# block 1

Figure 1. The metal 2 layer (block 1).
Drawn at 1 px/µm.
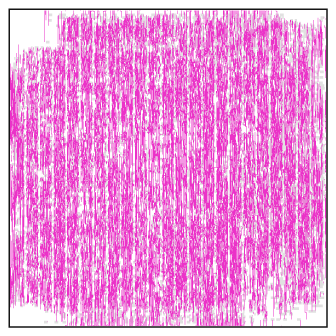

### src/rtl/axis_requantizer.sv
// -----------------------------------------------------------------------------
// axis_requantizer
//
// Takes the 256-bit stream of 16 unsigned 16-bit weighted products coming out
// of the beamforming weight multiplier and requantizes each lane back to
// 8 bits: right shift with round-half-up, then saturate to 0xFF. The result
// is a 128-bit stream for the next 8-bit stage or DMA.
//
// The shift amount is taken from the shift port on the first beat of each
// frame and held for the rest of the frame. Output is a single register
// backed by a one-entry skid register, so the block runs at one beat per
// clock while the sink is ready, and s_axis_tready comes straight from a flop.
// Saturated lanes are counted per input frame.
//
// Ports
//   CLK, resetn        clock, synchronous active-low reset
//   s_axis_tdata       16 input lanes, lane i at [i*16 +: 16]
//   s_axis_tkeep       per-lane valid (masked lanes emit 0x00, never saturate)
//   s_axis_tvalid/ready/last  input AXI-Stream handshake and end of frame
//   shift              right-shift amount, sampled on the first beat of a frame
//   m_axis_tdata       16 output lanes, lane i at [i*8 +: 8]
//   m_axis_tkeep/last  passed through with the beat
//   m_axis_tvalid/ready       output AXI-Stream handshake
//   frame_done         one-cycle pulse after the input tlast beat is accepted
//   frame_sat_count    saturated-lane count of the last completed input frame
// -----------------------------------------------------------------------------
module axis_requantizer #(
    parameter int SDATA_WIDTH   = 256,
    parameter int SSAMPLE_WIDTH = 16,
    parameter int MSAMPLE_WIDTH = 8,
    parameter int SHIFT_WIDTH   = 4,
    localparam int SAMPLES      = SDATA_WIDTH / SSAMPLE_WIDTH
) (
    input  logic                               CLK,
    input  logic                               resetn,
    input  logic [SDATA_WIDTH-1:0]             s_axis_tdata,
    input  logic [SAMPLES-1:0]                 s_axis_tkeep,
    input  logic                               s_axis_tvalid,
    output logic                               s_axis_tready,
    input  logic                               s_axis_tlast,
    input  logic [SHIFT_WIDTH-1:0]             shift,
    output logic [SAMPLES*MSAMPLE_WIDTH-1:0]   m_axis_tdata,
    output logic [SAMPLES-1:0]                 m_axis_tkeep,
    output logic                               m_axis_tvalid,
    input  logic                               m_axis_tready,
    output logic                               m_axis_tlast,
    output logic                               frame_done,
    output logic [15:0]                        frame_sat_count
);

    localparam int OUT_W = SAMPLES * MSAMPLE_WIDTH;
    localparam int PW    = SSAMPLE_WIDTH + 1;       // widened product, room for the rounding carry
    localparam int CNT_W = $clog2(SAMPLES + 1);

    typedef enum logic {
        IDLE     = 1'b0,
        IN_FRAME = 1'b1
    } state_t;

    state_t                 state_q;
    logic [SHIFT_WIDTH-1:0] shift_q;
    logic [SHIFT_WIDTH-1:0] shift_eff;

    // Requantized view of the beat currently on the input port
    logic [OUT_W-1:0]       beat_data;
    logic [SAMPLES-1:0]     lane_sat;
    logic [CNT_W-1:0]       beat_sat_cnt;

    // Output register and skid register
    logic                   out_valid_q;
    logic [OUT_W-1:0]       out_data_q;
    logic [SAMPLES-1:0]     out_keep_q;
    logic                   out_last_q;
    logic                   skid_valid_q;
    logic                   skid_valid_d;
    logic [OUT_W-1:0]       skid_data_q;
    logic [SAMPLES-1:0]     skid_keep_q;
    logic                   skid_last_q;
    logic                   s_ready_q;

    // Statistics
    logic [15:0]            sat_cnt_q;
    logic [15:0]            sat_cnt_d;
    logic [16:0]            sat_sum;
    logic                   frame_done_q;
    logic [15:0]            frame_sat_q;

    logic                   accept;

    assign accept    = s_axis_tvalid & s_ready_q;
    // First beat of a frame uses the live port value, later beats the latched one
    assign shift_eff = (state_q == IDLE) ? shift : shift_q;

    // -------------------------------------------------------------------------
    // Per-lane shift / round / saturate
    // -------------------------------------------------------------------------
    for (genvar gi = 0; gi < SAMPLES; gi++) begin : g_lane
        logic [PW-1:0] p_ext;
        logic [PW-1:0] rnd;
        logic [PW-1:0] r;

        assign p_ext = {1'b0, s_axis_tdata[gi*SSAMPLE_WIDTH +: SSAMPLE_WIDTH]};
        // Half an output LSB; the 17-bit sum cannot wrap even at 0xFFFF
        assign rnd   = (shift_eff == '0) ? '0 : (PW'(1) << (shift_eff - SHIFT_WIDTH'(1)));
        assign r     = (p_ext + rnd) >> shift_eff;

        assign lane_sat[gi] = s_axis_tkeep[gi] & (|r[PW-1:MSAMPLE_WIDTH]);
        assign beat_data[gi*MSAMPLE_WIDTH +: MSAMPLE_WIDTH] =
            !s_axis_tkeep[gi] ? '0 :
            lane_sat[gi]      ? '1 : r[MSAMPLE_WIDTH-1:0];
    end

    always_comb begin
        beat_sat_cnt = '0;
        for (int i = 0; i < SAMPLES; i++) begin
            beat_sat_cnt = beat_sat_cnt + CNT_W'(lane_sat[i]);
        end
    end

    // Running frame count, clamped at 0xFFFF
    assign sat_sum   = {1'b0, sat_cnt_q} + 17'(beat_sat_cnt);
    assign sat_cnt_d = sat_sum[16] ? 16'hFFFF : sat_sum[15:0];

    // Skid fills only when a beat arrives while the output holds a stalled beat;
    // it always empties on the next cycle the sink is ready.
    always_comb begin
        skid_valid_d = skid_valid_q;
        if (skid_valid_q) begin
            if (m_axis_tready) begin
                skid_valid_d = 1'b0;
            end
        end else if (accept && out_valid_q && !m_axis_tready) begin
            skid_valid_d = 1'b1;
        end
    end

    // -------------------------------------------------------------------------
    // State, datapath registers and statistics
    // -------------------------------------------------------------------------
    always_ff @(posedge CLK) begin
        if (!resetn) begin
            state_q      <= IDLE;
            shift_q      <= '0;
            out_valid_q  <= 1'b0;
            out_data_q   <= '0;
            out_keep_q   <= '0;
            out_last_q   <= 1'b0;
            skid_valid_q <= 1'b0;
            skid_data_q  <= '0;
            skid_keep_q  <= '0;
            skid_last_q  <= 1'b0;
            s_ready_q    <= 1'b0;
            sat_cnt_q    <= '0;
            frame_done_q <= 1'b0;
            frame_sat_q  <= '0;
        end else begin
            s_ready_q    <= !skid_valid_d;
            skid_valid_q <= skid_valid_d;

            // Output / skid movement. While the skid is full s_ready_q is low,
            // so no new beat can arrive in the same cycle it drains.
            if (skid_valid_q) begin
                if (m_axis_tready) begin
                    out_data_q <= skid_data_q;
                    out_keep_q <= skid_keep_q;
                    out_last_q <= skid_last_q;
                end
            end else if (accept) begin
                if (!out_valid_q || m_axis_tready) begin
                    out_valid_q <= 1'b1;
                    out_data_q  <= beat_data;
                    out_keep_q  <= s_axis_tkeep;
                    out_last_q  <= s_axis_tlast;
                end else begin
                    skid_data_q <= beat_data;
                    skid_keep_q <= s_axis_tkeep;
                    skid_last_q <= s_axis_tlast;
                end
            end else if (m_axis_tready) begin
                out_valid_q <= 1'b0;
            end

            // Frame tracking
            frame_done_q <= 1'b0;
            if (accept) begin
                case (state_q)
                    IDLE: begin
                        shift_q <= shift;
                        if (!s_axis_tlast) begin
                            state_q <= IN_FRAME;
                        end
                    end
                    IN_FRAME: begin
                        if (s_axis_tlast) begin
                            state_q <= IDLE;
                        end
                    end
                    default: state_q <= IDLE;
                endcase

                if (s_axis_tlast) begin
                    frame_sat_q  <= sat_cnt_d;
                    frame_done_q <= 1'b1;
                    sat_cnt_q    <= '0;
                end else begin
                    sat_cnt_q    <= sat_cnt_d;
                end
            end
        end
    end

    assign s_axis_tready   = s_ready_q;
    assign m_axis_tvalid   = out_valid_q;
    assign m_axis_tdata    = out_data_q;
    assign m_axis_tkeep    = out_keep_q;
    assign m_axis_tlast    = out_last_q;
    assign frame_done      = frame_done_q;
    assign frame_sat_count = frame_sat_q;

endmodule

### config.mk
export PLATFORM = sky130hd
export DESIGN_NAME = axis_requantizer
export DESIGN_NICKNAME = d
export VERILOG_FILES = /design/src/rtl/axis_requantizer.sv
export SDC_FILE = /design/constraint.sdc
export NUM_CORES = 2
export LEC_CHECK = 0
export CAP_MARGIN = 20
export CELL_PAD_IN_SITES_DETAIL_PLACEMENT = 1
export CELL_PAD_IN_SITES_GLOBAL_PLACEMENT = 1
export CORE_MARGIN = 1.5
export CORE_UTILIZATION = 43
export DETAILED_ROUTE_END_ITERATION = 12
export PLACE_DENSITY = 0.89
export SYNTH_ARGS = -nofsm -noshare
export SYNTH_HDL_FRONTEND = slang
export SYNTH_SLANG_ARGS = --single-unit
export TNS_END_PERCENT = 50
### constraint.sdc
create_clock -name CLK -period 17.6 [get_ports CLK]
set_input_delay 2.64 -clock CLK [delete_from_list [all_inputs] [get_ports CLK]]
set_output_delay 2.64 -clock CLK [all_outputs]
set_load 0.01 [all_outputs]
# block 2

### src/rtl/note_mix_pwm.sv
// note_mix_pwm: per-voice attack/release envelopes on three square-wave voices,
// summed and played on one PWM pin. Gated voices ramp in and out instead of
// switching hard, so key presses and releases do not click.

// One voice envelope: a linear ramp up while the key is held, and a linear ramp down after release.
module note_env_voice #(
    parameter int ENV_W = 8
) (
    input  logic             clk,
    input  logic             rst_n,
    input  logic             tick,
    input  logic             gate_s,
    output logic [ENV_W-1:0] level,
    output logic             active
);
    typedef enum logic [1:0] {IDLE, ATTACK, SUSTAIN, RELEASE} env_state_t;

    localparam logic [ENV_W-1:0] LVL_MAX = {ENV_W{1'b1}};

    env_state_t       state_q, state_d;
    logic [ENV_W-1:0] level_q, level_d;
    logic             active_q, active_d;

    // Gate transition first, then the tick step under the new state, then end-of-ramp hand-off
    always_comb begin
        state_d = state_q;
        level_d = level_q;
        unique case (state_q)
            IDLE: begin
                level_d = '0;
                if (gate_s) state_d = ATTACK;
            end
            ATTACK:  if (!gate_s) state_d = RELEASE;
            SUSTAIN: if (!gate_s) state_d = RELEASE;
            RELEASE: if (gate_s)  state_d = ATTACK;
            default: state_d = IDLE;
        endcase
        // A retrigger from RELEASE resumes from the current level; both ends saturate
        if (tick) begin
            if (state_d == ATTACK && level_d != LVL_MAX)
                level_d = level_d + ENV_W'(1);
            else if (state_d == RELEASE && level_d != '0)
                level_d = level_d - ENV_W'(1);
        end
        if (state_d == ATTACK && level_d == LVL_MAX)
            state_d = SUSTAIN;
        else if (state_d == RELEASE && level_d == '0)
            state_d = IDLE;
        active_d = (state_d != IDLE);
    end

    // Envelope state, level and registered activity flag
    always_ff @(posedge clk) begin
        if (!rst_n) begin
            state_q  <= IDLE;
            level_q  <= '0;
            active_q <= 1'b0;
        end else begin
            state_q  <= state_d;
            level_q  <= level_d;
            active_q <= active_d;
        end
    end

    assign level  = level_q;
    assign active = active_q;
endmodule

// Top: input sync, shared envelope prescaler, three voices, mixer and PWM.
module note_mix_pwm #(
    parameter int ENV_W        = 8,
    parameter int ENV_STEP_DIV = 1024,
    parameter int PWM_W        = 10
) (
    input  logic       clk,
    input  logic       rst_n,
    input  logic [2:0] tone_in,
    input  logic [2:0] gate_in,
    output logic       pwm_out,
    output logic [2:0] active
);
    localparam int NUM_VOICES = 3;
    localparam int SUM_W      = ENV_W + 2;
    localparam int PRE_W      = $clog2(ENV_STEP_DIV);

    logic [NUM_VOICES-1:0] tone_meta_q, tone_meta_d, tone_s_q, tone_s_d;
    logic [NUM_VOICES-1:0] gate_meta_q, gate_meta_d, gate_s_q, gate_s_d;
    logic [PRE_W-1:0]      presc_q, presc_d;
    logic                  tick;
    logic [SUM_W-1:0]      sum_q, sum_d;
    logic [SUM_W-1:0]      duty_q, duty_d;
    logic [PWM_W-1:0]      pcnt_q, pcnt_d;
    logic                  pwm_q, pwm_d;

    logic [NUM_VOICES-1:0][ENV_W-1:0] level;
    logic [NUM_VOICES-1:0]            voice_active;

    // Two-flop synchronisers for the asynchronous tone and button inputs
    always_comb begin
        tone_meta_d = tone_in;
        tone_s_d    = tone_meta_q;
        gate_meta_d = gate_in;
        gate_s_d    = gate_meta_q;
    end

    // Shared prescaler: one envelope step every ENV_STEP_DIV clocks
    assign tick = (presc_q == PRE_W'(ENV_STEP_DIV - 1));
    always_comb begin
        presc_d = tick ? '0 : presc_q + PRE_W'(1);
    end

    genvar gi;
    generate
        for (gi = 0; gi < NUM_VOICES; gi++) begin : g_voice
            note_env_voice #(.ENV_W(ENV_W)) u_voice (
                .clk    (clk),
                .rst_n  (rst_n),
                .tick   (tick),
                .gate_s (gate_s_q[gi]),
                .level  (level[gi]),
                .active (voice_active[gi])
            );
        end
    endgenerate

    // Mixer: voices whose tone is high contribute their envelope level; sum cannot overflow
    always_comb begin
        sum_d = '0;
        for (int i = 0; i < NUM_VOICES; i++)
            if (tone_s_q[i]) sum_d = sum_d + SUM_W'(level[i]);
    end

    // PWM: duty is only taken at the last count so a period never changes mid-way
    always_comb begin
        pcnt_d = pcnt_q + PWM_W'(1);
        duty_d = (pcnt_q == {PWM_W{1'b1}}) ? sum_q : duty_q;
        pwm_d  = (pcnt_d < PWM_W'(duty_d));
    end

    // All datapath registers
    always_ff @(posedge clk) begin
        if (!rst_n) begin
            tone_meta_q <= '0;
            tone_s_q    <= '0;
            gate_meta_q <= '0;
            gate_s_q    <= '0;
            presc_q     <= '0;
            sum_q       <= '0;
            duty_q      <= '0;
            pcnt_q      <= '0;
            pwm_q       <= 1'b0;
        end else begin
            tone_meta_q <= tone_meta_d;
            tone_s_q    <= tone_s_d;
            gate_meta_q <= gate_meta_d;
            gate_s_q    <= gate_s_d;
            presc_q     <= presc_d;
            sum_q       <= sum_d;
            duty_q      <= duty_d;
            pcnt_q      <= pcnt_d;
            pwm_q       <= pwm_d;
        end
    end

    assign pwm_out = pwm_q;
    assign active  = voice_active;
endmodule
### config.mk
export PLATFORM = sky130hd
export DESIGN_NAME = note_mix_pwm
export DESIGN_NICKNAME = d
export VERILOG_FILES = /design/src/rtl/note_mix_pwm.sv
export SDC_FILE = /design/constraint.sdc
export NUM_CORES = 1
export LEC_CHECK = 0
export ABC_AREA = 0
export CORE_MARGIN = 3
export CORE_UTILIZATION = 55
export DETAILED_ROUTE_END_ITERATION = 8
export PLACE_DENSITY_LB_ADDON = 0.05
export SLEW_MARGIN = 5
export SYNTH_ARGS = -nofsm -noshare
export SYNTH_HDL_FRONTEND = slang
export SYNTH_SLANG_ARGS = --single-unit
### constraint.sdc
create_clock -name clk -period 8.85 [get_ports clk]
set_input_delay 1.77 -clock clk [delete_from_list [all_inputs] [get_ports clk]]
set_output_delay 1.77 -clock clk [all_outputs]
set_load 0.02 [all_outputs]
# block 3

===== src/rtl/queue_pkg.sv =====
// Shared types and constants for the bank-queue counter path.
// Used by the conditioner, counter and flags stages.
package queue_pkg;

  localparam int DEBOUNCE_DEFAULT = 16;
  localparam int QUEUE_DEPTH = 16;

  typedef enum logic [1:0] {
    RELEASED,
    ARMING,
    PRESSED,
    DISARMING
  } btn_state_e;

endpackage


===== src/rtl/debounce_ch.sv =====
// One debounce channel: 2-flop synchroniser, stability counter, FSM.
// rise is combinational from flops only and is registered by the caller.
module debounce_ch
  import queue_pkg::*;
#(
  parameter int DEBOUNCE_CYCLES = DEBOUNCE_DEFAULT,
  parameter int CNT_W = $clog2(DEBOUNCE_CYCLES + 1)
) (
  input  logic clk,
  input  logic reset,
  input  logic raw,
  output logic lvl,
  output logic rise
);

  localparam logic [CNT_W-1:0] LAST = CNT_W'(DEBOUNCE_CYCLES - 1);

  logic [1:0]       sync_q;
  logic             smp;
  logic             done;
  logic             lvl_q;
  logic [CNT_W-1:0] cnt_q;
  btn_state_e       state_q;

  assign smp  = sync_q[1];
  assign done = (cnt_q == LAST);
  assign lvl  = lvl_q;
  assign rise = (state_q == ARMING) && smp && done;

  always_ff @(posedge clk or negedge reset) begin
    if (!reset) begin
      sync_q  <= '0;
      cnt_q   <= '0;
      lvl_q   <= 1'b0;
      state_q <= RELEASED;
    end else begin
      sync_q <= {sync_q[0], raw};
      unique case (state_q)
        RELEASED: begin
          cnt_q <= smp ? CNT_W'(1) : '0;
          if (smp) state_q <= ARMING;
        end
        ARMING: begin
          if (!smp) begin
            cnt_q   <= '0;
            state_q <= RELEASED;
          end else if (done) begin
            cnt_q   <= '0;
            lvl_q   <= 1'b1;
            state_q <= PRESSED;
          end else begin
            cnt_q <= cnt_q + 1'b1;
          end
        end
        PRESSED: begin
          cnt_q <= !smp ? CNT_W'(1) : '0;
          if (!smp) state_q <= DISARMING;
        end
        DISARMING: begin
          if (smp) begin
            cnt_q   <= '0;
            state_q <= PRESSED;
          end else if (done) begin
            cnt_q   <= '0;
            lvl_q   <= 1'b0;
            state_q <= RELEASED;
          end else begin
            cnt_q <= cnt_q + 1'b1;
          end
        end
        default: state_q <= RELEASED;
      endcase
    end
  end

endmodule


===== src/rtl/queue_event_conditioner.sv =====
// Turns raw push/updown into single-cycle inc/dec/reject requests,
// blocking presses that would overflow or underflow the queue.
module queue_event_conditioner
  import queue_pkg::*;
#(
  parameter int DEBOUNCE_CYCLES = DEBOUNCE_DEFAULT,
  parameter int CNT_W = $clog2(DEBOUNCE_CYCLES + 1)
) (
  input  logic clk,
  input  logic reset,
  input  logic push,
  input  logic updown,
  input  logic full,
  input  logic empty,
  output logic inc_pulse,
  output logic dec_pulse,
  output logic reject,
  output logic btn_level,
  output logic dir_level
);

  logic btn_rise;
  logic dir_rise;

  debounce_ch #(
    .DEBOUNCE_CYCLES(DEBOUNCE_CYCLES),
    .CNT_W(CNT_W)
  ) u_btn (
    .clk  (clk),
    .reset(reset),
    .raw  (push),
    .lvl  (btn_level),
    .rise (btn_rise)
  );

  debounce_ch #(
    .DEBOUNCE_CYCLES(DEBOUNCE_CYCLES),
    .CNT_W(CNT_W)
  ) u_dir (
    .clk  (clk),
    .reset(reset),
    .raw  (updown),
    .lvl  (dir_level),
    .rise (dir_rise)
  );

  always_ff @(posedge clk or negedge reset) begin
    if (!reset) begin
      inc_pulse <= 1'b0;
      dec_pulse <= 1'b0;
      reject    <= 1'b0;
    end else begin
      inc_pulse <= 1'b0;
      dec_pulse <= 1'b0;
      reject    <= 1'b0;
      if (btn_rise) begin
        unique case (1'b1)
          (dir_level && !full):  inc_pulse <= 1'b1;
          (!dir_level && !empty): dec_pulse <= 1'b1;
          default:                reject    <= 1'b1;
        endcase
      end
    end
  end

endmodule


===== config.mk =====
export PLATFORM = sky130hd
export DESIGN_NAME = queue_event_conditioner
export DESIGN_NICKNAME = d
export VERILOG_FILES = /design/src/rtl/queue_pkg.sv /design/src/rtl/debounce_ch.sv /design/src/rtl/queue_event_conditioner.sv
export SDC_FILE = /design/constraint.sdc
export NUM_CORES = 1
export LEC_CHECK = 0
export ABC_AREA = 1
export CAP_MARGIN = 20
export CORE_MARGIN = 8
export CORE_UTILIZATION = 57
export DETAILED_ROUTE_END_ITERATION = 10
export GPL_ROUTABILITY_DRIVEN = 0
export HOLD_SLACK_MARGIN = 0.15
export PLACE_DENSITY = 0.81
export SLEW_MARGIN = 20
export SYNTH_ARGS = -nofsm -noshare
export SYNTH_HDL_FRONTEND = slang
export SYNTH_SLANG_ARGS = --single-unit

===== constraint.sdc =====
create_clock -name clk -period 3.4 [get_ports clk]
set_clock_uncertainty 0.2 [all_clocks]
set_input_delay 0.51 -clock clk [delete_from_list [all_inputs] [get_ports clk]]
set_output_delay 0.51 -clock clk [all_outputs]
set_load 0.01 [all_outputs]

Figure 2. Zoomed window (block 2).
Region (72, 72) to (92, 92) µm. Cells in gray, sequential cells in the stronger gray; small squares are vias.
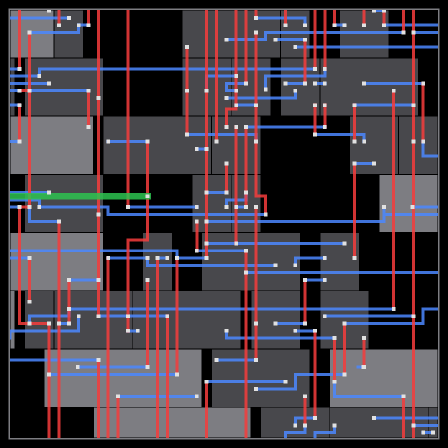
M3: in green. M2: in red. M1: in blue.
Netlist names of flops here include duty_q (4), pcnt_q (1). 32 logic cells have their middle in the window. Most frequent: ha_1 (5), dfxtp_1 (5). Sequential cells in the window: 5.

==> ci_impl_report.md, block 2 <==
## Implementation flow summary

| Metric | Value |
|---|---|
| Outcome | complete, no violations |
| Post-CTS Hold Buffers | 0 |
| Final Cycle Share | 0.469 |
| CP delay by family, top | simple AND/OR/NAND/NOR gates |
| Number of routed nets with antenna violations | 0 |
| Vias in the first global route | roughly 4700 |
| Worst Path Class, Setup | reg2reg |
| Fin Hold WS | roughly 0.44 ns |
| Met3 global-route usage | 0.0470 |
| CP max stage delay | around 0.55 ns |
| Antenna Cells | 0 |
| Ys async rst share | 0 |
| Post-place setup slack | ~4.7 ns |
| Compound Share, Synth | 0.182 |
| Clock network share of area | 0.0302 |
| Max-cap viol count | 0 |
| Power density cells | 185 nW/µm² |
| Num ports | 12 |
| Initial antenna violation count | 0 |
## block 2: power breakdown
group	internal, mW	total, mW	switching, mW	leakage [nW]
Combinational	0.185	0.435	0.250	1.70
Clock	0.130	0.280	0.150	0.0927
Sequential	0.409	0.434	0.0253	0.699
Total	0.724	1.15	0.425	2.49
## block 2: state kept, by name, indices dropped and copies added (netlist names)
register / flops
gate_meta_q: 3
tone_meta_q: 3
pcnt_q: 10
pwm_out: 1
g_voice.u_voice.level: 24
presc_q: 10
tone_s_q: 3
gate_s_q: 3
g_voice.u_voice.state_q: 6
g_voice.u_voice.active: 3
duty_q: 10
sum_q: 10
## block 2: final timing paths
check                                                               from                                  endpoint  slack [ns]  depth (start not counted)
worst max-delay path            g_voice[1].u_voice.state_q[0]$_SDFF_PN0_  g_voice[1].u_voice.state_q[0]$_SDFF_PN0_        4.70                         14
worst min-delay path                           tone_meta_q[1]$_SDFF_PN0_                    tone_s_q[1]$_SDFF_PN0_        0.44                          1
worst max register to register  g_voice[1].u_voice.state_q[0]$_SDFF_PN0_  g_voice[1].u_voice.state_q[0]$_SDFF_PN0_        4.70                         14
worst min register to register                 tone_meta_q[1]$_SDFF_PN0_                    tone_s_q[1]$_SDFF_PN0_        0.44                          1
Figure 3. Zoomed window (block 1).
Region (227, 227) to (247, 247) µm. Cells in gray, sequential cells in the stronger gray; small squares are vias.
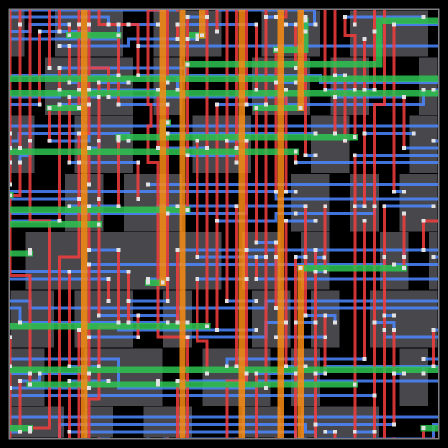
M1: in blue. M4: in orange. M2: in red. M3: in green.
Sequential cells in the window: 0. Most frequent: nand2_1 (7), a21oi_1 (7), mux2i_1 (4). 38 logic cells have their middle in the window.

Figure 4. Clock nets (block 1).
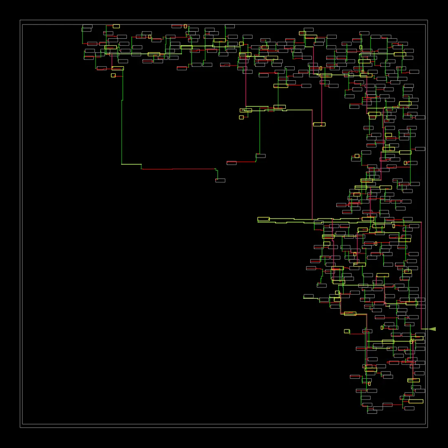
Clock Sinks: 331
registers: 331

About Figure 1:
The layer carries 105 mm of wire. The longest straight run is 190 µm.
routed via count: 55500
detailed-route wire length: 267 mm
grt met2 use: 0.715

==> ci_impl_report.md, block 1 <==
## Implementation flow summary

| Metric | Value |
|---|---|
| Root Buffer | clkbuf_16 |
| Post-Synth Adder-Cell Area | 0.0633 |
| Sequential power share | 0.231 |
| Post-CTS Hold Buffers | 0 |
| Synth Area in Simple Gates | 0.204 |
| Met1 Track Usage GR | 0.606 |
| Largest net degree at the start of global routing | approximately 100 |
| Post-Synthesis Cells | 6023 |
| Fin. Hold Viols | 0 |
| EDFF count, synth | 0 |
| Yosys Instances | 6023 |
| Final Total Pwr | ~3.6 mW |
| Layout cell share with drive strength beyond 1 | 0.0668 |
| Final setup fails | 0 |
| Post-DP HPWL | ~200 mm |
| CP delay by family, top | simple AND/OR/NAND/NOR gates |
| Core Area | roughly 97000 µm² |
| Outcome | complete, no violations |
| Final instance area | roughly 49000 µm² |
| Area delta synth->final | 15.9% |
| Dominant logic cell type in the layout | nand2_1 |
| Die Size | around 100000 µm² |
| Number of routed nets with antenna violations | 0 |
==> block 1: worst paths after layout <==
kind                               startpoint                                to  slack, ns  cells after the start
min reg2reg  frame_sat_count[11]$_SDFFE_PN0P_  frame_sat_count[11]$_SDFFE_PN0P_       0.44                      2
max                                  shift[0]         sat_cnt_q[3]$_SDFFE_PN0P_       2.81                     40
min          frame_sat_count[11]$_SDFFE_PN0P_  frame_sat_count[11]$_SDFFE_PN0P_       0.44                      2
max reg2reg              state_q$_SDFFE_PN0P_         sat_cnt_q[3]$_SDFFE_PN0P_       4.29                     40
==> block 1: layout make-up <==
class | instances | area [µm²] | area share
multi-input cells | 5033 | 33100 | 0.677
flip-flops and latches | 331 | 6630 | 0.136
repair buffers | 613 | 5780 | 0.118
well taps | 1276 | 1600 | 0.0326
clock buffers | 52 | 1070 | 0.0219
inverters | 138 | 520 | 0.0106
clock inverters | 15 | 165 | 0.00338
diodes | 14 | 35.0 | 0.000716
==> block 1: worst reg2reg max path, delay by kind of cell, from the launching register on <==
family | cells | cell delay (ns)
and+or+nand+nor | 15 | 4.28
muxes | 1 | 0.60
DFF | 1 | 0.62
AOI/OAI and AO/OA | 12 | 3.18
adders and majority gates | 7 | 3.25
buffers and inverters | 5 | 1.28
Figure 5. The metal 2 layer (block 3).
Drawn at 6 px/µm.
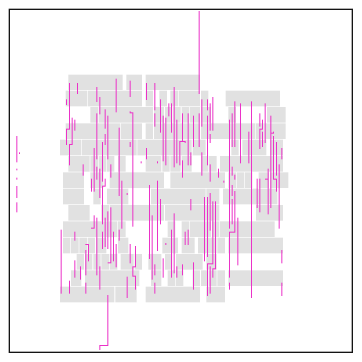
The layer holds 47% of the routed length. The layer carries 708 µm of wire. The wires run mostly vertical. The longest straight run is 32.6 µm.

Figure 6. Metal layers overlaid (block 3).
Drawn at 10 px/µm. Only two layers are drawn.
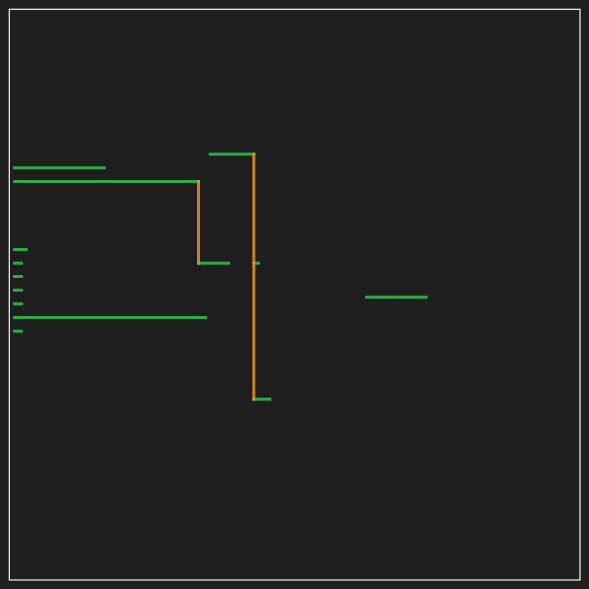
M4: in orange, wire length 32.6 µm. M3: in green, wire length 66.2 µm.
detailed-route wire length: 1.51 mm
routed via count: 654
detailed-route wire length per cell: 11.9 µm

==> ci_impl_report.md, block 3 <==
## Implementation flow summary

| Metric | Value |
|---|---|
| Filler cells | 120 |
| Die y size | about 57 µm |
| GR peak layer | met2 |
| Chip Area, Yosys | 955 µm² |
| Mux contribution to synthesized area | 0 |
| Core Area | about 1500 µm² |
| Log Warnings | 26 |
| Area delta synth->final | 15.9% |
| Initial antenna violation count | 0 |
| Metal-1 WL | 706 µm |
| Gr ovfl total | 0 |
| First-pass iteration count of the detailed router | 4 |
| Non-clock buffers | 11 |
| Outcome | complete, no violations |
| Layout Cells excl Fill | ~130 |
| Fin nets | around 120 |
| Post-place setup slack | 1.47 ns |
| Fmax | approximately 0.51 GHz |
| Logic area | about 330 µm² |
| Final worst slack | approximately 1.4 ns |
| Number of routed nets with antenna violations | 0 |
| Post-DP HPWL | between 1 and 1.5 mm |
-- block 3: power groups by stage --
| stage | clock (mW) | combinational, mW | sequential [mW] |
|---|---|---|---|
| after global placement | 0 | 0.0247 | 0.291 |
| final | 0.123 | 0.0253 | 0.286 |
| after floorplan | 0 | 0.0127 | 0.290 |
| after CTS | 0.128 | 0.0257 | 0.286 |
| after detailed placement | 0 | 0.0256 | 0.291 |
| after global routing | 0.139 | 0.0303 | 0.287 |
-- block 3: cells in the mapped netlist --
| cell | n | area share |
|---|---|---|
| nand3_2 | 2 | 0.021 |
| dfrtp_1 | 23 | 0.60 |
| o21ai_1 | 3 | 0.016 |
| xor2_1 | 2 | 0.018 |
| or2_2 | 1 | 0.0066 |
| xnor2_1 | 2 | 0.018 |
| nor2_1 | 15 | 0.059 |
| nor2_4 | 1 | 0.012 |
| nand4_4 | 1 | 0.022 |
| nor2_2 | 2 | 0.013 |
| nand4_1 | 3 | 0.020 |
| nand2_1 | 17 | 0.067 |
| a21oi_1 | 3 | 0.016 |
| nand2_2 | 1 | 0.0066 |
| nand3_1 | 4 | 0.021 |
| ha_1 | 2 | 0.026 |
| inv_1 | 14 | 0.055 |

# block 4

Figure 7. The metal 2 layer (block 4).
Drawn at 3 px/µm.
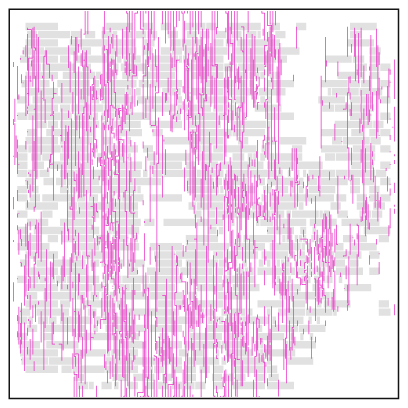

===== src/rtl/sdram_arbiter.sv =====
// Shares one SDRAM controller command port between three requesters and schedules
// refresh (hinted or forced). One command or refresh is in flight at a time.
module sdram_arbiter #(
  parameter int ADDR_BITS        = 22,
  parameter int DATA_BITS        = 16,
  parameter int REFRESH_INTERVAL = 780
) (
  input  logic                   clk,
  input  logic                   rst_n,
  input  logic [2:0]             req,
  input  logic [2:0]             we,
  input  logic [3*ADDR_BITS-1:0] addr,
  input  logic [3*DATA_BITS-1:0] wdata,
  output logic [2:0]             ack,
  output logic [DATA_BITS-1:0]   rdata,
  input  logic                   refresh_hint,
  output logic                   mem_req,
  output logic                   mem_we,
  output logic [ADDR_BITS-1:0]   mem_addr,
  output logic [DATA_BITS-1:0]   mem_wdata,
  output logic                   mem_refresh,
  input  logic                   mem_ack,
  input  logic [DATA_BITS-1:0]   mem_rdata
);
  localparam logic [15:0] CNT_MAX = 16'(REFRESH_INTERVAL - 1);

  typedef enum logic [1:0] {S_IDLE, S_BUSY, S_REFRESH} state_e;

  state_e               state_q;
  logic [2:0]           slot_vld_q, slot_vld_d;
  logic [2:0]           slot_we_q;
  logic [ADDR_BITS-1:0] slot_addr_q  [3];
  logic [DATA_BITS-1:0] slot_wdata_q [3];
  logic                 ref_pend_q, ref_pend_d;
  logic [15:0]          ref_cnt_q, ref_cnt_d;
  logic [1:0]           gnt_port_q;
  logic [2:0]           ack_q;
  logic [DATA_BITS-1:0] rdata_q;
  logic                 mem_req_q, mem_refresh_q, mem_we_q;
  logic [ADDR_BITS-1:0] mem_addr_q;
  logic [DATA_BITS-1:0] mem_wdata_q;

  logic                 gnt_ref;
  logic [2:0]           gnt_vec;
  logic [1:0]           gnt_idx;
  logic                 sel_we;
  logic [ADDR_BITS-1:0] sel_addr;
  logic [DATA_BITS-1:0] sel_wdata;

  // Fixed priority in IDLE: pending refresh, then port 0, 1, 2.
  always_comb begin
    gnt_ref = (state_q == S_IDLE) && ref_pend_q;
    gnt_vec = 3'b000;
    gnt_idx = 2'd0;
    if ((state_q == S_IDLE) && !ref_pend_q) begin
      if (slot_vld_q[0]) begin
        gnt_vec = 3'b001;
        gnt_idx = 2'd0;
      end else if (slot_vld_q[1]) begin
        gnt_vec = 3'b010;
        gnt_idx = 2'd1;
      end else if (slot_vld_q[2]) begin
        gnt_vec = 3'b100;
        gnt_idx = 2'd2;
      end
    end
    case (gnt_idx)
      2'd1: begin
        sel_we    = slot_we_q[1];
        sel_addr  = slot_addr_q[1];
        sel_wdata = slot_wdata_q[1];
      end
      2'd2: begin
        sel_we    = slot_we_q[2];
        sel_addr  = slot_addr_q[2];
        sel_wdata = slot_wdata_q[2];
      end
      default: begin
        sel_we    = slot_we_q[0];
        sel_addr  = slot_addr_q[0];
        sel_wdata = slot_wdata_q[0];
      end
    endcase
  end

  // A req in the grant cycle reloads the slot, so req wins over the grant clear.
  always_comb begin
    slot_vld_d = (slot_vld_q & ~gnt_vec) | req;
    if (gnt_ref) begin
      ref_cnt_d = 16'd0;
    end else if (ref_cnt_q >= CNT_MAX) begin
      ref_cnt_d = CNT_MAX;
    end else begin
      ref_cnt_d = ref_cnt_q + 16'd1;
    end
    if (gnt_ref) begin
      ref_pend_d = 1'b0;
    end else begin
      ref_pend_d = ref_pend_q | refresh_hint | (ref_cnt_d == CNT_MAX);
    end
  end

  always_ff @(posedge clk) begin
    for (int i = 0; i < 3; i++) begin
      if (req[i]) begin
        slot_we_q[i]    <= we[i];
        slot_addr_q[i]  <= addr[i*ADDR_BITS +: ADDR_BITS];
        slot_wdata_q[i] <= wdata[i*DATA_BITS +: DATA_BITS];
      end
    end
  end

  always_ff @(posedge clk or negedge rst_n) begin
    if (!rst_n) begin
      state_q       <= S_IDLE;
      slot_vld_q    <= 3'b000;
      ref_pend_q    <= 1'b0;
      ref_cnt_q     <= 16'd0;
      gnt_port_q    <= 2'd0;
      ack_q         <= 3'b000;
      rdata_q       <= '0;
      mem_req_q     <= 1'b0;
      mem_refresh_q <= 1'b0;
      mem_we_q      <= 1'b0;
      mem_addr_q    <= '0;
      mem_wdata_q   <= '0;
    end else begin
      slot_vld_q    <= slot_vld_d;
      ref_pend_q    <= ref_pend_d;
      ref_cnt_q     <= ref_cnt_d;
      ack_q         <= 3'b000;
      mem_req_q     <= 1'b0;
      mem_refresh_q <= 1'b0;
      case (state_q)
        S_IDLE: begin
          if (gnt_ref) begin
            mem_refresh_q <= 1'b1;
            state_q       <= S_REFRESH;
          end else if (gnt_vec != 3'b000) begin
            mem_req_q   <= 1'b1;
            mem_we_q    <= sel_we;
            mem_addr_q  <= sel_addr;
            mem_wdata_q <= sel_wdata;
            gnt_port_q  <= gnt_idx;
            state_q     <= S_BUSY;
          end
        end
        S_BUSY: begin
          if (mem_ack) begin
            if (!mem_we_q) begin
              rdata_q <= mem_rdata;
            end
            ack_q   <= 3'b001 << gnt_port_q;
            state_q <= S_IDLE;
          end
        end
        S_REFRESH: begin
          if (mem_ack) begin
            state_q <= S_IDLE;
          end
        end
        default: state_q <= S_IDLE;
      endcase
    end
  end

  assign ack         = ack_q;
  assign rdata       = rdata_q;
  assign mem_req     = mem_req_q;
  assign mem_refresh = mem_refresh_q;
  assign mem_we      = mem_we_q;
  assign mem_addr    = mem_addr_q;
  assign mem_wdata   = mem_wdata_q;

endmodule


===== config.mk =====
export PLATFORM = sky130hd
export DESIGN_NAME = sdram_arbiter
export DESIGN_NICKNAME = d
export VERILOG_FILES = /design/src/rtl/sdram_arbiter.sv
export SDC_FILE = /design/constraint.sdc
export NUM_CORES = 1
export LEC_CHECK = 0
export ABC_AREA = 1
export CAP_MARGIN = 5
export CORE_MARGIN = 2
export CORE_UTILIZATION = 49
export DETAILED_ROUTE_END_ITERATION = 12
export GPL_TIMING_DRIVEN = 1
export PLACE_DENSITY = 0.8
export SLEW_MARGIN = 20
export SYNTH_ARGS = -nofsm -noshare
export SYNTH_HDL_FRONTEND = slang
export SYNTH_SLANG_ARGS = --single-unit
export TNS_END_PERCENT = 1

===== constraint.sdc =====
create_clock -name clk -period 2.69 [get_ports clk]
set_input_delay 0.269 -clock clk [delete_from_list [all_inputs] [get_ports clk]]
set_output_delay 0.269 -clock clk [all_outputs]
set_load 0.01 [all_outputs]

# block 5

### config.mk
export PLATFORM = sky130hd
export DESIGN_NAME = mem_access
export DESIGN_NICKNAME = d
export VERILOG_FILES = /design/src/rtl/mem_access.sv
export SDC_FILE = /design/constraint.sdc
export NUM_CORES = 1
export LEC_CHECK = 0
export ABC_AREA = 0
export CAP_MARGIN = 10
export CORE_MARGIN = 2
export CORE_UTILIZATION = 30
export CTS_CLUSTER_DIAMETER = 50
export DETAILED_ROUTE_END_ITERATION = 16
export DONT_BUFFER_PORTS = 1
export PLACE_DENSITY = 0.42
export SLEW_MARGIN = 20
export SYNTH_ARGS = -nofsm -noshare
export SYNTH_HDL_FRONTEND = slang
export SYNTH_SLANG_ARGS = --single-unit
### constraint.sdc
create_clock -name clk -period 3.6 [get_ports clk]
set_clock_uncertainty 0.1 [all_clocks]
set_input_delay 0.72 -clock clk [delete_from_list [all_inputs] [get_ports clk]]
set_output_delay 0.72 -clock clk [all_outputs]
set_load 0.02 [all_outputs]
### src/rtl/mem_access.sv
// Memory-stage load/store unit: req/ack bus master with lane steering, load formatting,
// alignment rejection and bus timeout.
module mem_access #(
  parameter int unsigned TIMEOUT = 255
) (
  input  logic        clk,
  input  logic        rst,
  input  logic        MemReadM,
  input  logic        MemWriteM,
  input  logic [2:0]  Funct3M,
  input  logic [31:0] AluResultM,
  input  logic [31:0] WriteDataM,
  output logic [31:0] ReadDataM,
  output logic        StallM,
  output logic        RejectM,
  output logic        BusErrM,
  output logic        mem_req,
  output logic        mem_we,
  output logic [31:0] mem_addr,
  output logic [3:0]  mem_be,
  output logic [31:0] mem_wdata,
  input  logic        mem_ack,
  input  logic [31:0] mem_rdata
);

  localparam logic [1:0] IDLE = 2'd0;
  localparam logic [1:0] BUSY = 2'd1;
  localparam logic [1:0] DONE = 2'd2;

  logic [1:0]  state;
  logic [7:0]  cnt;
  logic [2:0]  f3_q;
  logic [1:0]  lo_q;

  logic        access;
  logic        legal;
  logic        aligned;
  logic        accepted;
  logic        in_idle;
  logic        in_busy;
  logic        expired;
  logic [3:0]  be_c;
  logic [31:0] wdata_c;
  logic [31:0] shifted;
  logic [31:0] load_fmt;

  assign access  = MemReadM | MemWriteM;
  assign in_idle = (state == IDLE);
  assign in_busy = (state == BUSY);
  assign expired = (cnt == 8'(TIMEOUT - 1));

  always_comb begin
    legal = 1'b0;
    if (MemWriteM) begin
      legal = (Funct3M == 3'b000) || (Funct3M == 3'b001) || (Funct3M == 3'b010);
    end else begin
      legal = (Funct3M == 3'b000) || (Funct3M == 3'b001) || (Funct3M == 3'b010) ||
              (Funct3M == 3'b100) || (Funct3M == 3'b101);
    end
  end

  always_comb begin
    aligned = 1'b1;
    be_c    = 4'b1111;
    wdata_c = WriteDataM;
    case (Funct3M[1:0])
      2'b00: begin
        be_c    = 4'b0001 << AluResultM[1:0];
        wdata_c = {4{WriteDataM[7:0]}};
      end
      2'b01: begin
        aligned = ~AluResultM[0];
        be_c    = 4'b0011 << AluResultM[1:0];
        wdata_c = {2{WriteDataM[15:0]}};
      end
      default: aligned = (AluResultM[1:0] == 2'b00);
    endcase
  end

  assign accepted = access & legal & aligned;
  assign RejectM  = in_idle & access & ~accepted;
  assign StallM   = (in_idle & accepted) | in_busy;

  // Formatting uses the size/offset captured at launch, since M inputs may not be trusted later.
  always_comb begin
    shifted  = mem_rdata >> {lo_q, 3'b000};
    load_fmt = mem_rdata;
    case (f3_q)
      3'b000:  load_fmt = {{24{shifted[7]}}, shifted[7:0]};
      3'b001:  load_fmt = {{16{shifted[15]}}, shifted[15:0]};
      3'b100:  load_fmt = {24'd0, shifted[7:0]};
      3'b101:  load_fmt = {16'd0, shifted[15:0]};
      default: load_fmt = mem_rdata;
    endcase
  end

  always_ff @(posedge clk or posedge rst) begin
    if (rst) begin
      state     <= IDLE;
      cnt       <= 8'd0;
      f3_q      <= 3'd0;
      lo_q      <= 2'd0;
      ReadDataM <= 32'd0;
      BusErrM   <= 1'b0;
      mem_req   <= 1'b0;
      mem_we    <= 1'b0;
      mem_addr  <= 32'd0;
      mem_be    <= 4'd0;
      mem_wdata <= 32'd0;
    end else begin
      case (state)
        IDLE: begin
          BusErrM <= 1'b0;
          if (accepted) begin
            state     <= BUSY;
            cnt       <= 8'd0;
            f3_q      <= Funct3M;
            lo_q      <= AluResultM[1:0];
            mem_req   <= 1'b1;
            mem_we    <= MemWriteM;
            mem_addr  <= {AluResultM[31:2], 2'b00};
            mem_be    <= be_c;
            mem_wdata <= wdata_c;
          end
        end
        BUSY: begin
          if (mem_ack || expired) begin
            state     <= DONE;
            BusErrM   <= ~mem_ack;
            mem_req   <= 1'b0;
            mem_we    <= 1'b0;
            mem_addr  <= 32'd0;
            mem_be    <= 4'd0;
            mem_wdata <= 32'd0;
            if (!mem_ack) begin
              ReadDataM <= 32'd0;
            end else if (!mem_we) begin
              ReadDataM <= load_fmt;
            end
          end else begin
            cnt <= cnt + 8'd1;
          end
        end
        DONE: begin
          state   <= IDLE;
          BusErrM <= 1'b0;
        end
        default: begin
          state   <= IDLE;
          BusErrM <= 1'b0;
        end
      endcase
    end
  end

endmodule
# block 6

`config.mk`:
```
export PLATFORM = sky130hd
export DESIGN_NAME = product_code_stream_encoder
export DESIGN_NICKNAME = d
export VERILOG_FILES = /design/src/rtl/product_code_pkg.sv /design/src/rtl/hamming_encoder_param.sv /design/src/rtl/product_code_stream_encoder.sv
export SDC_FILE = /design/constraint.sdc
export NUM_CORES = 1
export LEC_CHECK = 0
export ABC_AREA = 0
export CORE_ASPECT_RATIO = 1.5
export CORE_MARGIN = 4
export CORE_UTILIZATION = 40
export DETAILED_ROUTE_END_ITERATION = 16
export PLACE_DENSITY_LB_ADDON = 0.08
export SETUP_SLACK_MARGIN = 0.3
export SYNTH_ARGS = -nofsm -noshare
export SYNTH_HDL_FRONTEND = slang
export SYNTH_SLANG_ARGS = --single-unit
```
`constraint.sdc`:
```
create_clock -name clk -period 3 [get_ports clk]
set_clock_uncertainty 0.15 [all_clocks]
set_input_delay 0.6 -clock clk [delete_from_list [all_inputs] [get_ports clk]]
set_output_delay 0.6 -clock clk [all_outputs]
set_load 0.005 [all_outputs]
```
`src/rtl/product_code_pkg.sv`:
```
// Shared definitions for the streaming Hamming product-code encoder:
// default code geometry, FSM states and Hamming layout helpers.
package product_code_pkg;

    localparam int unsigned ROW_N = 15;
    localparam int unsigned ROW_K = 11;
    localparam int unsigned COL_N = 7;
    localparam int unsigned COL_K = 4;

    function automatic int unsigned idx_w(input int unsigned n);
        return (n > 1) ? $clog2(n) : 1;
    endfunction

    localparam int unsigned ROW_IDX_W = idx_w(COL_K);
    localparam int unsigned COL_IDX_W = idx_w(ROW_N);

    typedef enum logic {
        FILL  = 1'b0,
        DRAIN = 1'b1
    } state_e;

    // Bit p-1 set when codeword position p (1-based) is a parity position 2^k.
    function automatic logic [63:0] parity_mask(input int unsigned n);
        logic [63:0] mask;
        mask = '0;
        for (int unsigned k = 0; k < 6; k++) begin
            if ((32'd1 << k) <= n) begin
                mask[(32'd1 << k) - 1] = 1'b1;
            end
        end
        return mask;
    endfunction

endpackage

```
`src/rtl/hamming_encoder_param.sv`:
```
// Combinational Hamming(2^R-1, 2^R-1-R) encoder; codeword bit p-1 holds
// position p, parity at powers of two, data in the remaining positions.
module hamming_encoder_param
    import product_code_pkg::*;
#(
    parameter int unsigned R = 4
) (
    input  logic [(2**R)-R-2:0] data_in,
    output logic [(2**R)-2:0]   codeword_out
);

    localparam int unsigned N = (2**R) - 1;
    localparam logic [63:0] MASK = parity_mask(N);

    always_comb begin
        logic [N-1:0] cw;
        int unsigned  d;
        logic         par;
        cw  = '0;
        d   = 0;
        par = 1'b0;
        for (int unsigned p = 1; p <= N; p++) begin
            if (!MASK[p-1]) begin
                cw[p-1] = data_in[d];
                d++;
            end
        end
        for (int unsigned k = 0; k < R; k++) begin
            par = 1'b0;
            for (int unsigned p = 1; p <= N; p++) begin
                if (p[k] && !MASK[p-1]) begin
                    par = par ^ cw[p-1];
                end
            end
            cw[(32'd1 << k) - 1] = par;
        end
        codeword_out = cw;
    end

endmodule

```
`src/rtl/product_code_stream_encoder.sv`:
```
// Streaming 2-D Hamming product encoder: buffers a block of row codewords,
// then emits each transposed column as a column codeword, one per beat.
module product_code_stream_encoder
    import product_code_pkg::*;
#(
    parameter int unsigned ROW_R     = 4,
    parameter int unsigned COL_R     = 3,
    parameter int unsigned BLK_CNT_W = 16
) (
    input  logic                              clk,
    input  logic                              rst_n,
    input  logic                              s_valid,
    output logic                              s_ready,
    input  logic [(2**ROW_R)-ROW_R-2:0]       s_data,
    output logic                              m_valid,
    input  logic                              m_ready,
    output logic [(2**COL_R)-2:0]             m_data,
    output logic [idx_w((2**ROW_R)-1)-1:0]    m_col_idx,
    output logic                              m_last,
    output logic [BLK_CNT_W-1:0]              blk_cnt
);

    localparam int unsigned ROW_W  = (2**ROW_R) - 1;
    localparam int unsigned COL_W  = (2**COL_R) - 1;
    localparam int unsigned COL_DW = COL_W - COL_R;
    localparam int unsigned RC_W   = idx_w(COL_DW);
    localparam int unsigned CC_W   = idx_w(ROW_W);

    state_e               state_q, state_d;
    logic [RC_W-1:0]      row_cnt_q, row_cnt_d;
    logic [CC_W-1:0]      col_cnt_q, col_cnt_d;
    logic                 m_valid_q, m_valid_d;
    logic                 m_last_q, m_last_d;
    logic [COL_W-1:0]     m_data_q, m_data_d;
    logic [BLK_CNT_W-1:0] blk_cnt_q, blk_cnt_d;
    logic [ROW_W-1:0]     row_buf_q [COL_DW];
    logic [ROW_W-1:0]     row_buf_d [COL_DW];

    logic [ROW_W-1:0]     row_cw;
    logic [COL_DW-1:0]    col_data;
    logic [COL_W-1:0]     col_cw;

    hamming_encoder_param #(.R(ROW_R)) u_row_enc (
        .data_in      (s_data),
        .codeword_out (row_cw)
    );

    hamming_encoder_param #(.R(COL_R)) u_col_enc (
        .data_in      (col_data),
        .codeword_out (col_cw)
    );

    always_comb begin
        state_d   = state_q;
        row_cnt_d = row_cnt_q;
        col_cnt_d = col_cnt_q;
        m_valid_d = m_valid_q;
        blk_cnt_d = blk_cnt_q;
        row_buf_d = row_buf_q;
        case (state_q)
            FILL: begin
                if (s_valid) begin
                    for (int unsigned r = 0; r < COL_DW; r++) begin
                        if (row_cnt_q == RC_W'(r)) begin
                            row_buf_d[r] = row_cw;
                        end
                    end
                    if (row_cnt_q == RC_W'(COL_DW - 1)) begin
                        row_cnt_d = '0;
                        col_cnt_d = '0;
                        m_valid_d = 1'b1;
                        state_d   = DRAIN;
                    end else begin
                        row_cnt_d = row_cnt_q + RC_W'(1);
                    end
                end
            end
            default: begin
                if (m_valid_q && m_ready) begin
                    if (col_cnt_q == CC_W'(ROW_W - 1)) begin
                        col_cnt_d = '0;
                        m_valid_d = 1'b0;
                        blk_cnt_d = blk_cnt_q + BLK_CNT_W'(1);
                        state_d   = FILL;
                    end else begin
                        col_cnt_d = col_cnt_q + CC_W'(1);
                    end
                end
            end
        endcase
        m_last_d = m_valid_d && (col_cnt_d == CC_W'(ROW_W - 1));
    end

    // Column is taken from next-state buffer/index so the first column is
    // already registered on the cycle after the final row is written.
    always_comb begin
        col_data = '0;
        for (int unsigned j = 0; j < ROW_W; j++) begin
            if (col_cnt_d == CC_W'(j)) begin
                for (int unsigned r = 0; r < COL_DW; r++) begin
                    col_data[COL_DW-1-r] = row_buf_d[r][ROW_W-1-j];
                end
            end
        end
    end

    always_comb begin
        m_data_d = m_valid_d ? col_cw : m_data_q;
    end

    always_ff @(posedge clk) begin
        if (!rst_n) begin
            state_q   <= FILL;
            row_cnt_q <= '0;
            col_cnt_q <= '0;
            m_valid_q <= 1'b0;
            m_last_q  <= 1'b0;
            m_data_q  <= '0;
            blk_cnt_q <= '0;
        end else begin
            state_q   <= state_d;
            row_cnt_q <= row_cnt_d;
            col_cnt_q <= col_cnt_d;
            m_valid_q <= m_valid_d;
            m_last_q  <= m_last_d;
            m_data_q  <= m_data_d;
            blk_cnt_q <= blk_cnt_d;
        end
    end

    always_ff @(posedge clk) begin
        if (rst_n) begin
            row_buf_q <= row_buf_d;
        end
    end

    assign s_ready   = (state_q == FILL);
    assign m_valid   = m_valid_q;
    assign m_data    = m_data_q;
    assign m_col_idx = col_cnt_q;
    assign m_last    = m_last_q;
    assign blk_cnt   = blk_cnt_q;

endmodule

```

## Gallery

Nets reached from selected ports.
image #1
Drawn at 3 px/µm.
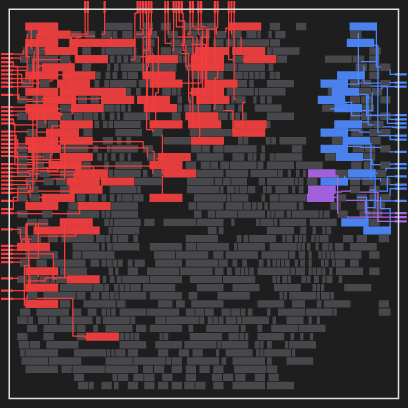
image #2
Drawn at 3 px/µm.
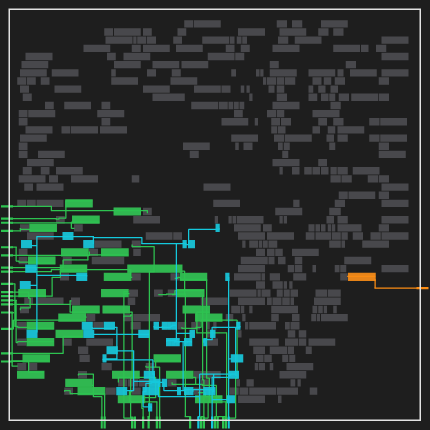
image #3
Drawn at 2 px/µm.
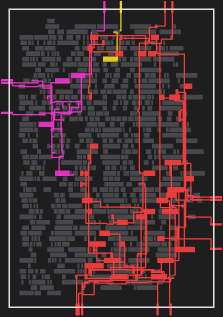
- image #3 = block 6
- image #1 = block 4
- image #2 = block 5

Figure 8. Metal layers overlaid (block 5).
Drawn at 4 px/µm. Only two layers are drawn.
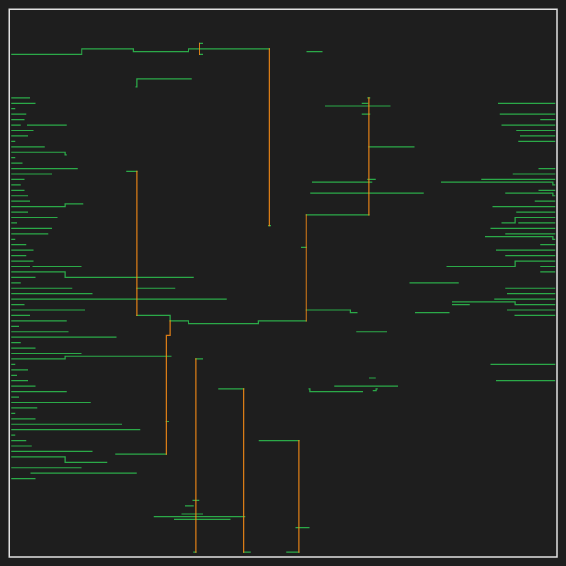
M3: in green, wire length 1540 µm. M4: in orange, wire length 290 µm.
GRT Total Usage: 0.171
routed via count: 3832

==> ci_impl_report.md, block 5 <==
## Implementation flow summary

| Metric | Value |
|---|---|
| Gr ovfl total | 0 |
| XOR/XNOR Area Share | 0.00831 |
| Crit-path slowest cell | or4_4 |
| CTS clk-pin slew, worst paths | roughly 0.06 ns |
| Top cell category | sequential cells |
| Layout cell share with drive strength beyond 1 | 0.124 |
| Fin nets | approximately 550 |
| Switching Fraction | 0.382 |
| Global-route wire length before repair | around 24 mm |
| Yosys warnings | 0 |
| CP max stage delay | around 0.55 ns |
| Cell Area, Synth | about 5300 µm² |
| Post-Synthesis Cells | 446 |
| Grt met2 use | 0.261 |
| Psw | 1.98 mW |
| Drt drc | 0 |
| First-pass iteration count of the detailed router | 5 |
| Highest metal used | met4 |
| Mux contribution to synthesized area | 0.0734 |
| Avg Cell Area, Syn | about 12 µm² |
| Commonest flop | dfrtp_1 |
| Top flop regs | ReadDataM (32), mem_wdata (32), mem_addr (30) |
| Outcome | complete, no violations |
| Vias/cell | 5.66 |
| Unrepaired setup endpoints after global routing | no |
| Most instantiated logic cells after routing | 116 x dfrtp_1, 51 x a22o_1, 33 x mux2i_1 |
| Power density cells | about 850 nW/µm² |
| Min-Delay Path Class | in2async |
| Invs w/o clock | 3 |
==> block 5: kinds of logic after synthesis <==
kind of cell               Yosys count
other                                1
DFF                                116
and+or+nand+nor                     93
muxes                               37
xor gates and xnor gates             5
buffers and inverters               42
AOI/OAI and AO/OA                  150
adders and majority gates            2
==> block 5: per-stage QoR <==
step	instance area, µm²	instances	setup slack [ns]	hold WS [ns]
after floorplan	5280	447	0.418	0.403
after detailed placement	5520	645	0.751	0.442
after global routing	6100	677	0.717	0.269
after CTS	6100	677	0.831	0.229
final	6100	677	0.856	0.214
after global placement	5520	645	0.814	0.430
==> block 5: path summary, 6_finish.rpt <==
| path | from | cells after the start | endpoint |
|---|---|---|---|
| min | rst | 1 | mem_req$_DFFE_PP0P_ |
| min reg2reg | f3_q[2]$_DFFE_PP0P_ | 2 | f3_q[2]$_DFFE_PP0P_ |
| min in group clk | AluResultM[0] | 2 | lo_q[0]$_DFFE_PP0P_ |
| max reg2reg | cnt[0]$_DFFE_PP0P_ | 7 | mem_wdata[31]$_DFFE_PP0P_ |
| max in group asynchronous | rst | 2 | mem_addr[12]$_DFFE_PP0P_ |
| max | AluResultM[0] | 3 | StallM |
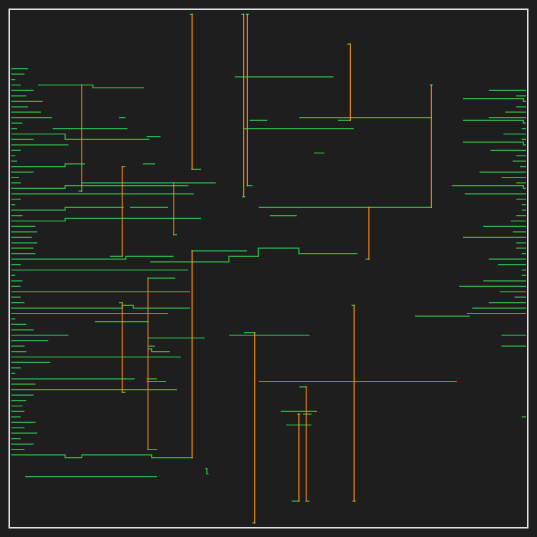
Figure 9: block 4, metal layers overlaid.
Drawn at 4 px/µm. Only two layers are drawn.
M4: in orange, wire length 515 µm. M3: in green, wire length 1640 µm.
detailed-route wire length: 17.5 mm
GRT Total Usage: 0.210

Notes on Figure 7 above:
The layer holds 52% of the routed length. 771 nets have wire on it.
grt met2 use: 0.379
routed via count: 5114

==> ci_impl_report.md, block 4 <==
## Implementation flow summary

| Metric | Value |
|---|---|
| Die width | about 130 µm |
| CP Data Required Time | between 3 and 4 ns |
| Placed Area | between 9000 and 10000 µm² |
| Compound Share, Synth | 0.131 |
| GR peak layer | met2 |
| Outcome | complete, no violations |
| Leak pwr | between 4 and 5 nW |
| Hold_sp | wdata[12] |
| Synth Area in Simple Gates | 0.0636 |
| Mux contribution to synthesized area | 0.0234 |
| Fmax | around 0.41 GHz |
| Clock network share of area | 0.0629 |
| Met3 global-route usage | 0.0702 |
| Highest metal used | met4 |
| Die Size | around 17000 µm² |
| Init Core Util | 0.504 |
| Clk latency late pin | around 0.50 ns |
| CTS max path bufs | 3 |
block 4: critical path: cells and delay by family (launching register included):
| family | cells | cell delay, ns |
|---|---|---|
| and+or+nand+nor | 3 | 0.59 |
| DFF | 1 | 0.38 |
| adders and majority gates | 2 | 0.53 |
| AOI/OAI and AO/OA | 1 | 0.09 |
| buffers and inverters | 5 | 0.71 |
block 4: sequential cells by signal, summed over array words and instances (netlist names), 16 cells and up:
signal and count:
rdata 16, slot_addr_q 66, slot_wdata_q 48, ref_cnt_q 16, mem_wdata 16, mem_addr 22
block 4: what timing repair did:
item / 4_1_cts / 5_1_grt
setup buffers: 0 / 0
resized: 0 / 6
hold buffers: 0 / 1
hold endpoints to repair: 0 / 84
endpoints found under the setup margin: 0 / 39
block 4: power breakdown:
group          leakage [nW]  total, mW  internal [mW]  switching, mW
sequential             2.17       4.29           3.94          0.353
combinational          1.56       2.85           1.47           1.38
clock                 0.321       2.74           1.59           1.15
block 4: through the flow:
stage,std cells,utilization,hold WS [ns]
2_1_floorplan,557,-,-0.0266
3_3_place_gp,946,0.644,0.445
3_5_place_dp,946,0.644,0.449
4_1_cts,984,0.687,0.00844
5_1_grt,985,0.690,0.307
6_report,985,0.690,0.324
Figure 10. Zoomed window (block 6).
Region (66, 101) to (86, 121) µm. Cells in gray, sequential cells in the stronger gray; small squares are vias.
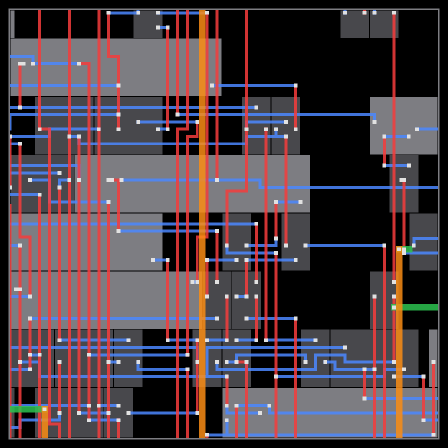
M2: in red. M1: in blue. M4: in orange. M3: in green.
Netlist names of flops here include row_buf_q (5). Sequential cells in the window: 5. 25 logic cells have their middle in the window. Most frequent: nand2_1 (12), edfxtp_1 (5), o21ai_2 (3).

Figure 11. Metal layers overlaid (block 6).
Drawn at 4 px/µm. Only two layers are drawn.
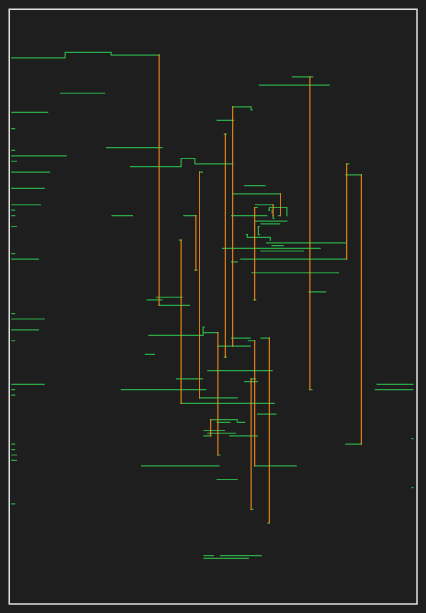
M4: in orange, wire length 634 µm. M3: in green, wire length 658 µm.
GRT Total Usage: 0.226
routed via count: 4648

==> ci_impl_report.md, block 6 <==
## Implementation flow summary

| Metric | Value |
|---|---|
| Die width | 102 µm |
| Final instance area | roughly 7600 µm² |
| Tap cells | between 150 and 200 |
| Met3 global-route usage | 0.0394 |
| Final setup TNS | -0.0105 ns |
| Outcome | finished, violations left |
| Final setup fails | 1 |
| R2r startpoint | row_cnt_q[1]$_SDFFE_PN0P_ |
| Max-area cell share | 0.343 |
| Fin. Hold Viols | 0 |
| Top cell category | combinational gates |
| Final worst slack | -0.0105 ns |
| Registers | 92 |
| Seq group | approximately 1.5 mW |
| Cell Area, Synth | between 5000 and 6000 µm² |
| Avg Cell Area, Syn | around 10 µm² |
| 1st-iter DRT viols | ~250 |
| Clock network share of area | 0.0398 |
| CTS max path bufs | 2 |
| Failing checks | setup timing |
| CP max FO | 5 |
| Synth unique cells | ~80 |
| Min-Delay Path Class | reg2reg |
| Layout cell share with drive strength beyond 1 | 0.371 |
| Post-synth seq share | 0.465 |
| Logic share of the area | 0.384 |
-- block 6: how the worst max path moves through the flow --
stage | from | slack (ns) | cells past startpoint | end
2_1_floorplan | s_data[10] | -0.13 | 9 | m_data[1]$_SDFFE_PN0N_
3_3_place_gp | s_data[2] | -0.80 | 10 | m_data[3]$_SDFFE_PN0N_
3_5_place_dp | s_data[10] | -0.87 | 12 | m_data[1]$_SDFFE_PN0N_
4_1_cts | s_data[1] | -0.10 | 9 | m_data[1]$_SDFFE_PN0N_
5_1_grt | row_cnt_q[1]$_SDFFE_PN0P_ | -0.11 | 11 | m_data[1]$_SDFFE_PN0N_
6_report | row_cnt_q[1]$_SDFFE_PN0P_ | -0.01 | 11 | m_data[1]$_SDFFE_PN0N_
-- block 6: cells by family (layout without fill, tap and decap cells) --
logic type / Yosys count / count (layout) / synth area share
compound gates: 96 / 96 / 0.138
xor+xnor: 29 / 29 / 0.0713
fa+ha+maj: 5 / 5 / 0.0119
buf+inv: 46 / 215 / 0.0443
flops: 92 / 92 / 0.465
mux: 27 / 27 / 0.0653
simple gates: 228 / 228 / 0.204

# block 7

Figure 12. The metal 2 layer (block 7).
Drawn at 1.5 px/µm.
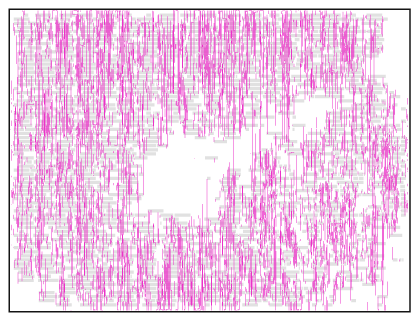

### config.mk
export PLATFORM = sky130hd
export DESIGN_NAME = matrix_result_drain
export DESIGN_NICKNAME = d
export VERILOG_FILES = /design/src/rtl/matrix_result_drain_pkg.sv /design/src/rtl/matrix_result_drain_fifo.sv /design/src/rtl/matrix_result_drain.sv
export SDC_FILE = /design/constraint.sdc
export NUM_CORES = 1
export LEC_CHECK = 0
export CORE_ASPECT_RATIO = 0.75
export CORE_MARGIN = 2
export CORE_UTILIZATION = 55
export CTS_BUF_LIST = sky130_fd_sc_hd__clkbuf_16
export CTS_CLUSTER_DIAMETER = 150
export DETAILED_ROUTE_END_ITERATION = 7
export PLACE_DENSITY = 0.78
export RECOVER_POWER = 50
export SLEW_MARGIN = 20
export SYNTH_ARGS = -nofsm -noshare
export SYNTH_HDL_FRONTEND = slang
export SYNTH_SLANG_ARGS = --single-unit
### constraint.sdc
create_clock -name clk -period 20.8 [get_ports clk]
set_input_delay 4.16 -clock clk [delete_from_list [all_inputs] [get_ports clk]]
set_output_delay 4.16 -clock clk [all_outputs]
set_load 0.01 [all_outputs]
### src/rtl/matrix_result_drain_pkg.sv
// Shared types and sizing for the output-BRAM drain path.
// Contents: result-lane geometry, BRAM address width, read latency,
// derived holding-FIFO depth, drain FSM state encoding and the ReLU helper.
package matrix_result_drain_pkg;

    localparam int OUTPUT_WIDTH      = 32;
    localparam int LANES             = 4;
    localparam int ADDR_WIDTH        = 12;
    localparam int BRAM_READ_LATENCY = 3;
    localparam int FIFO_DEPTH        = BRAM_READ_LATENCY + 2;
    localparam int CNT_WIDTH         = ADDR_WIDTH + 1;
    localparam int CREDIT_WIDTH      = $clog2(FIFO_DEPTH + 1);
    localparam int WORD_WIDTH        = LANES * OUTPUT_WIDTH;

    typedef logic [ADDR_WIDTH-1:0]                output_bram_addr_t;
    typedef logic [CNT_WIDTH-1:0]                 drain_count_t;
    typedef logic [LANES-1:0][OUTPUT_WIDTH-1:0]   result_word_t;

    typedef enum logic [1:0] {
        S_IDLE  = 2'd0,
        S_RUN   = 2'd1,
        S_FLUSH = 2'd2,
        S_DONE  = 2'd3
    } drain_state_e;

    // Clamp every signed lane that is negative to zero.
    function automatic result_word_t relu_word(input result_word_t w);
        result_word_t r;
        r = w;
        for (int i = 0; i < LANES; i++) begin
            if (w[i][OUTPUT_WIDTH-1]) begin
                r[i] = '0;
            end
        end
        return r;
    endfunction

endpackage

### src/rtl/matrix_result_drain_fifo.sv
// Synchronous first-word-fall-through FIFO; head is valid whenever !empty.
// Ports: clk, rst_n (async active-low), push/push_data, pop, head,
//        count (occupancy), full, empty.
// A push on a full FIFO is accepted only when a pop happens in the same cycle.
module matrix_result_drain_fifo #(
    parameter int DEPTH = 5,
    parameter int WIDTH = 128
) (
    input  logic                         clk,
    input  logic                         rst_n,
    input  logic                         push,
    input  logic [WIDTH-1:0]             push_data,
    input  logic                         pop,
    output logic [WIDTH-1:0]             head,
    output logic [$clog2(DEPTH+1)-1:0]   count,
    output logic                         full,
    output logic                         empty
);

    localparam int PTR_W = (DEPTH > 1) ? $clog2(DEPTH) : 1;
    localparam int CW    = $clog2(DEPTH + 1);

    logic [WIDTH-1:0] mem [DEPTH];
    logic [PTR_W-1:0] wr_ptr;
    logic [PTR_W-1:0] rd_ptr;
    logic             do_push;
    logic             do_pop;

    // Depth need not be a power of two, so pointers wrap explicitly.
    function automatic logic [PTR_W-1:0] ptr_next(input logic [PTR_W-1:0] p);
        return (p == PTR_W'(DEPTH - 1)) ? '0 : p + PTR_W'(1);
    endfunction

    assign full    = (count == CW'(DEPTH));
    assign empty   = (count == '0);
    assign do_pop  = pop && !empty;
    assign do_push = push && (!full || do_pop);
    assign head    = mem[rd_ptr];

    always_ff @(posedge clk) begin
        if (do_push) begin
            mem[wr_ptr] <= push_data;
        end
    end

    always_ff @(posedge clk or negedge rst_n) begin
        if (!rst_n) begin
            wr_ptr <= '0;
            rd_ptr <= '0;
            count  <= '0;
        end else begin
            if (do_push) wr_ptr <= ptr_next(wr_ptr);
            if (do_pop)  rd_ptr <= ptr_next(rd_ptr);
            case ({do_push, do_pop})
                2'b10:   count <= count + CW'(1);
                2'b01:   count <= count - CW'(1);
                default: count <= count;
            endcase
        end
    end

endmodule

### src/rtl/matrix_result_drain.sv
// Drains the result matrix from output BRAM and streams it on valid/ready.
// Ports: clk, rst_n (async active-low), start, base_addr, word_count,
//        busy, done, rd_en, rd_addr, rd_data, m_valid, m_ready, m_data, m_last.
// Build option: MATRIX_DRAIN_RELU_EN clamps negative signed lanes to zero
// as data enters the holding FIFO; without it lanes pass through bit-exact.
//
// state | meaning
// IDLE  | waiting for start; busy only during the accepting cycle
// RUN   | issuing reads, limited by outstanding credit
// FLUSH | all reads issued; waiting for returns and the last handshake
// DONE  | one-cycle done pulse
module matrix_result_drain
    import matrix_result_drain_pkg::*;
(
    input  logic                      clk,
    input  logic                      rst_n,
    input  logic                      start,
    input  logic [ADDR_WIDTH-1:0]     base_addr,
    input  logic [ADDR_WIDTH:0]       word_count,
    output logic                      busy,
    output logic                      done,
    output logic                      rd_en,
    output logic [ADDR_WIDTH-1:0]     rd_addr,
    input  logic [WORD_WIDTH-1:0]     rd_data,
    output logic                      m_valid,
    input  logic                      m_ready,
    output logic [WORD_WIDTH-1:0]     m_data,
    output logic                      m_last
);

    drain_state_e                  state;
    drain_state_e                  state_next;
    drain_count_t                  count_q;
    drain_count_t                  issued;
    drain_count_t                  beats_out;
    logic [CREDIT_WIDTH-1:0]       in_flight;
    logic [CREDIT_WIDTH-1:0]       fifo_count;
    logic [CREDIT_WIDTH:0]         credit_used;
    logic [BRAM_READ_LATENCY-1:0]  rd_pipe;
    logic                          pipe_out;
    logic                          fifo_full;
    logic                          fifo_empty;
    logic                          issue_ok;
    logic                          start_accept;
    logic                          beat;
    result_word_t                  push_word;
    result_word_t                  fifo_head;

    assign start_accept = (state == S_IDLE) && start;
    assign pipe_out     = rd_pipe[BRAM_READ_LATENCY-1];
    assign credit_used  = {1'b0, in_flight} + {1'b0, fifo_count};
    // Reads in flight plus queued words never exceed the FIFO depth, so
    // every returning word has a guaranteed slot regardless of m_ready.
    assign issue_ok     = (issued != count_q) && !fifo_full &&
                          (credit_used < (CREDIT_WIDTH+1)'(FIFO_DEPTH));

    assign m_valid = !fifo_empty;
    assign m_data  = fifo_empty ? '0 : fifo_head;
    assign beat    = m_valid && m_ready;
    assign m_last  = m_valid && (beats_out == count_q - CNT_WIDTH'(1));

`ifdef MATRIX_DRAIN_RELU_EN
    assign push_word = relu_word(result_word_t'(rd_data));
`else
    assign push_word = result_word_t'(rd_data);
`endif

    always_ff @(posedge clk or negedge rst_n) begin
        if (!rst_n) begin
            state <= S_IDLE;
        end else begin
            state <= state_next;
        end
    end

    always_comb begin
        state_next = state;
        case (state)
            S_IDLE:  if (start) state_next = (word_count == '0) ? S_DONE : S_RUN;
            S_RUN:   if (rd_en && (issued == count_q - CNT_WIDTH'(1))) state_next = S_FLUSH;
            S_FLUSH: if ((in_flight == '0) && fifo_empty && (beats_out == count_q))
                         state_next = S_DONE;
            S_DONE:  state_next = S_IDLE;
            default: state_next = S_IDLE;
        endcase
    end

    // busy covers the accepting cycle itself, so it is high from the start
    // pulse through the done pulse.
    always_comb begin
        busy  = 1'b0;
        done  = 1'b0;
        rd_en = 1'b0;
        case (state)
            S_IDLE:  busy = start;
            S_RUN:   begin busy = 1'b1; rd_en = issue_ok; end
            S_FLUSH: busy = 1'b1;
            S_DONE:  begin busy = 1'b1; done = 1'b1; end
            default: busy = 1'b0;
        endcase
    end

    always_ff @(posedge clk or negedge rst_n) begin
        if (!rst_n) begin
            rd_addr   <= '0;
            count_q   <= '0;
            issued    <= '0;
            beats_out <= '0;
            in_flight <= '0;
            rd_pipe   <= '0;
        end else begin
            rd_pipe <= (rd_pipe << 1) | BRAM_READ_LATENCY'(rd_en);
            if (start_accept) begin
                rd_addr   <= base_addr;
                count_q   <= word_count;
                issued    <= '0;
                beats_out <= '0;
            end else begin
                if (rd_en) begin
                    rd_addr <= rd_addr + ADDR_WIDTH'(1);
                    issued  <= issued + CNT_WIDTH'(1);
                end
                if (beat) begin
                    beats_out <= beats_out + CNT_WIDTH'(1);
                end
            end
            case ({rd_en, pipe_out})
                2'b10:   in_flight <= in_flight + CREDIT_WIDTH'(1);
                2'b01:   in_flight <= in_flight - CREDIT_WIDTH'(1);
                default: in_flight <= in_flight;
            endcase
        end
    end

    matrix_result_drain_fifo #(
        .DEPTH (FIFO_DEPTH),
        .WIDTH (WORD_WIDTH)
    ) u_fifo (
        .clk       (clk),
        .rst_n     (rst_n),
        .push      (pipe_out),
        .push_data (push_word),
        .pop       (beat),
        .head      (fifo_head),
        .count     (fifo_count),
        .full      (fifo_full),
        .empty     (fifo_empty)
    );

endmodule

# block 8

## src/rtl/sampler_ctrl_if.sv

```systemverilog
// ADC sample input and buffer RAM write port of the sampler controller.
// master = controller side, slave = ADC source / sample buffer side.
interface sampler_ctrl_if #(
    parameter int unsigned DATA_WIDTH = 12,
    parameter int unsigned ADDR_WIDTH = 10
);
    logic [DATA_WIDTH-1:0] adc_sampler_data;
    logic                  adc_sampler_valid;
    logic                  sampler_mem_we;
    logic [ADDR_WIDTH-1:0] sampler_mem_addr;
    logic [DATA_WIDTH-1:0] sampler_mem_wdata;

    modport master (
        input  adc_sampler_data,
        input  adc_sampler_valid,
        output sampler_mem_we,
        output sampler_mem_addr,
        output sampler_mem_wdata
    );

    modport slave (
        output adc_sampler_data,
        output adc_sampler_valid,
        input  sampler_mem_we,
        input  sampler_mem_addr,
        input  sampler_mem_wdata
    );
endinterface

```

## src/rtl/sampler_ctrl.sv

```systemverilog
// Capture-run controller: on a rising start edge, stores NUM_SAMPLES decimated
// ADC samples into the sample buffer and reports busy/done/count.
module sampler_ctrl #(
    parameter int unsigned DATA_WIDTH  = 12,
    parameter int unsigned ADDR_WIDTH  = 10,
    parameter int unsigned NUM_SAMPLES = 1024,
    parameter int unsigned DECIM       = 1
) (
    input  logic                  clk_sampler,
    input  logic                  rst_sampler_n_sync,
    input  logic                  startsync_sampler_start_r_sync,
    sampler_ctrl_if.master        bus,
    output logic                  sampler_busy,
    output logic                  sampler_done,
    output logic [ADDR_WIDTH:0]   sampler_count
);
    localparam int unsigned CNT_W = ADDR_WIDTH + 1;
    localparam int unsigned DEC_W = (DECIM > 1) ? $clog2(DECIM) : 1;
    localparam logic [CNT_W-1:0] NUM_C      = CNT_W'(NUM_SAMPLES);
    localparam logic [DEC_W-1:0] DECIM_LAST = DEC_W'(DECIM - 1);

    typedef enum logic [1:0] {
        ST_IDLE,
        ST_RUN,
        ST_DONE
    } state_t;

    state_t                r_state;
    logic                  r_start_d;
    logic                  r_edge_en;
    logic                  r_we;
    logic                  r_busy;
    logic                  r_done;
    logic [ADDR_WIDTH-1:0] r_addr;
    logic [DATA_WIDTH-1:0] r_wdata;
    logic [CNT_W-1:0]      r_count;
    logic [DEC_W-1:0]      r_decim;

    logic w_start_rise;
    logic w_room;
    logic w_take;
    logic w_store;

    // r_edge_en masks the first post-reset cycle so a start already high at release is not an edge
    assign w_start_rise = startsync_sampler_start_r_sync & ~r_start_d & r_edge_en;
    assign w_room       = (r_count < NUM_C);
    assign w_take       = (r_state == ST_RUN) && bus.adc_sampler_valid && w_room;
    assign w_store      = w_take && (r_decim == '0);

    always_ff @(posedge clk_sampler or negedge rst_sampler_n_sync) begin
        if (!rst_sampler_n_sync) begin
            r_state   <= ST_IDLE;
            r_start_d <= 1'b0;
            r_edge_en <= 1'b0;
            r_we      <= 1'b0;
            r_busy    <= 1'b0;
            r_done    <= 1'b0;
            r_addr    <= '0;
            r_wdata   <= '0;
            r_count   <= '0;
            r_decim   <= '0;
        end else begin
            r_start_d <= startsync_sampler_start_r_sync;
            r_edge_en <= 1'b1;
            r_we      <= 1'b0;
            case (r_state)
                ST_IDLE, ST_DONE: begin
                    if (w_start_rise) begin
                        r_state <= ST_RUN;
                        r_busy  <= 1'b1;
                        r_done  <= 1'b0;
                        r_count <= '0;
                        r_addr  <= '0;
                        r_decim <= '0;
                    end
                end
                ST_RUN: begin
                    if (w_take) begin
                        r_decim <= (r_decim == DECIM_LAST) ? '0 : r_decim + DEC_W'(1);
                    end
                    if (w_store) begin
                        r_we    <= 1'b1;
                        r_addr  <= r_count[ADDR_WIDTH-1:0];
                        r_wdata <= bus.adc_sampler_data;
                        r_count <= r_count + CNT_W'(1);
                    end
                    // Final write is already out; close the run one cycle later
                    if (!w_room) begin
                        r_state <= ST_DONE;
                        r_busy  <= 1'b0;
                        r_done  <= 1'b1;
                    end
                end
                default: r_state <= ST_IDLE;
            endcase
        end
    end

    assign bus.sampler_mem_we    = r_we;
    assign bus.sampler_mem_addr  = r_addr;
    assign bus.sampler_mem_wdata = r_wdata;
    assign sampler_busy          = r_busy;
    assign sampler_done          = r_done;
    assign sampler_count         = r_count;
endmodule

```

## src/flat_wrapper.sv

```systemverilog
// flat-port wrapper written by rule: the top's interface ports become plain ports
module sampler_ctrl_flat 
#(
    parameter int unsigned DATA_WIDTH  = 12,
    parameter int unsigned ADDR_WIDTH  = 10,
    parameter int unsigned NUM_SAMPLES = 1024,
    parameter int unsigned DECIM       = 1
)
  (clk_sampler, rst_sampler_n_sync, startsync_sampler_start_r_sync, sampler_busy, sampler_done, sampler_count, bus_adc_sampler_data, bus_adc_sampler_valid, bus_sampler_mem_we, bus_sampler_mem_addr, bus_sampler_mem_wdata);
  sampler_ctrl_if #(.DATA_WIDTH(DATA_WIDTH), .ADDR_WIDTH(ADDR_WIDTH)) bus_i ();
  input  logic clk_sampler;
  input  logic rst_sampler_n_sync;
  input  logic startsync_sampler_start_r_sync;
  output logic sampler_busy;
  output logic sampler_done;
  output logic [ADDR_WIDTH:0] sampler_count;
  input wire logic [$bits(bus_i.adc_sampler_data)-1:0] bus_adc_sampler_data;
  input wire logic [$bits(bus_i.adc_sampler_valid)-1:0] bus_adc_sampler_valid;
  output wire logic [$bits(bus_i.sampler_mem_we)-1:0] bus_sampler_mem_we;
  output wire logic [$bits(bus_i.sampler_mem_addr)-1:0] bus_sampler_mem_addr;
  output wire logic [$bits(bus_i.sampler_mem_wdata)-1:0] bus_sampler_mem_wdata;
  assign bus_i.adc_sampler_data = bus_adc_sampler_data;
  assign bus_i.adc_sampler_valid = bus_adc_sampler_valid;
  assign bus_sampler_mem_we = bus_i.sampler_mem_we;
  assign bus_sampler_mem_addr = bus_i.sampler_mem_addr;
  assign bus_sampler_mem_wdata = bus_i.sampler_mem_wdata;
  sampler_ctrl #(.DATA_WIDTH(DATA_WIDTH), .ADDR_WIDTH(ADDR_WIDTH), .NUM_SAMPLES(NUM_SAMPLES), .DECIM(DECIM)) u_core (.clk_sampler(clk_sampler), .rst_sampler_n_sync(rst_sampler_n_sync), .startsync_sampler_start_r_sync(startsync_sampler_start_r_sync), .bus(bus_i), .sampler_busy(sampler_busy), .sampler_done(sampler_done), .sampler_count(sampler_count));
endmodule
```

## config.mk

```make
export PLATFORM = sky130hd
export DESIGN_NAME = sampler_ctrl_flat
export DESIGN_NICKNAME = d
export VERILOG_FILES = /design/src/rtl/sampler_ctrl_if.sv /design/src/rtl/sampler_ctrl.sv /design/src/flat_wrapper.sv
export SDC_FILE = /design/constraint.sdc
export NUM_CORES = 1
export LEC_CHECK = 0
export CORE_MARGIN = 4
export CORE_UTILIZATION = 48
export DETAILED_ROUTE_END_ITERATION = 7
export GPL_TIMING_DRIVEN = 0
export PLACE_DENSITY = 0.82
export RECOVER_POWER = 25
export SYNTH_ARGS = -nofsm -noshare
export SYNTH_HDL_FRONTEND = slang
export SYNTH_SLANG_ARGS = --single-unit
```

## constraint.sdc

```tcl
create_clock -name clk_sampler -period 3.4 [get_ports clk_sampler]
set_clock_uncertainty 0.15 [all_clocks]
set_input_delay 0.68 -clock clk_sampler [delete_from_list [all_inputs] [get_ports clk_sampler]]
set_output_delay 0.68 -clock clk_sampler [all_outputs]
set_load 0.005 [all_outputs]
```

# block 9

--- src/rtl/event_sram.sv ---
// event_sram: single-port-per-direction event SRAM with a post-reset clear
// sweep, a fully pipelined read path of RD_LAT cycles, and a write-first
// bypass when a read and a write hit the same word in the same cycle.
//
// Ports:
//   clk        rising-edge clock
//   rst        synchronous active-high reset
//   wr_en      write request (ignored while the sweep runs)
//   wr_addr    write address; writes to addresses >= DEPTH are dropped
//   wr_data    write data
//   rd_en      read request (ignored while the sweep runs)
//   rd_addr    read address; addresses >= DEPTH read as 0
//   rd_data    registered read data, holds between rd_valid pulses
//   rd_valid   one-cycle pulse qualifying rd_data, RD_LAT cycles after rd_en
//   init_busy  high while the clear sweep runs
//   par_err    sticky parity error (only with EVENT_SRAM_PARITY_EN)
//
// Optional feature macro: EVENT_SRAM_PARITY_EN adds one even-parity bit per
// word and the par_err output.

`ifndef EVENT_BITS
`define EVENT_BITS 8
`endif
`ifndef EVENT_QUEUE_DEPTH
`define EVENT_QUEUE_DEPTH 16
`endif

module event_sram #(
  parameter int unsigned DATA_W = `EVENT_BITS,
  parameter int unsigned DEPTH  = `EVENT_QUEUE_DEPTH,
  parameter int unsigned RD_LAT = 1,
  localparam int unsigned AW    = $clog2(DEPTH)
) (
  input  logic              clk,
  input  logic              rst,
  input  logic              wr_en,
  input  logic [AW-1:0]     wr_addr,
  input  logic [DATA_W-1:0] wr_data,
  input  logic              rd_en,
  input  logic [AW-1:0]     rd_addr,
  output logic [DATA_W-1:0] rd_data,
  output logic              rd_valid,
  output logic              init_busy
`ifdef EVENT_SRAM_PARITY_EN
  ,
  output logic              par_err
`endif
);

`ifdef EVENT_SRAM_PARITY_EN
  localparam int unsigned MW = DATA_W + 1;
`else
  localparam int unsigned MW = DATA_W;
`endif

  typedef enum logic {ST_INIT, ST_READY} state_e;

  state_e            state_q, state_d;
  logic [AW-1:0]     cnt_q, cnt_d;
  logic [MW-1:0]     mem_q [DEPTH];

  logic              mem_we_c;
  logic [AW-1:0]     mem_waddr_c;
  logic [MW-1:0]     mem_wdata_c;
  logic              rd_acc_c;
  logic [MW-1:0]     rd_word_c;
  logic              wr_in_range_c;
  logic              rd_in_range_c;

  logic [RD_LAT-1:0]             pv_q;
  logic [RD_LAT-1:0][DATA_W-1:0] pd_q;

  assign wr_in_range_c = 32'(wr_addr) < DEPTH;
  assign rd_in_range_c = 32'(rd_addr) < DEPTH;

  // FSM state register and sweep counter
  always_ff @(posedge clk) begin
    if (rst) begin
      state_q <= ST_INIT;
      cnt_q   <= '0;
    end else begin
      state_q <= state_d;
      cnt_q   <= cnt_d;
    end
  end

  // FSM next state: sweep DEPTH words, then stay in READY until reset
  always_comb begin
    state_d = state_q;
    cnt_d   = cnt_q;
    if (state_q == ST_INIT) begin
      cnt_d = cnt_q + AW'(1);
      if (cnt_q == AW'(DEPTH - 1)) begin
        state_d = ST_READY;
        cnt_d   = '0;
      end
    end
  end

  // FSM outputs: sweep owns the write port in INIT, user ports in READY
  always_comb begin
    init_busy   = 1'b0;
    mem_we_c    = 1'b0;
    mem_waddr_c = wr_addr;
`ifdef EVENT_SRAM_PARITY_EN
    mem_wdata_c = {^wr_data, wr_data};
`else
    mem_wdata_c = wr_data;
`endif
    rd_acc_c    = 1'b0;
    if (state_q == ST_INIT) begin
      init_busy   = 1'b1;
      mem_we_c    = !rst;
      mem_waddr_c = cnt_q;
      mem_wdata_c = '0;
    end else begin
      mem_we_c = !rst && wr_en && wr_in_range_c;
      rd_acc_c = !rst && rd_en;
    end
  end

  // Storage array; contents are defined only by the sweep and user writes
  always_ff @(posedge clk) begin
    if (mem_we_c) begin
      mem_q[mem_waddr_c] <= mem_wdata_c;
    end
  end

  // Read lookup with write-first bypass; out-of-range reads return zero
  always_comb begin
    rd_word_c = '0;
    if (rd_in_range_c) begin
      rd_word_c = mem_q[rd_addr];
      if (mem_we_c && (mem_waddr_c == rd_addr)) begin
        rd_word_c = mem_wdata_c;
      end
    end
  end

  // Read pipeline; each stage loads data only with a valid so the
  // last stage (rd_data) holds between pulses
  always_ff @(posedge clk) begin
    if (rst) begin
      pv_q <= '0;
      pd_q <= '0;
    end else begin
      pv_q[0] <= rd_acc_c;
      if (rd_acc_c) begin
        pd_q[0] <= rd_word_c[DATA_W-1:0];
      end
      for (int i = 1; i < int'(RD_LAT); i++) begin
        pv_q[i] <= pv_q[i-1];
        if (pv_q[i-1]) begin
          pd_q[i] <= pd_q[i-1];
        end
      end
    end
  end

  assign rd_valid = pv_q[RD_LAT-1];
  assign rd_data  = pd_q[RD_LAT-1];

`ifdef EVENT_SRAM_PARITY_EN
  // Even parity over {parity, data} is zero for an intact word
  logic              rd_perr_c;
  logic [RD_LAT-1:0] pe_q;
  logic              last_in_v_c;
  logic              last_in_pe_c;
  logic              par_err_q;

  assign rd_perr_c = ^rd_word_c;

  always_ff @(posedge clk) begin
    if (rst) begin
      pe_q <= '0;
    end else begin
      pe_q[0] <= rd_acc_c & rd_perr_c;
      for (int i = 1; i < int'(RD_LAT); i++) begin
        pe_q[i] <= pe_q[i-1];
      end
    end
  end

  // Flag rises on the same edge that raises rd_valid for the bad read
  if (RD_LAT == 1) begin : g_pe_lat1
    assign last_in_v_c  = rd_acc_c;
    assign last_in_pe_c = rd_perr_c;
  end else begin : g_pe_latn
    assign last_in_v_c  = pv_q[RD_LAT-2];
    assign last_in_pe_c = pe_q[RD_LAT-2];
  end

  always_ff @(posedge clk) begin
    if (rst) begin
      par_err_q <= 1'b0;
    end else if (last_in_v_c && last_in_pe_c) begin
      par_err_q <= 1'b1;
    end
  end

  assign par_err = par_err_q;
`endif

endmodule

--- config.mk ---
export PLATFORM = sky130hd
export DESIGN_NAME = event_sram
export DESIGN_NICKNAME = d
export VERILOG_FILES = /design/src/rtl/event_sram.sv
export SDC_FILE = /design/constraint.sdc
export NUM_CORES = 1
export LEC_CHECK = 0
export CORE_MARGIN = 2
export CORE_UTILIZATION = 39
export CTS_CLUSTER_DIAMETER = 50
export CTS_CLUSTER_SIZE = 8
export DETAILED_ROUTE_END_ITERATION = 10
export GPL_TIMING_DRIVEN = 0
export HOLD_SLACK_MARGIN = 0.1
export SLEW_MARGIN = 20
export SYNTH_ARGS = -nofsm -noshare
export SYNTH_HDL_FRONTEND = slang
export SYNTH_SLANG_ARGS = --single-unit
--- constraint.sdc ---
create_clock -name clk -period 4.6 [get_ports clk]
set_input_delay 1.38 -clock clk [delete_from_list [all_inputs] [get_ports clk]]
set_output_delay 1.38 -clock clk [all_outputs]
set_load 0.05 [all_outputs]
# block 10

==> config.mk <==
export PLATFORM = sky130hd
export DESIGN_NAME = decimation
export DESIGN_NICKNAME = d
export VERILOG_FILES = /design/src/rtl/decimation.sv
export SDC_FILE = /design/constraint.sdc
export NUM_CORES = 1
export LEC_CHECK = 0
export CORE_MARGIN = 1.5
export CORE_UTILIZATION = 55
export CTS_CLUSTER_DIAMETER = 60
export DETAILED_ROUTE_END_ITERATION = 12
export PLACE_DENSITY = 0.8
export SLEW_MARGIN = 20
export SYNTH_ARGS = -nofsm -noshare
export SYNTH_HDL_FRONTEND = slang
export SYNTH_SLANG_ARGS = --single-unit
==> constraint.sdc <==
create_clock -name clk -period 2.6 [get_ports clk]
set_input_delay 0.65 -clock clk [delete_from_list [all_inputs] [get_ports clk]]
set_output_delay 0.65 -clock clk [all_outputs]
set_load 0.05 [all_outputs]
==> src/rtl/decimation.sv <==
// Boxcar-average decimator: sums 2^SAMPLE_RATE offset-binary ADC samples and writes their mean to a FIFO.
// Define DECIM_ROUND_EN to round half up instead of truncating toward -inf.
module decimation #(
    parameter int SAMPLE_RATE = 4,
    parameter int DATAWIDTH   = 14
) (
    input  logic                 clk,
    input  logic                 rst,
    input  logic                 ena,
    input  logic [DATAWIDTH-1:0] dataIn,
    input  logic                 full,
    output logic [DATAWIDTH-1:0] dec_data,
    output logic                 wr_en,
    output logic                 overflow
);
    localparam int AW = DATAWIDTH + SAMPLE_RATE;

    typedef enum logic {S_IDLE, S_HELD} state_t;

    state_t                 state, state_n;
    logic [SAMPLE_RATE-1:0] cnt;
    logic [AW-1:0]          acc, sum;
    logic [DATAWIDTH-1:0]   s_in, avg, avg_ob;
    logic [DATAWIDTH-1:0]   hold, hold_n, dec_n;
    logic                   done, wr_n, ovf_n;

    assign s_in = {~dataIn[DATAWIDTH-1], dataIn[DATAWIDTH-2:0]};
    assign sum  = acc + {{SAMPLE_RATE{s_in[DATAWIDTH-1]}}, s_in};
    assign done = ena && (cnt == '1);

    // Dropping the low SAMPLE_RATE bits is the arithmetic shift; rounding adds the
    // carry that +2^(SAMPLE_RATE-1) would produce into the kept bits.
`ifdef DECIM_ROUND_EN
    assign avg = sum[AW-1:SAMPLE_RATE] + DATAWIDTH'(sum[SAMPLE_RATE-1]);
`else
    assign avg = sum[AW-1:SAMPLE_RATE];
`endif
    assign avg_ob = {~avg[DATAWIDTH-1], avg[DATAWIDTH-2:0]};

    always_ff @(posedge clk) begin
        if (rst) begin
            cnt <= '0;
            acc <= '0;
        end else if (ena) begin
            cnt <= cnt + SAMPLE_RATE'(1);
            acc <= done ? '0 : sum;
        end
    end

    // S_HELD: one finished block waits in hold; the oldest result wins when both are blocked.
    always_comb begin
        state_n = state;
        hold_n  = hold;
        dec_n   = dec_data;
        wr_n    = 1'b0;
        ovf_n   = overflow;
        case (state)
            S_IDLE: begin
                if (done) begin
                    if (!full) begin
                        wr_n  = 1'b1;
                        dec_n = avg_ob;
                    end else begin
                        hold_n  = avg_ob;
                        state_n = S_HELD;
                    end
                end
            end
            S_HELD: begin
                if (!full) begin
                    wr_n  = 1'b1;
                    dec_n = hold;
                    if (done) hold_n = avg_ob;
                    else      state_n = S_IDLE;
                end else if (done) begin
                    ovf_n = 1'b1;
                end
            end
            default: state_n = S_IDLE;
        endcase
    end

    always_ff @(posedge clk) begin
        if (rst) begin
            state    <= S_IDLE;
            hold     <= '0;
            dec_data <= '0;
            wr_en    <= 1'b0;
            overflow <= 1'b0;
        end else begin
            state    <= state_n;
            hold     <= hold_n;
            dec_data <= dec_n;
            wr_en    <= wr_n;
            overflow <= ovf_n;
        end
    end
endmodule

Figure 13. Zoomed window (block 10).
Region (46, 46) to (66, 66) µm. Cells in gray, sequential cells in the stronger gray; small squares are vias.
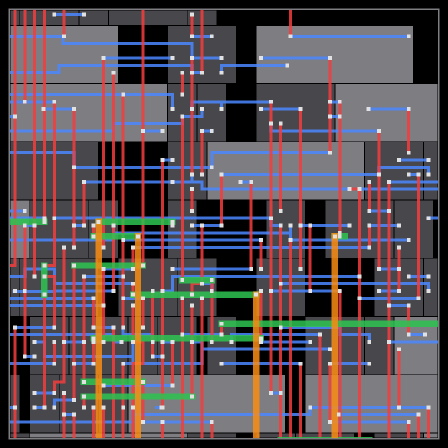
M2: in red. M3: in green. M4: in orange. M1: in blue.
Netlist names of flops here include dec_data (4), hold (3). Most frequent: dfxtp_1 (7), nand2_1 (5). 35 logic cells have their middle in the window. Sequential cells in the window: 7.

Figure 14. Clock nets (block 10).
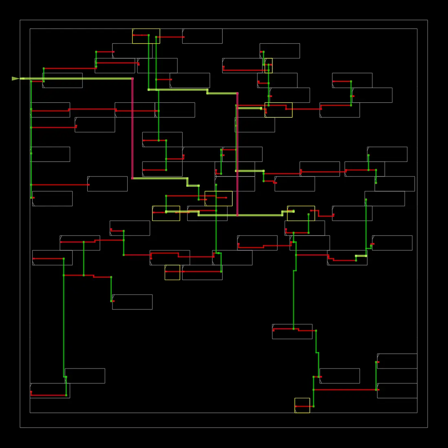
P_clk: 482 µW
clock skew: 0.00663 ns

==> ci_impl_report.md, block 10 <==
## Implementation flow summary

| Metric | Value |
|---|---|
| Outcome | finished, violations left |
| Failing checks | setup timing |
| EDFF count, synth | 0 |
| Commonest flop | dfxtp_1 |
| TritonCTS buffer count | 5 |
| Grt met2 use | 0.547 |
| Die y size | approximately 75 µm |
| Final setup fails | 2 |
| Filler cells | a little over 300 |
| Fmax | 0.379 GHz |
| Crit-path slowest cell | clkdlybuf4s50_1 |
| Placed Area | ~3700 µm² |
| Detailed-route wire length per cell | 16.6 µm |
| Final worst slack | -0.0407 ns |
| Row cnt | 26 |
| Top flop regs | acc (18), dec_data (14), hold (14) |
| Metal3 WL | between 400 and 500 µm |
| Slew Limit Fails | 0 |
| Registers | about 53 |
| R2R setup slack | around 0.25 ns |
| Min-Delay Path Class | reg2reg |
| Synth unique cells | 44 |
| Core Util, Final | 0.805 |
| Largest net degree at the start of global routing | 27 |
| Area occupied by registers | roughly 1100 µm² |
| Fin Hold WS | 0.466 ns |
| Routed via count | approximately 3000 |
| Detailed-route wire length | around 8.5 mm |
| Invs w/o clock | 9 |
## block 10: synthesized netlist by cell type, types with 3 or more instances
cell,count,area share
xnor2_1,10,0.031
nand2_1,54,0.071
a311oi_1,6,0.018
mux2i_1,6,0.021
a21oi_1,41,0.072
o21ai_0,7,0.012
nand2b_1,5,0.011
a211oi_1,8,0.021
inv_1,8,0.011
o211ai_1,6,0.016
clkbuf_1,13,0.017
buf_1,3,0.0039
xor2_1,8,0.025
a22o_1,3,0.0092
nand3_1,5,0.0088
a31oi_1,4,0.0088
ha_1,18,0.079
nor2b_1,9,0.020
a21o_1,5,0.013
dfxtp_1,53,0.37
nor2_1,45,0.059
nand4_1,5,0.011
nor3_1,4,0.0070
## block 10: worst reg2reg max path, stage by stage (launching register included)
cell       delay (ns)
dfxtp_1          0.34
ha_1             0.27
a21o_1           0.13
nand4_1          0.21
a2111oi_4        0.48
nand3b_1         0.21
a311oi_2         0.12
xnor2_1          0.14
buf_4            0.14
a22o_2           0.20
## block 10: where the power goes
group | switching, mW | internal [mW]
Sequential | 0.0366 | 0.854
Clock | 0.292 | 0.191
Combinational | 0.455 | 0.458
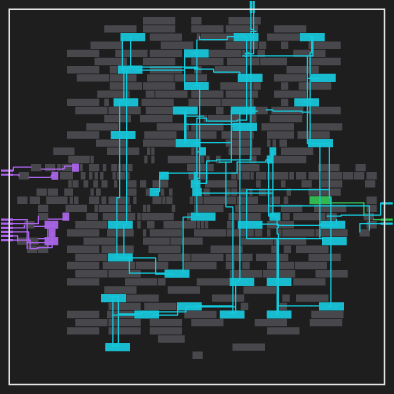
Figure 15: block 9, nets reached from selected ports.
Drawn at 3 px/µm.
rd_valid: in green, bits 1, direction output, edge east, end cells 1, buffers 1, wire 18.6 µm. wr_data: in purple, bits 8, direction input, edge west, end cells 8, buffers 8, wire 133 µm. rd_addr: in cyan, bits 4, direction input, edge 2 north, 2 east, end cells 42, buffers 10, wire 1440 µm.
num ports: 30
I/O Buffers: 27

Figure 16. Clock nets (block 9).
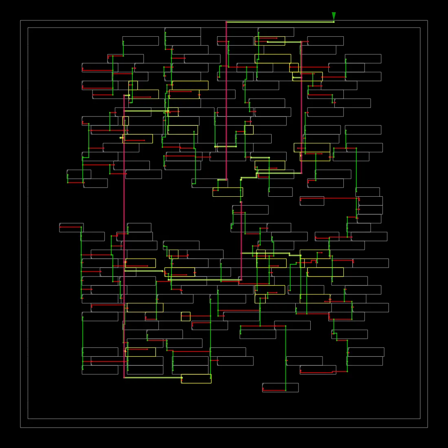
clock skew: 0.00875 ns
Clock Sinks: 142
TritonCTS buffer count: 17
P_clk: 1.48 mW

==> ci_impl_report.md, block 9 <==
## Implementation flow summary

| Metric | Value |
|---|---|
| Ys async rst share | 0 |
| Registers | approximately 140 |
| Area leader, netlist | edfxtp_1 |
| WHS Endpoint | rd_data[0]$_SDFFE_PP0P_ |
| Clock network share of area | 0.0948 |
| WP buf/inv | 3 |
| Final setup TNS | 0 ns |
| Root Buffer | clkbuf_16 |
| Dominant logic cell type in the layout | edfxtp_1 |
| CTS tree | built |
| Initial antenna violation count | 0 |
| Min-Delay Path Depth | 1 |
| Worst R2R Path Depth | 6 |
| Die Size | 15500 µm² |
| Outcome | complete, no violations |
| Row cnt | around 44 |
| Final worst slack | around 1.3 ns |
| Non-clock buffers | approximately 43 |
| Leak pwr | approximately 2.1 nW |
| Slew @ Worst Pin | ~0.88 ns |
| GRT Total Usage | 0.166 |
[block 9: power by group]
part	internal [mW]	total (mW)	leakage, nW	switching (mW)
logic	0.0614	0.135	0.582	0.0739
clock network	0.961	1.48	0.294	0.520
registers	1.41	1.41	1.24	0.00735
[block 9: registers in the layout, indices dropped and copies added (netlist names)]
signal and flops:
rd_valid 1, mem_q 128, state_q 1, rd_data 8
cnt_q 4
[block 9: layer usage]
metal	share of wire	routed length, µm	vias to the layer above
li1	-	-	1347
met1	0.46	5550	1508
met2	0.47	5690	114
met3	0.059	716	15
met4	0.016	198	0
met5	0	0	-
[block 9: cells by family after synthesis]
kind of cell | share of synthesized area
muxes | 0.136
adders and majority gates | 0.00220
AOI/OAI and AO/OA | 0.0604
and+or+nand+nor | 0.0492
buffers and inverters | 0.0179
xor gates and xnor gates | 0.00772
DFF | 0.727
[block 9: worst register-to-register path: stages (launching register included)]
cell      delay (ns)
dfxtp_1         0.32
buf_6           0.13
clkbuf_1        0.28
clkbuf_1        0.38
nand2_1         0.09
o32a_1          0.27
nor2_1          0.68
[block 9: per-stage QoR]
stage                util  instances
finish              0.475        553
global route        0.475        553
floorplan               -        310
global placement    0.430        521
CTS                 0.475        553
detailed placement  0.430        521
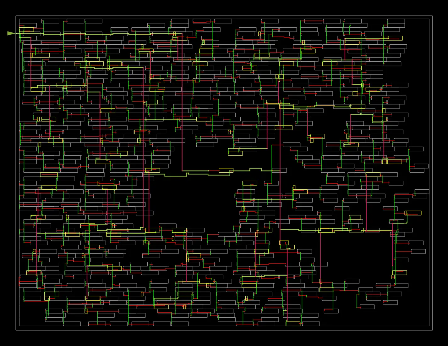
Figure 17: block 7, clock nets.
P_clk: 1.17 mW
clk latency late pin: 0.60 ns
TritonCTS buffer count: 67

About Figure 12:
1816 nets have wire on it. The layer holds 49% of the routed length.

==> ci_impl_report.md, block 7 <==
## Implementation flow summary

| Metric | Value |
|---|---|
| Met1 Track Usage GR | 0.311 |
| Post-CTS sizing | 0 |
| First-pass iteration count of the detailed router | 7 |
| Post-DP HPWL | roughly 35 mm |
| Slew Limit Fails | roughly 130 |
| Global-route wire length before repair | between 90 and 100 mm |
| Fin Hold WS | roughly 0.36 ns |
| Max-cap viol count | 2 |
| Leak pwr | about 11 nW |
| Number of routed nets with antenna violations | 0 |
| Outcome | finished, violations left |
| Die Size | around 53000 µm² |
| Failing checks | capacitance limit, slew limit |
| Final Cycle Share | 0.464 |
| Worst Setup EP | busy |
| RR Endpoint | state[0]$_DFFE_PN0P_ |
| Worst R2R Path Depth | 10 |
| Synth unique cells | roughly 50 |
| Fmax | approximately 0.10 GHz |
| R2R setup slack | roughly 17 ns |
| H-tree depth | 3 |
-- block 7: report_power, final --
group,leakage [nW],total [mW],internal [mW],switching [mW]
Sequential,6.64,1.81,1.68,0.129
Clock,1.09,1.17,0.661,0.514
Combinational,3.74,1.66,0.844,0.820
Total,11.5,4.65,3.19,1.46
-- block 7: registers in the layout (all words and copies together), names as in the netlist --
signal and count:
rd_pipe 3, u_fifo.count 3, rd_addr 12, in_flight 3, issued 13, state 2
u_fifo.mem 640, u_fifo.rd_ptr 3, u_fifo.wr_ptr 3, count_q 13, beats_out 13
-- block 7: critical path: cells and delay by family --
kind / cells / cell delay [ns]
buf+inv: 3 / 1.11
simple gates: 1 / 0.23
-- block 7: area by class of cell --
cell class / instances / area [µm²]
Clock buffer: 68 / 1700
Inverter: 19 / 71.3
Timing Repair Buffer: 327 / 3210
Sequential cell: 708 / 20900
Multi-Input combinational cell: 760 / 7060
Fill cell: 3302 / 17000
Clock inverter: 54 / 403
Antenna cell: 14 / 35.0
Tap cell: 666 / 833
Figure 18. The metal 2 layer (block 8).
Drawn at 6 px/µm.
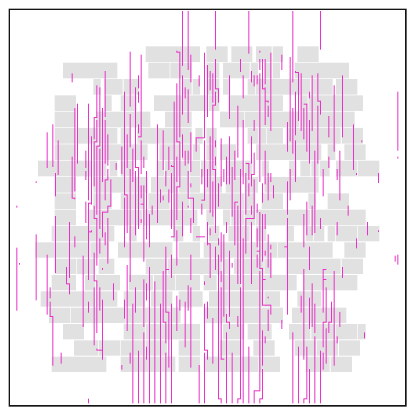
The wires run mostly vertical. The longest straight run is 27.4 µm. The layer holds 51% of the routed length. The layer carries 1990 µm of wire. 191 nets have wire on it.
routed via count: 1241
detailed-route wire length: 3.93 mm
grt met2 use: 0.328

==> ci_impl_report.md, block 8 <==
## Implementation flow summary

| Metric | Value |
|---|---|
| Post-CTS Hold Buffers | 0 |
| Yosys Instances | approximately 130 |
| Failing checks | capacitance limit, slew limit |
| Row cnt | 20 |
| R2R setup slack | roughly 1.6 ns |
| Root Buffer | clkbuf_4 |
| Area delta synth->final | 39.6% |
| Max-cap viol count | 1 |
| Syn nets | 149 |
| Outcome | finished, violations left |
| Unrepaired setup endpoints after global routing | no |
| Slew Limit Fails | between 40 and 50 |
| RePlAce Congestion | ~0.82 |
| Min-Delay Path Depth | 2 |
| TritonCTS buffer count | 5 |
## block 8: layer usage
layer,wire [µm],global-route usage,share of wire
met1,1660,0.255,0.42
met2,1990,0.328,0.51
met3,186,0.0459,0.047
met4,92,0.124,0.023
met5,0,0,0
## block 8: layout make-up
type | count | area [µm²]
plain buffers | 6 | 35.0
multi-input cells | 84 | 563
inverters | 2 | 7.51
flip-flops and latches | 40 | 1000
clock inverters | 2 | 35.0
clock buffers | 6 | 41.3
repair buffers | 51 | 504
well taps | 44 | 55.1
fillers | 250 | 886
## block 8: state kept, by name, indices dropped and copies added, names as in the netlist
| name | cells |
|---|---|
| u_core.r_edge_en | 1 |
| u_core.bus.sampler_mem_wdata | 12 |
| u_core.bus.sampler_mem_addr | 10 |
| u_core.bus.sampler_mem_we | 1 |
| u_core.sampler_done | 1 |
| u_core.sampler_count | 11 |
| u_core.sampler_busy | 1 |
| u_core.r_state | 2 |
| u_core.r_start_d | 1 |
## block 8: where the power goes
group / total [mW] / switching [mW] / internal, mW
clock: 0.307 / 0.153 / 0.154
sequential: 0.668 / 0.0963 / 0.571
combinational: 0.409 / 0.153 / 0.256
total: 1.38 / 0.402 / 0.982


==> layout pictures side by side <==
Clock nets.
shot_01.png
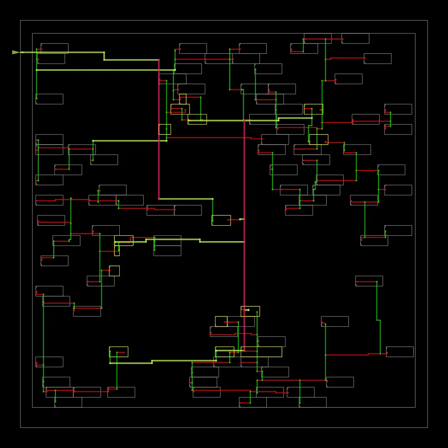
shot_02.png
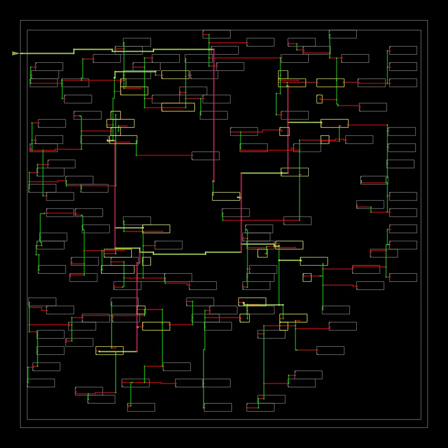
shot_03.png
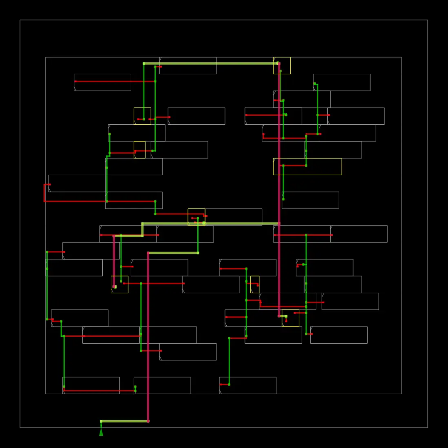
shot_04.png
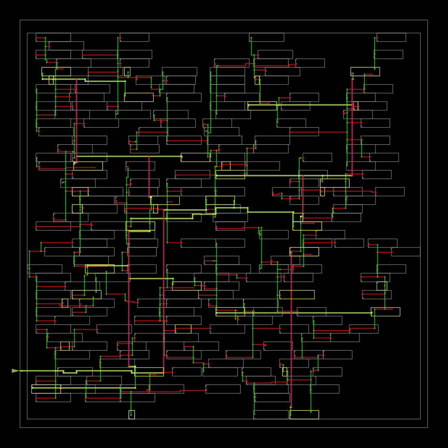
shot_05.png
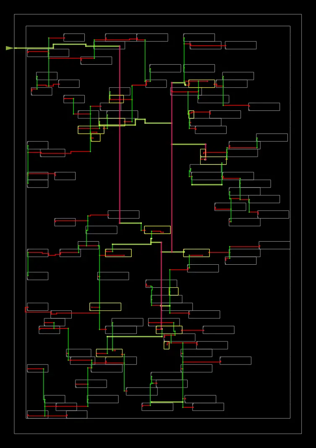
| picture | from |
|---|---|
| shot_05.png | block 6 |
| shot_03.png | block 8 |
| shot_04.png | block 4 |
| shot_01.png | block 2 |
| shot_02.png | block 5 |
- fewest clock buffers: shot_03.png
- fewest sequential cells: shot_03.png


## Gallery

The metal 2 layer.
picture 1
Drawn at 3 px/µm.
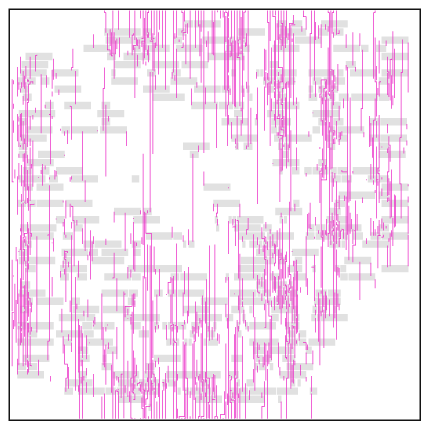
picture 2
Drawn at 3 px/µm.
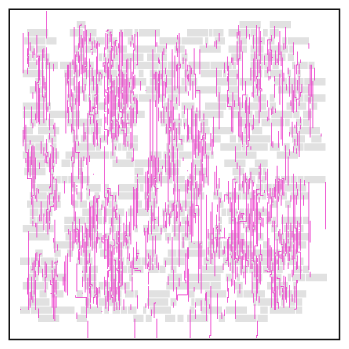
picture 3
Drawn at 4 px/µm.
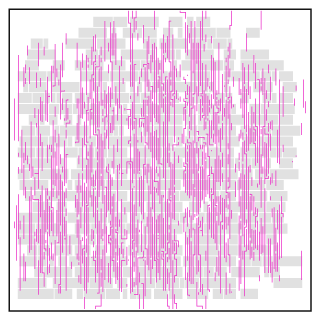
picture 4
Drawn at 2 px/µm.
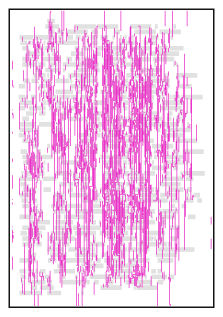
picture 5
Drawn at 3 px/µm.
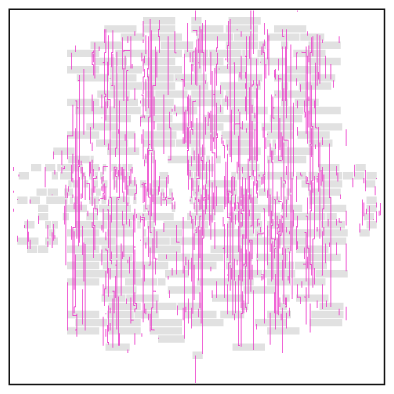
Of these, smallest die: picture 3
block 10: picture 3
block 2: picture 2
block 5: picture 1
block 6: picture 4
block 9: picture 5

Key to picture 2:
The layer carries 5900 µm of wire. 596 nets have wire on it. The wires run mostly vertical. The layer holds 47% of the routed length.

Power and IR drop assume default switching activity.
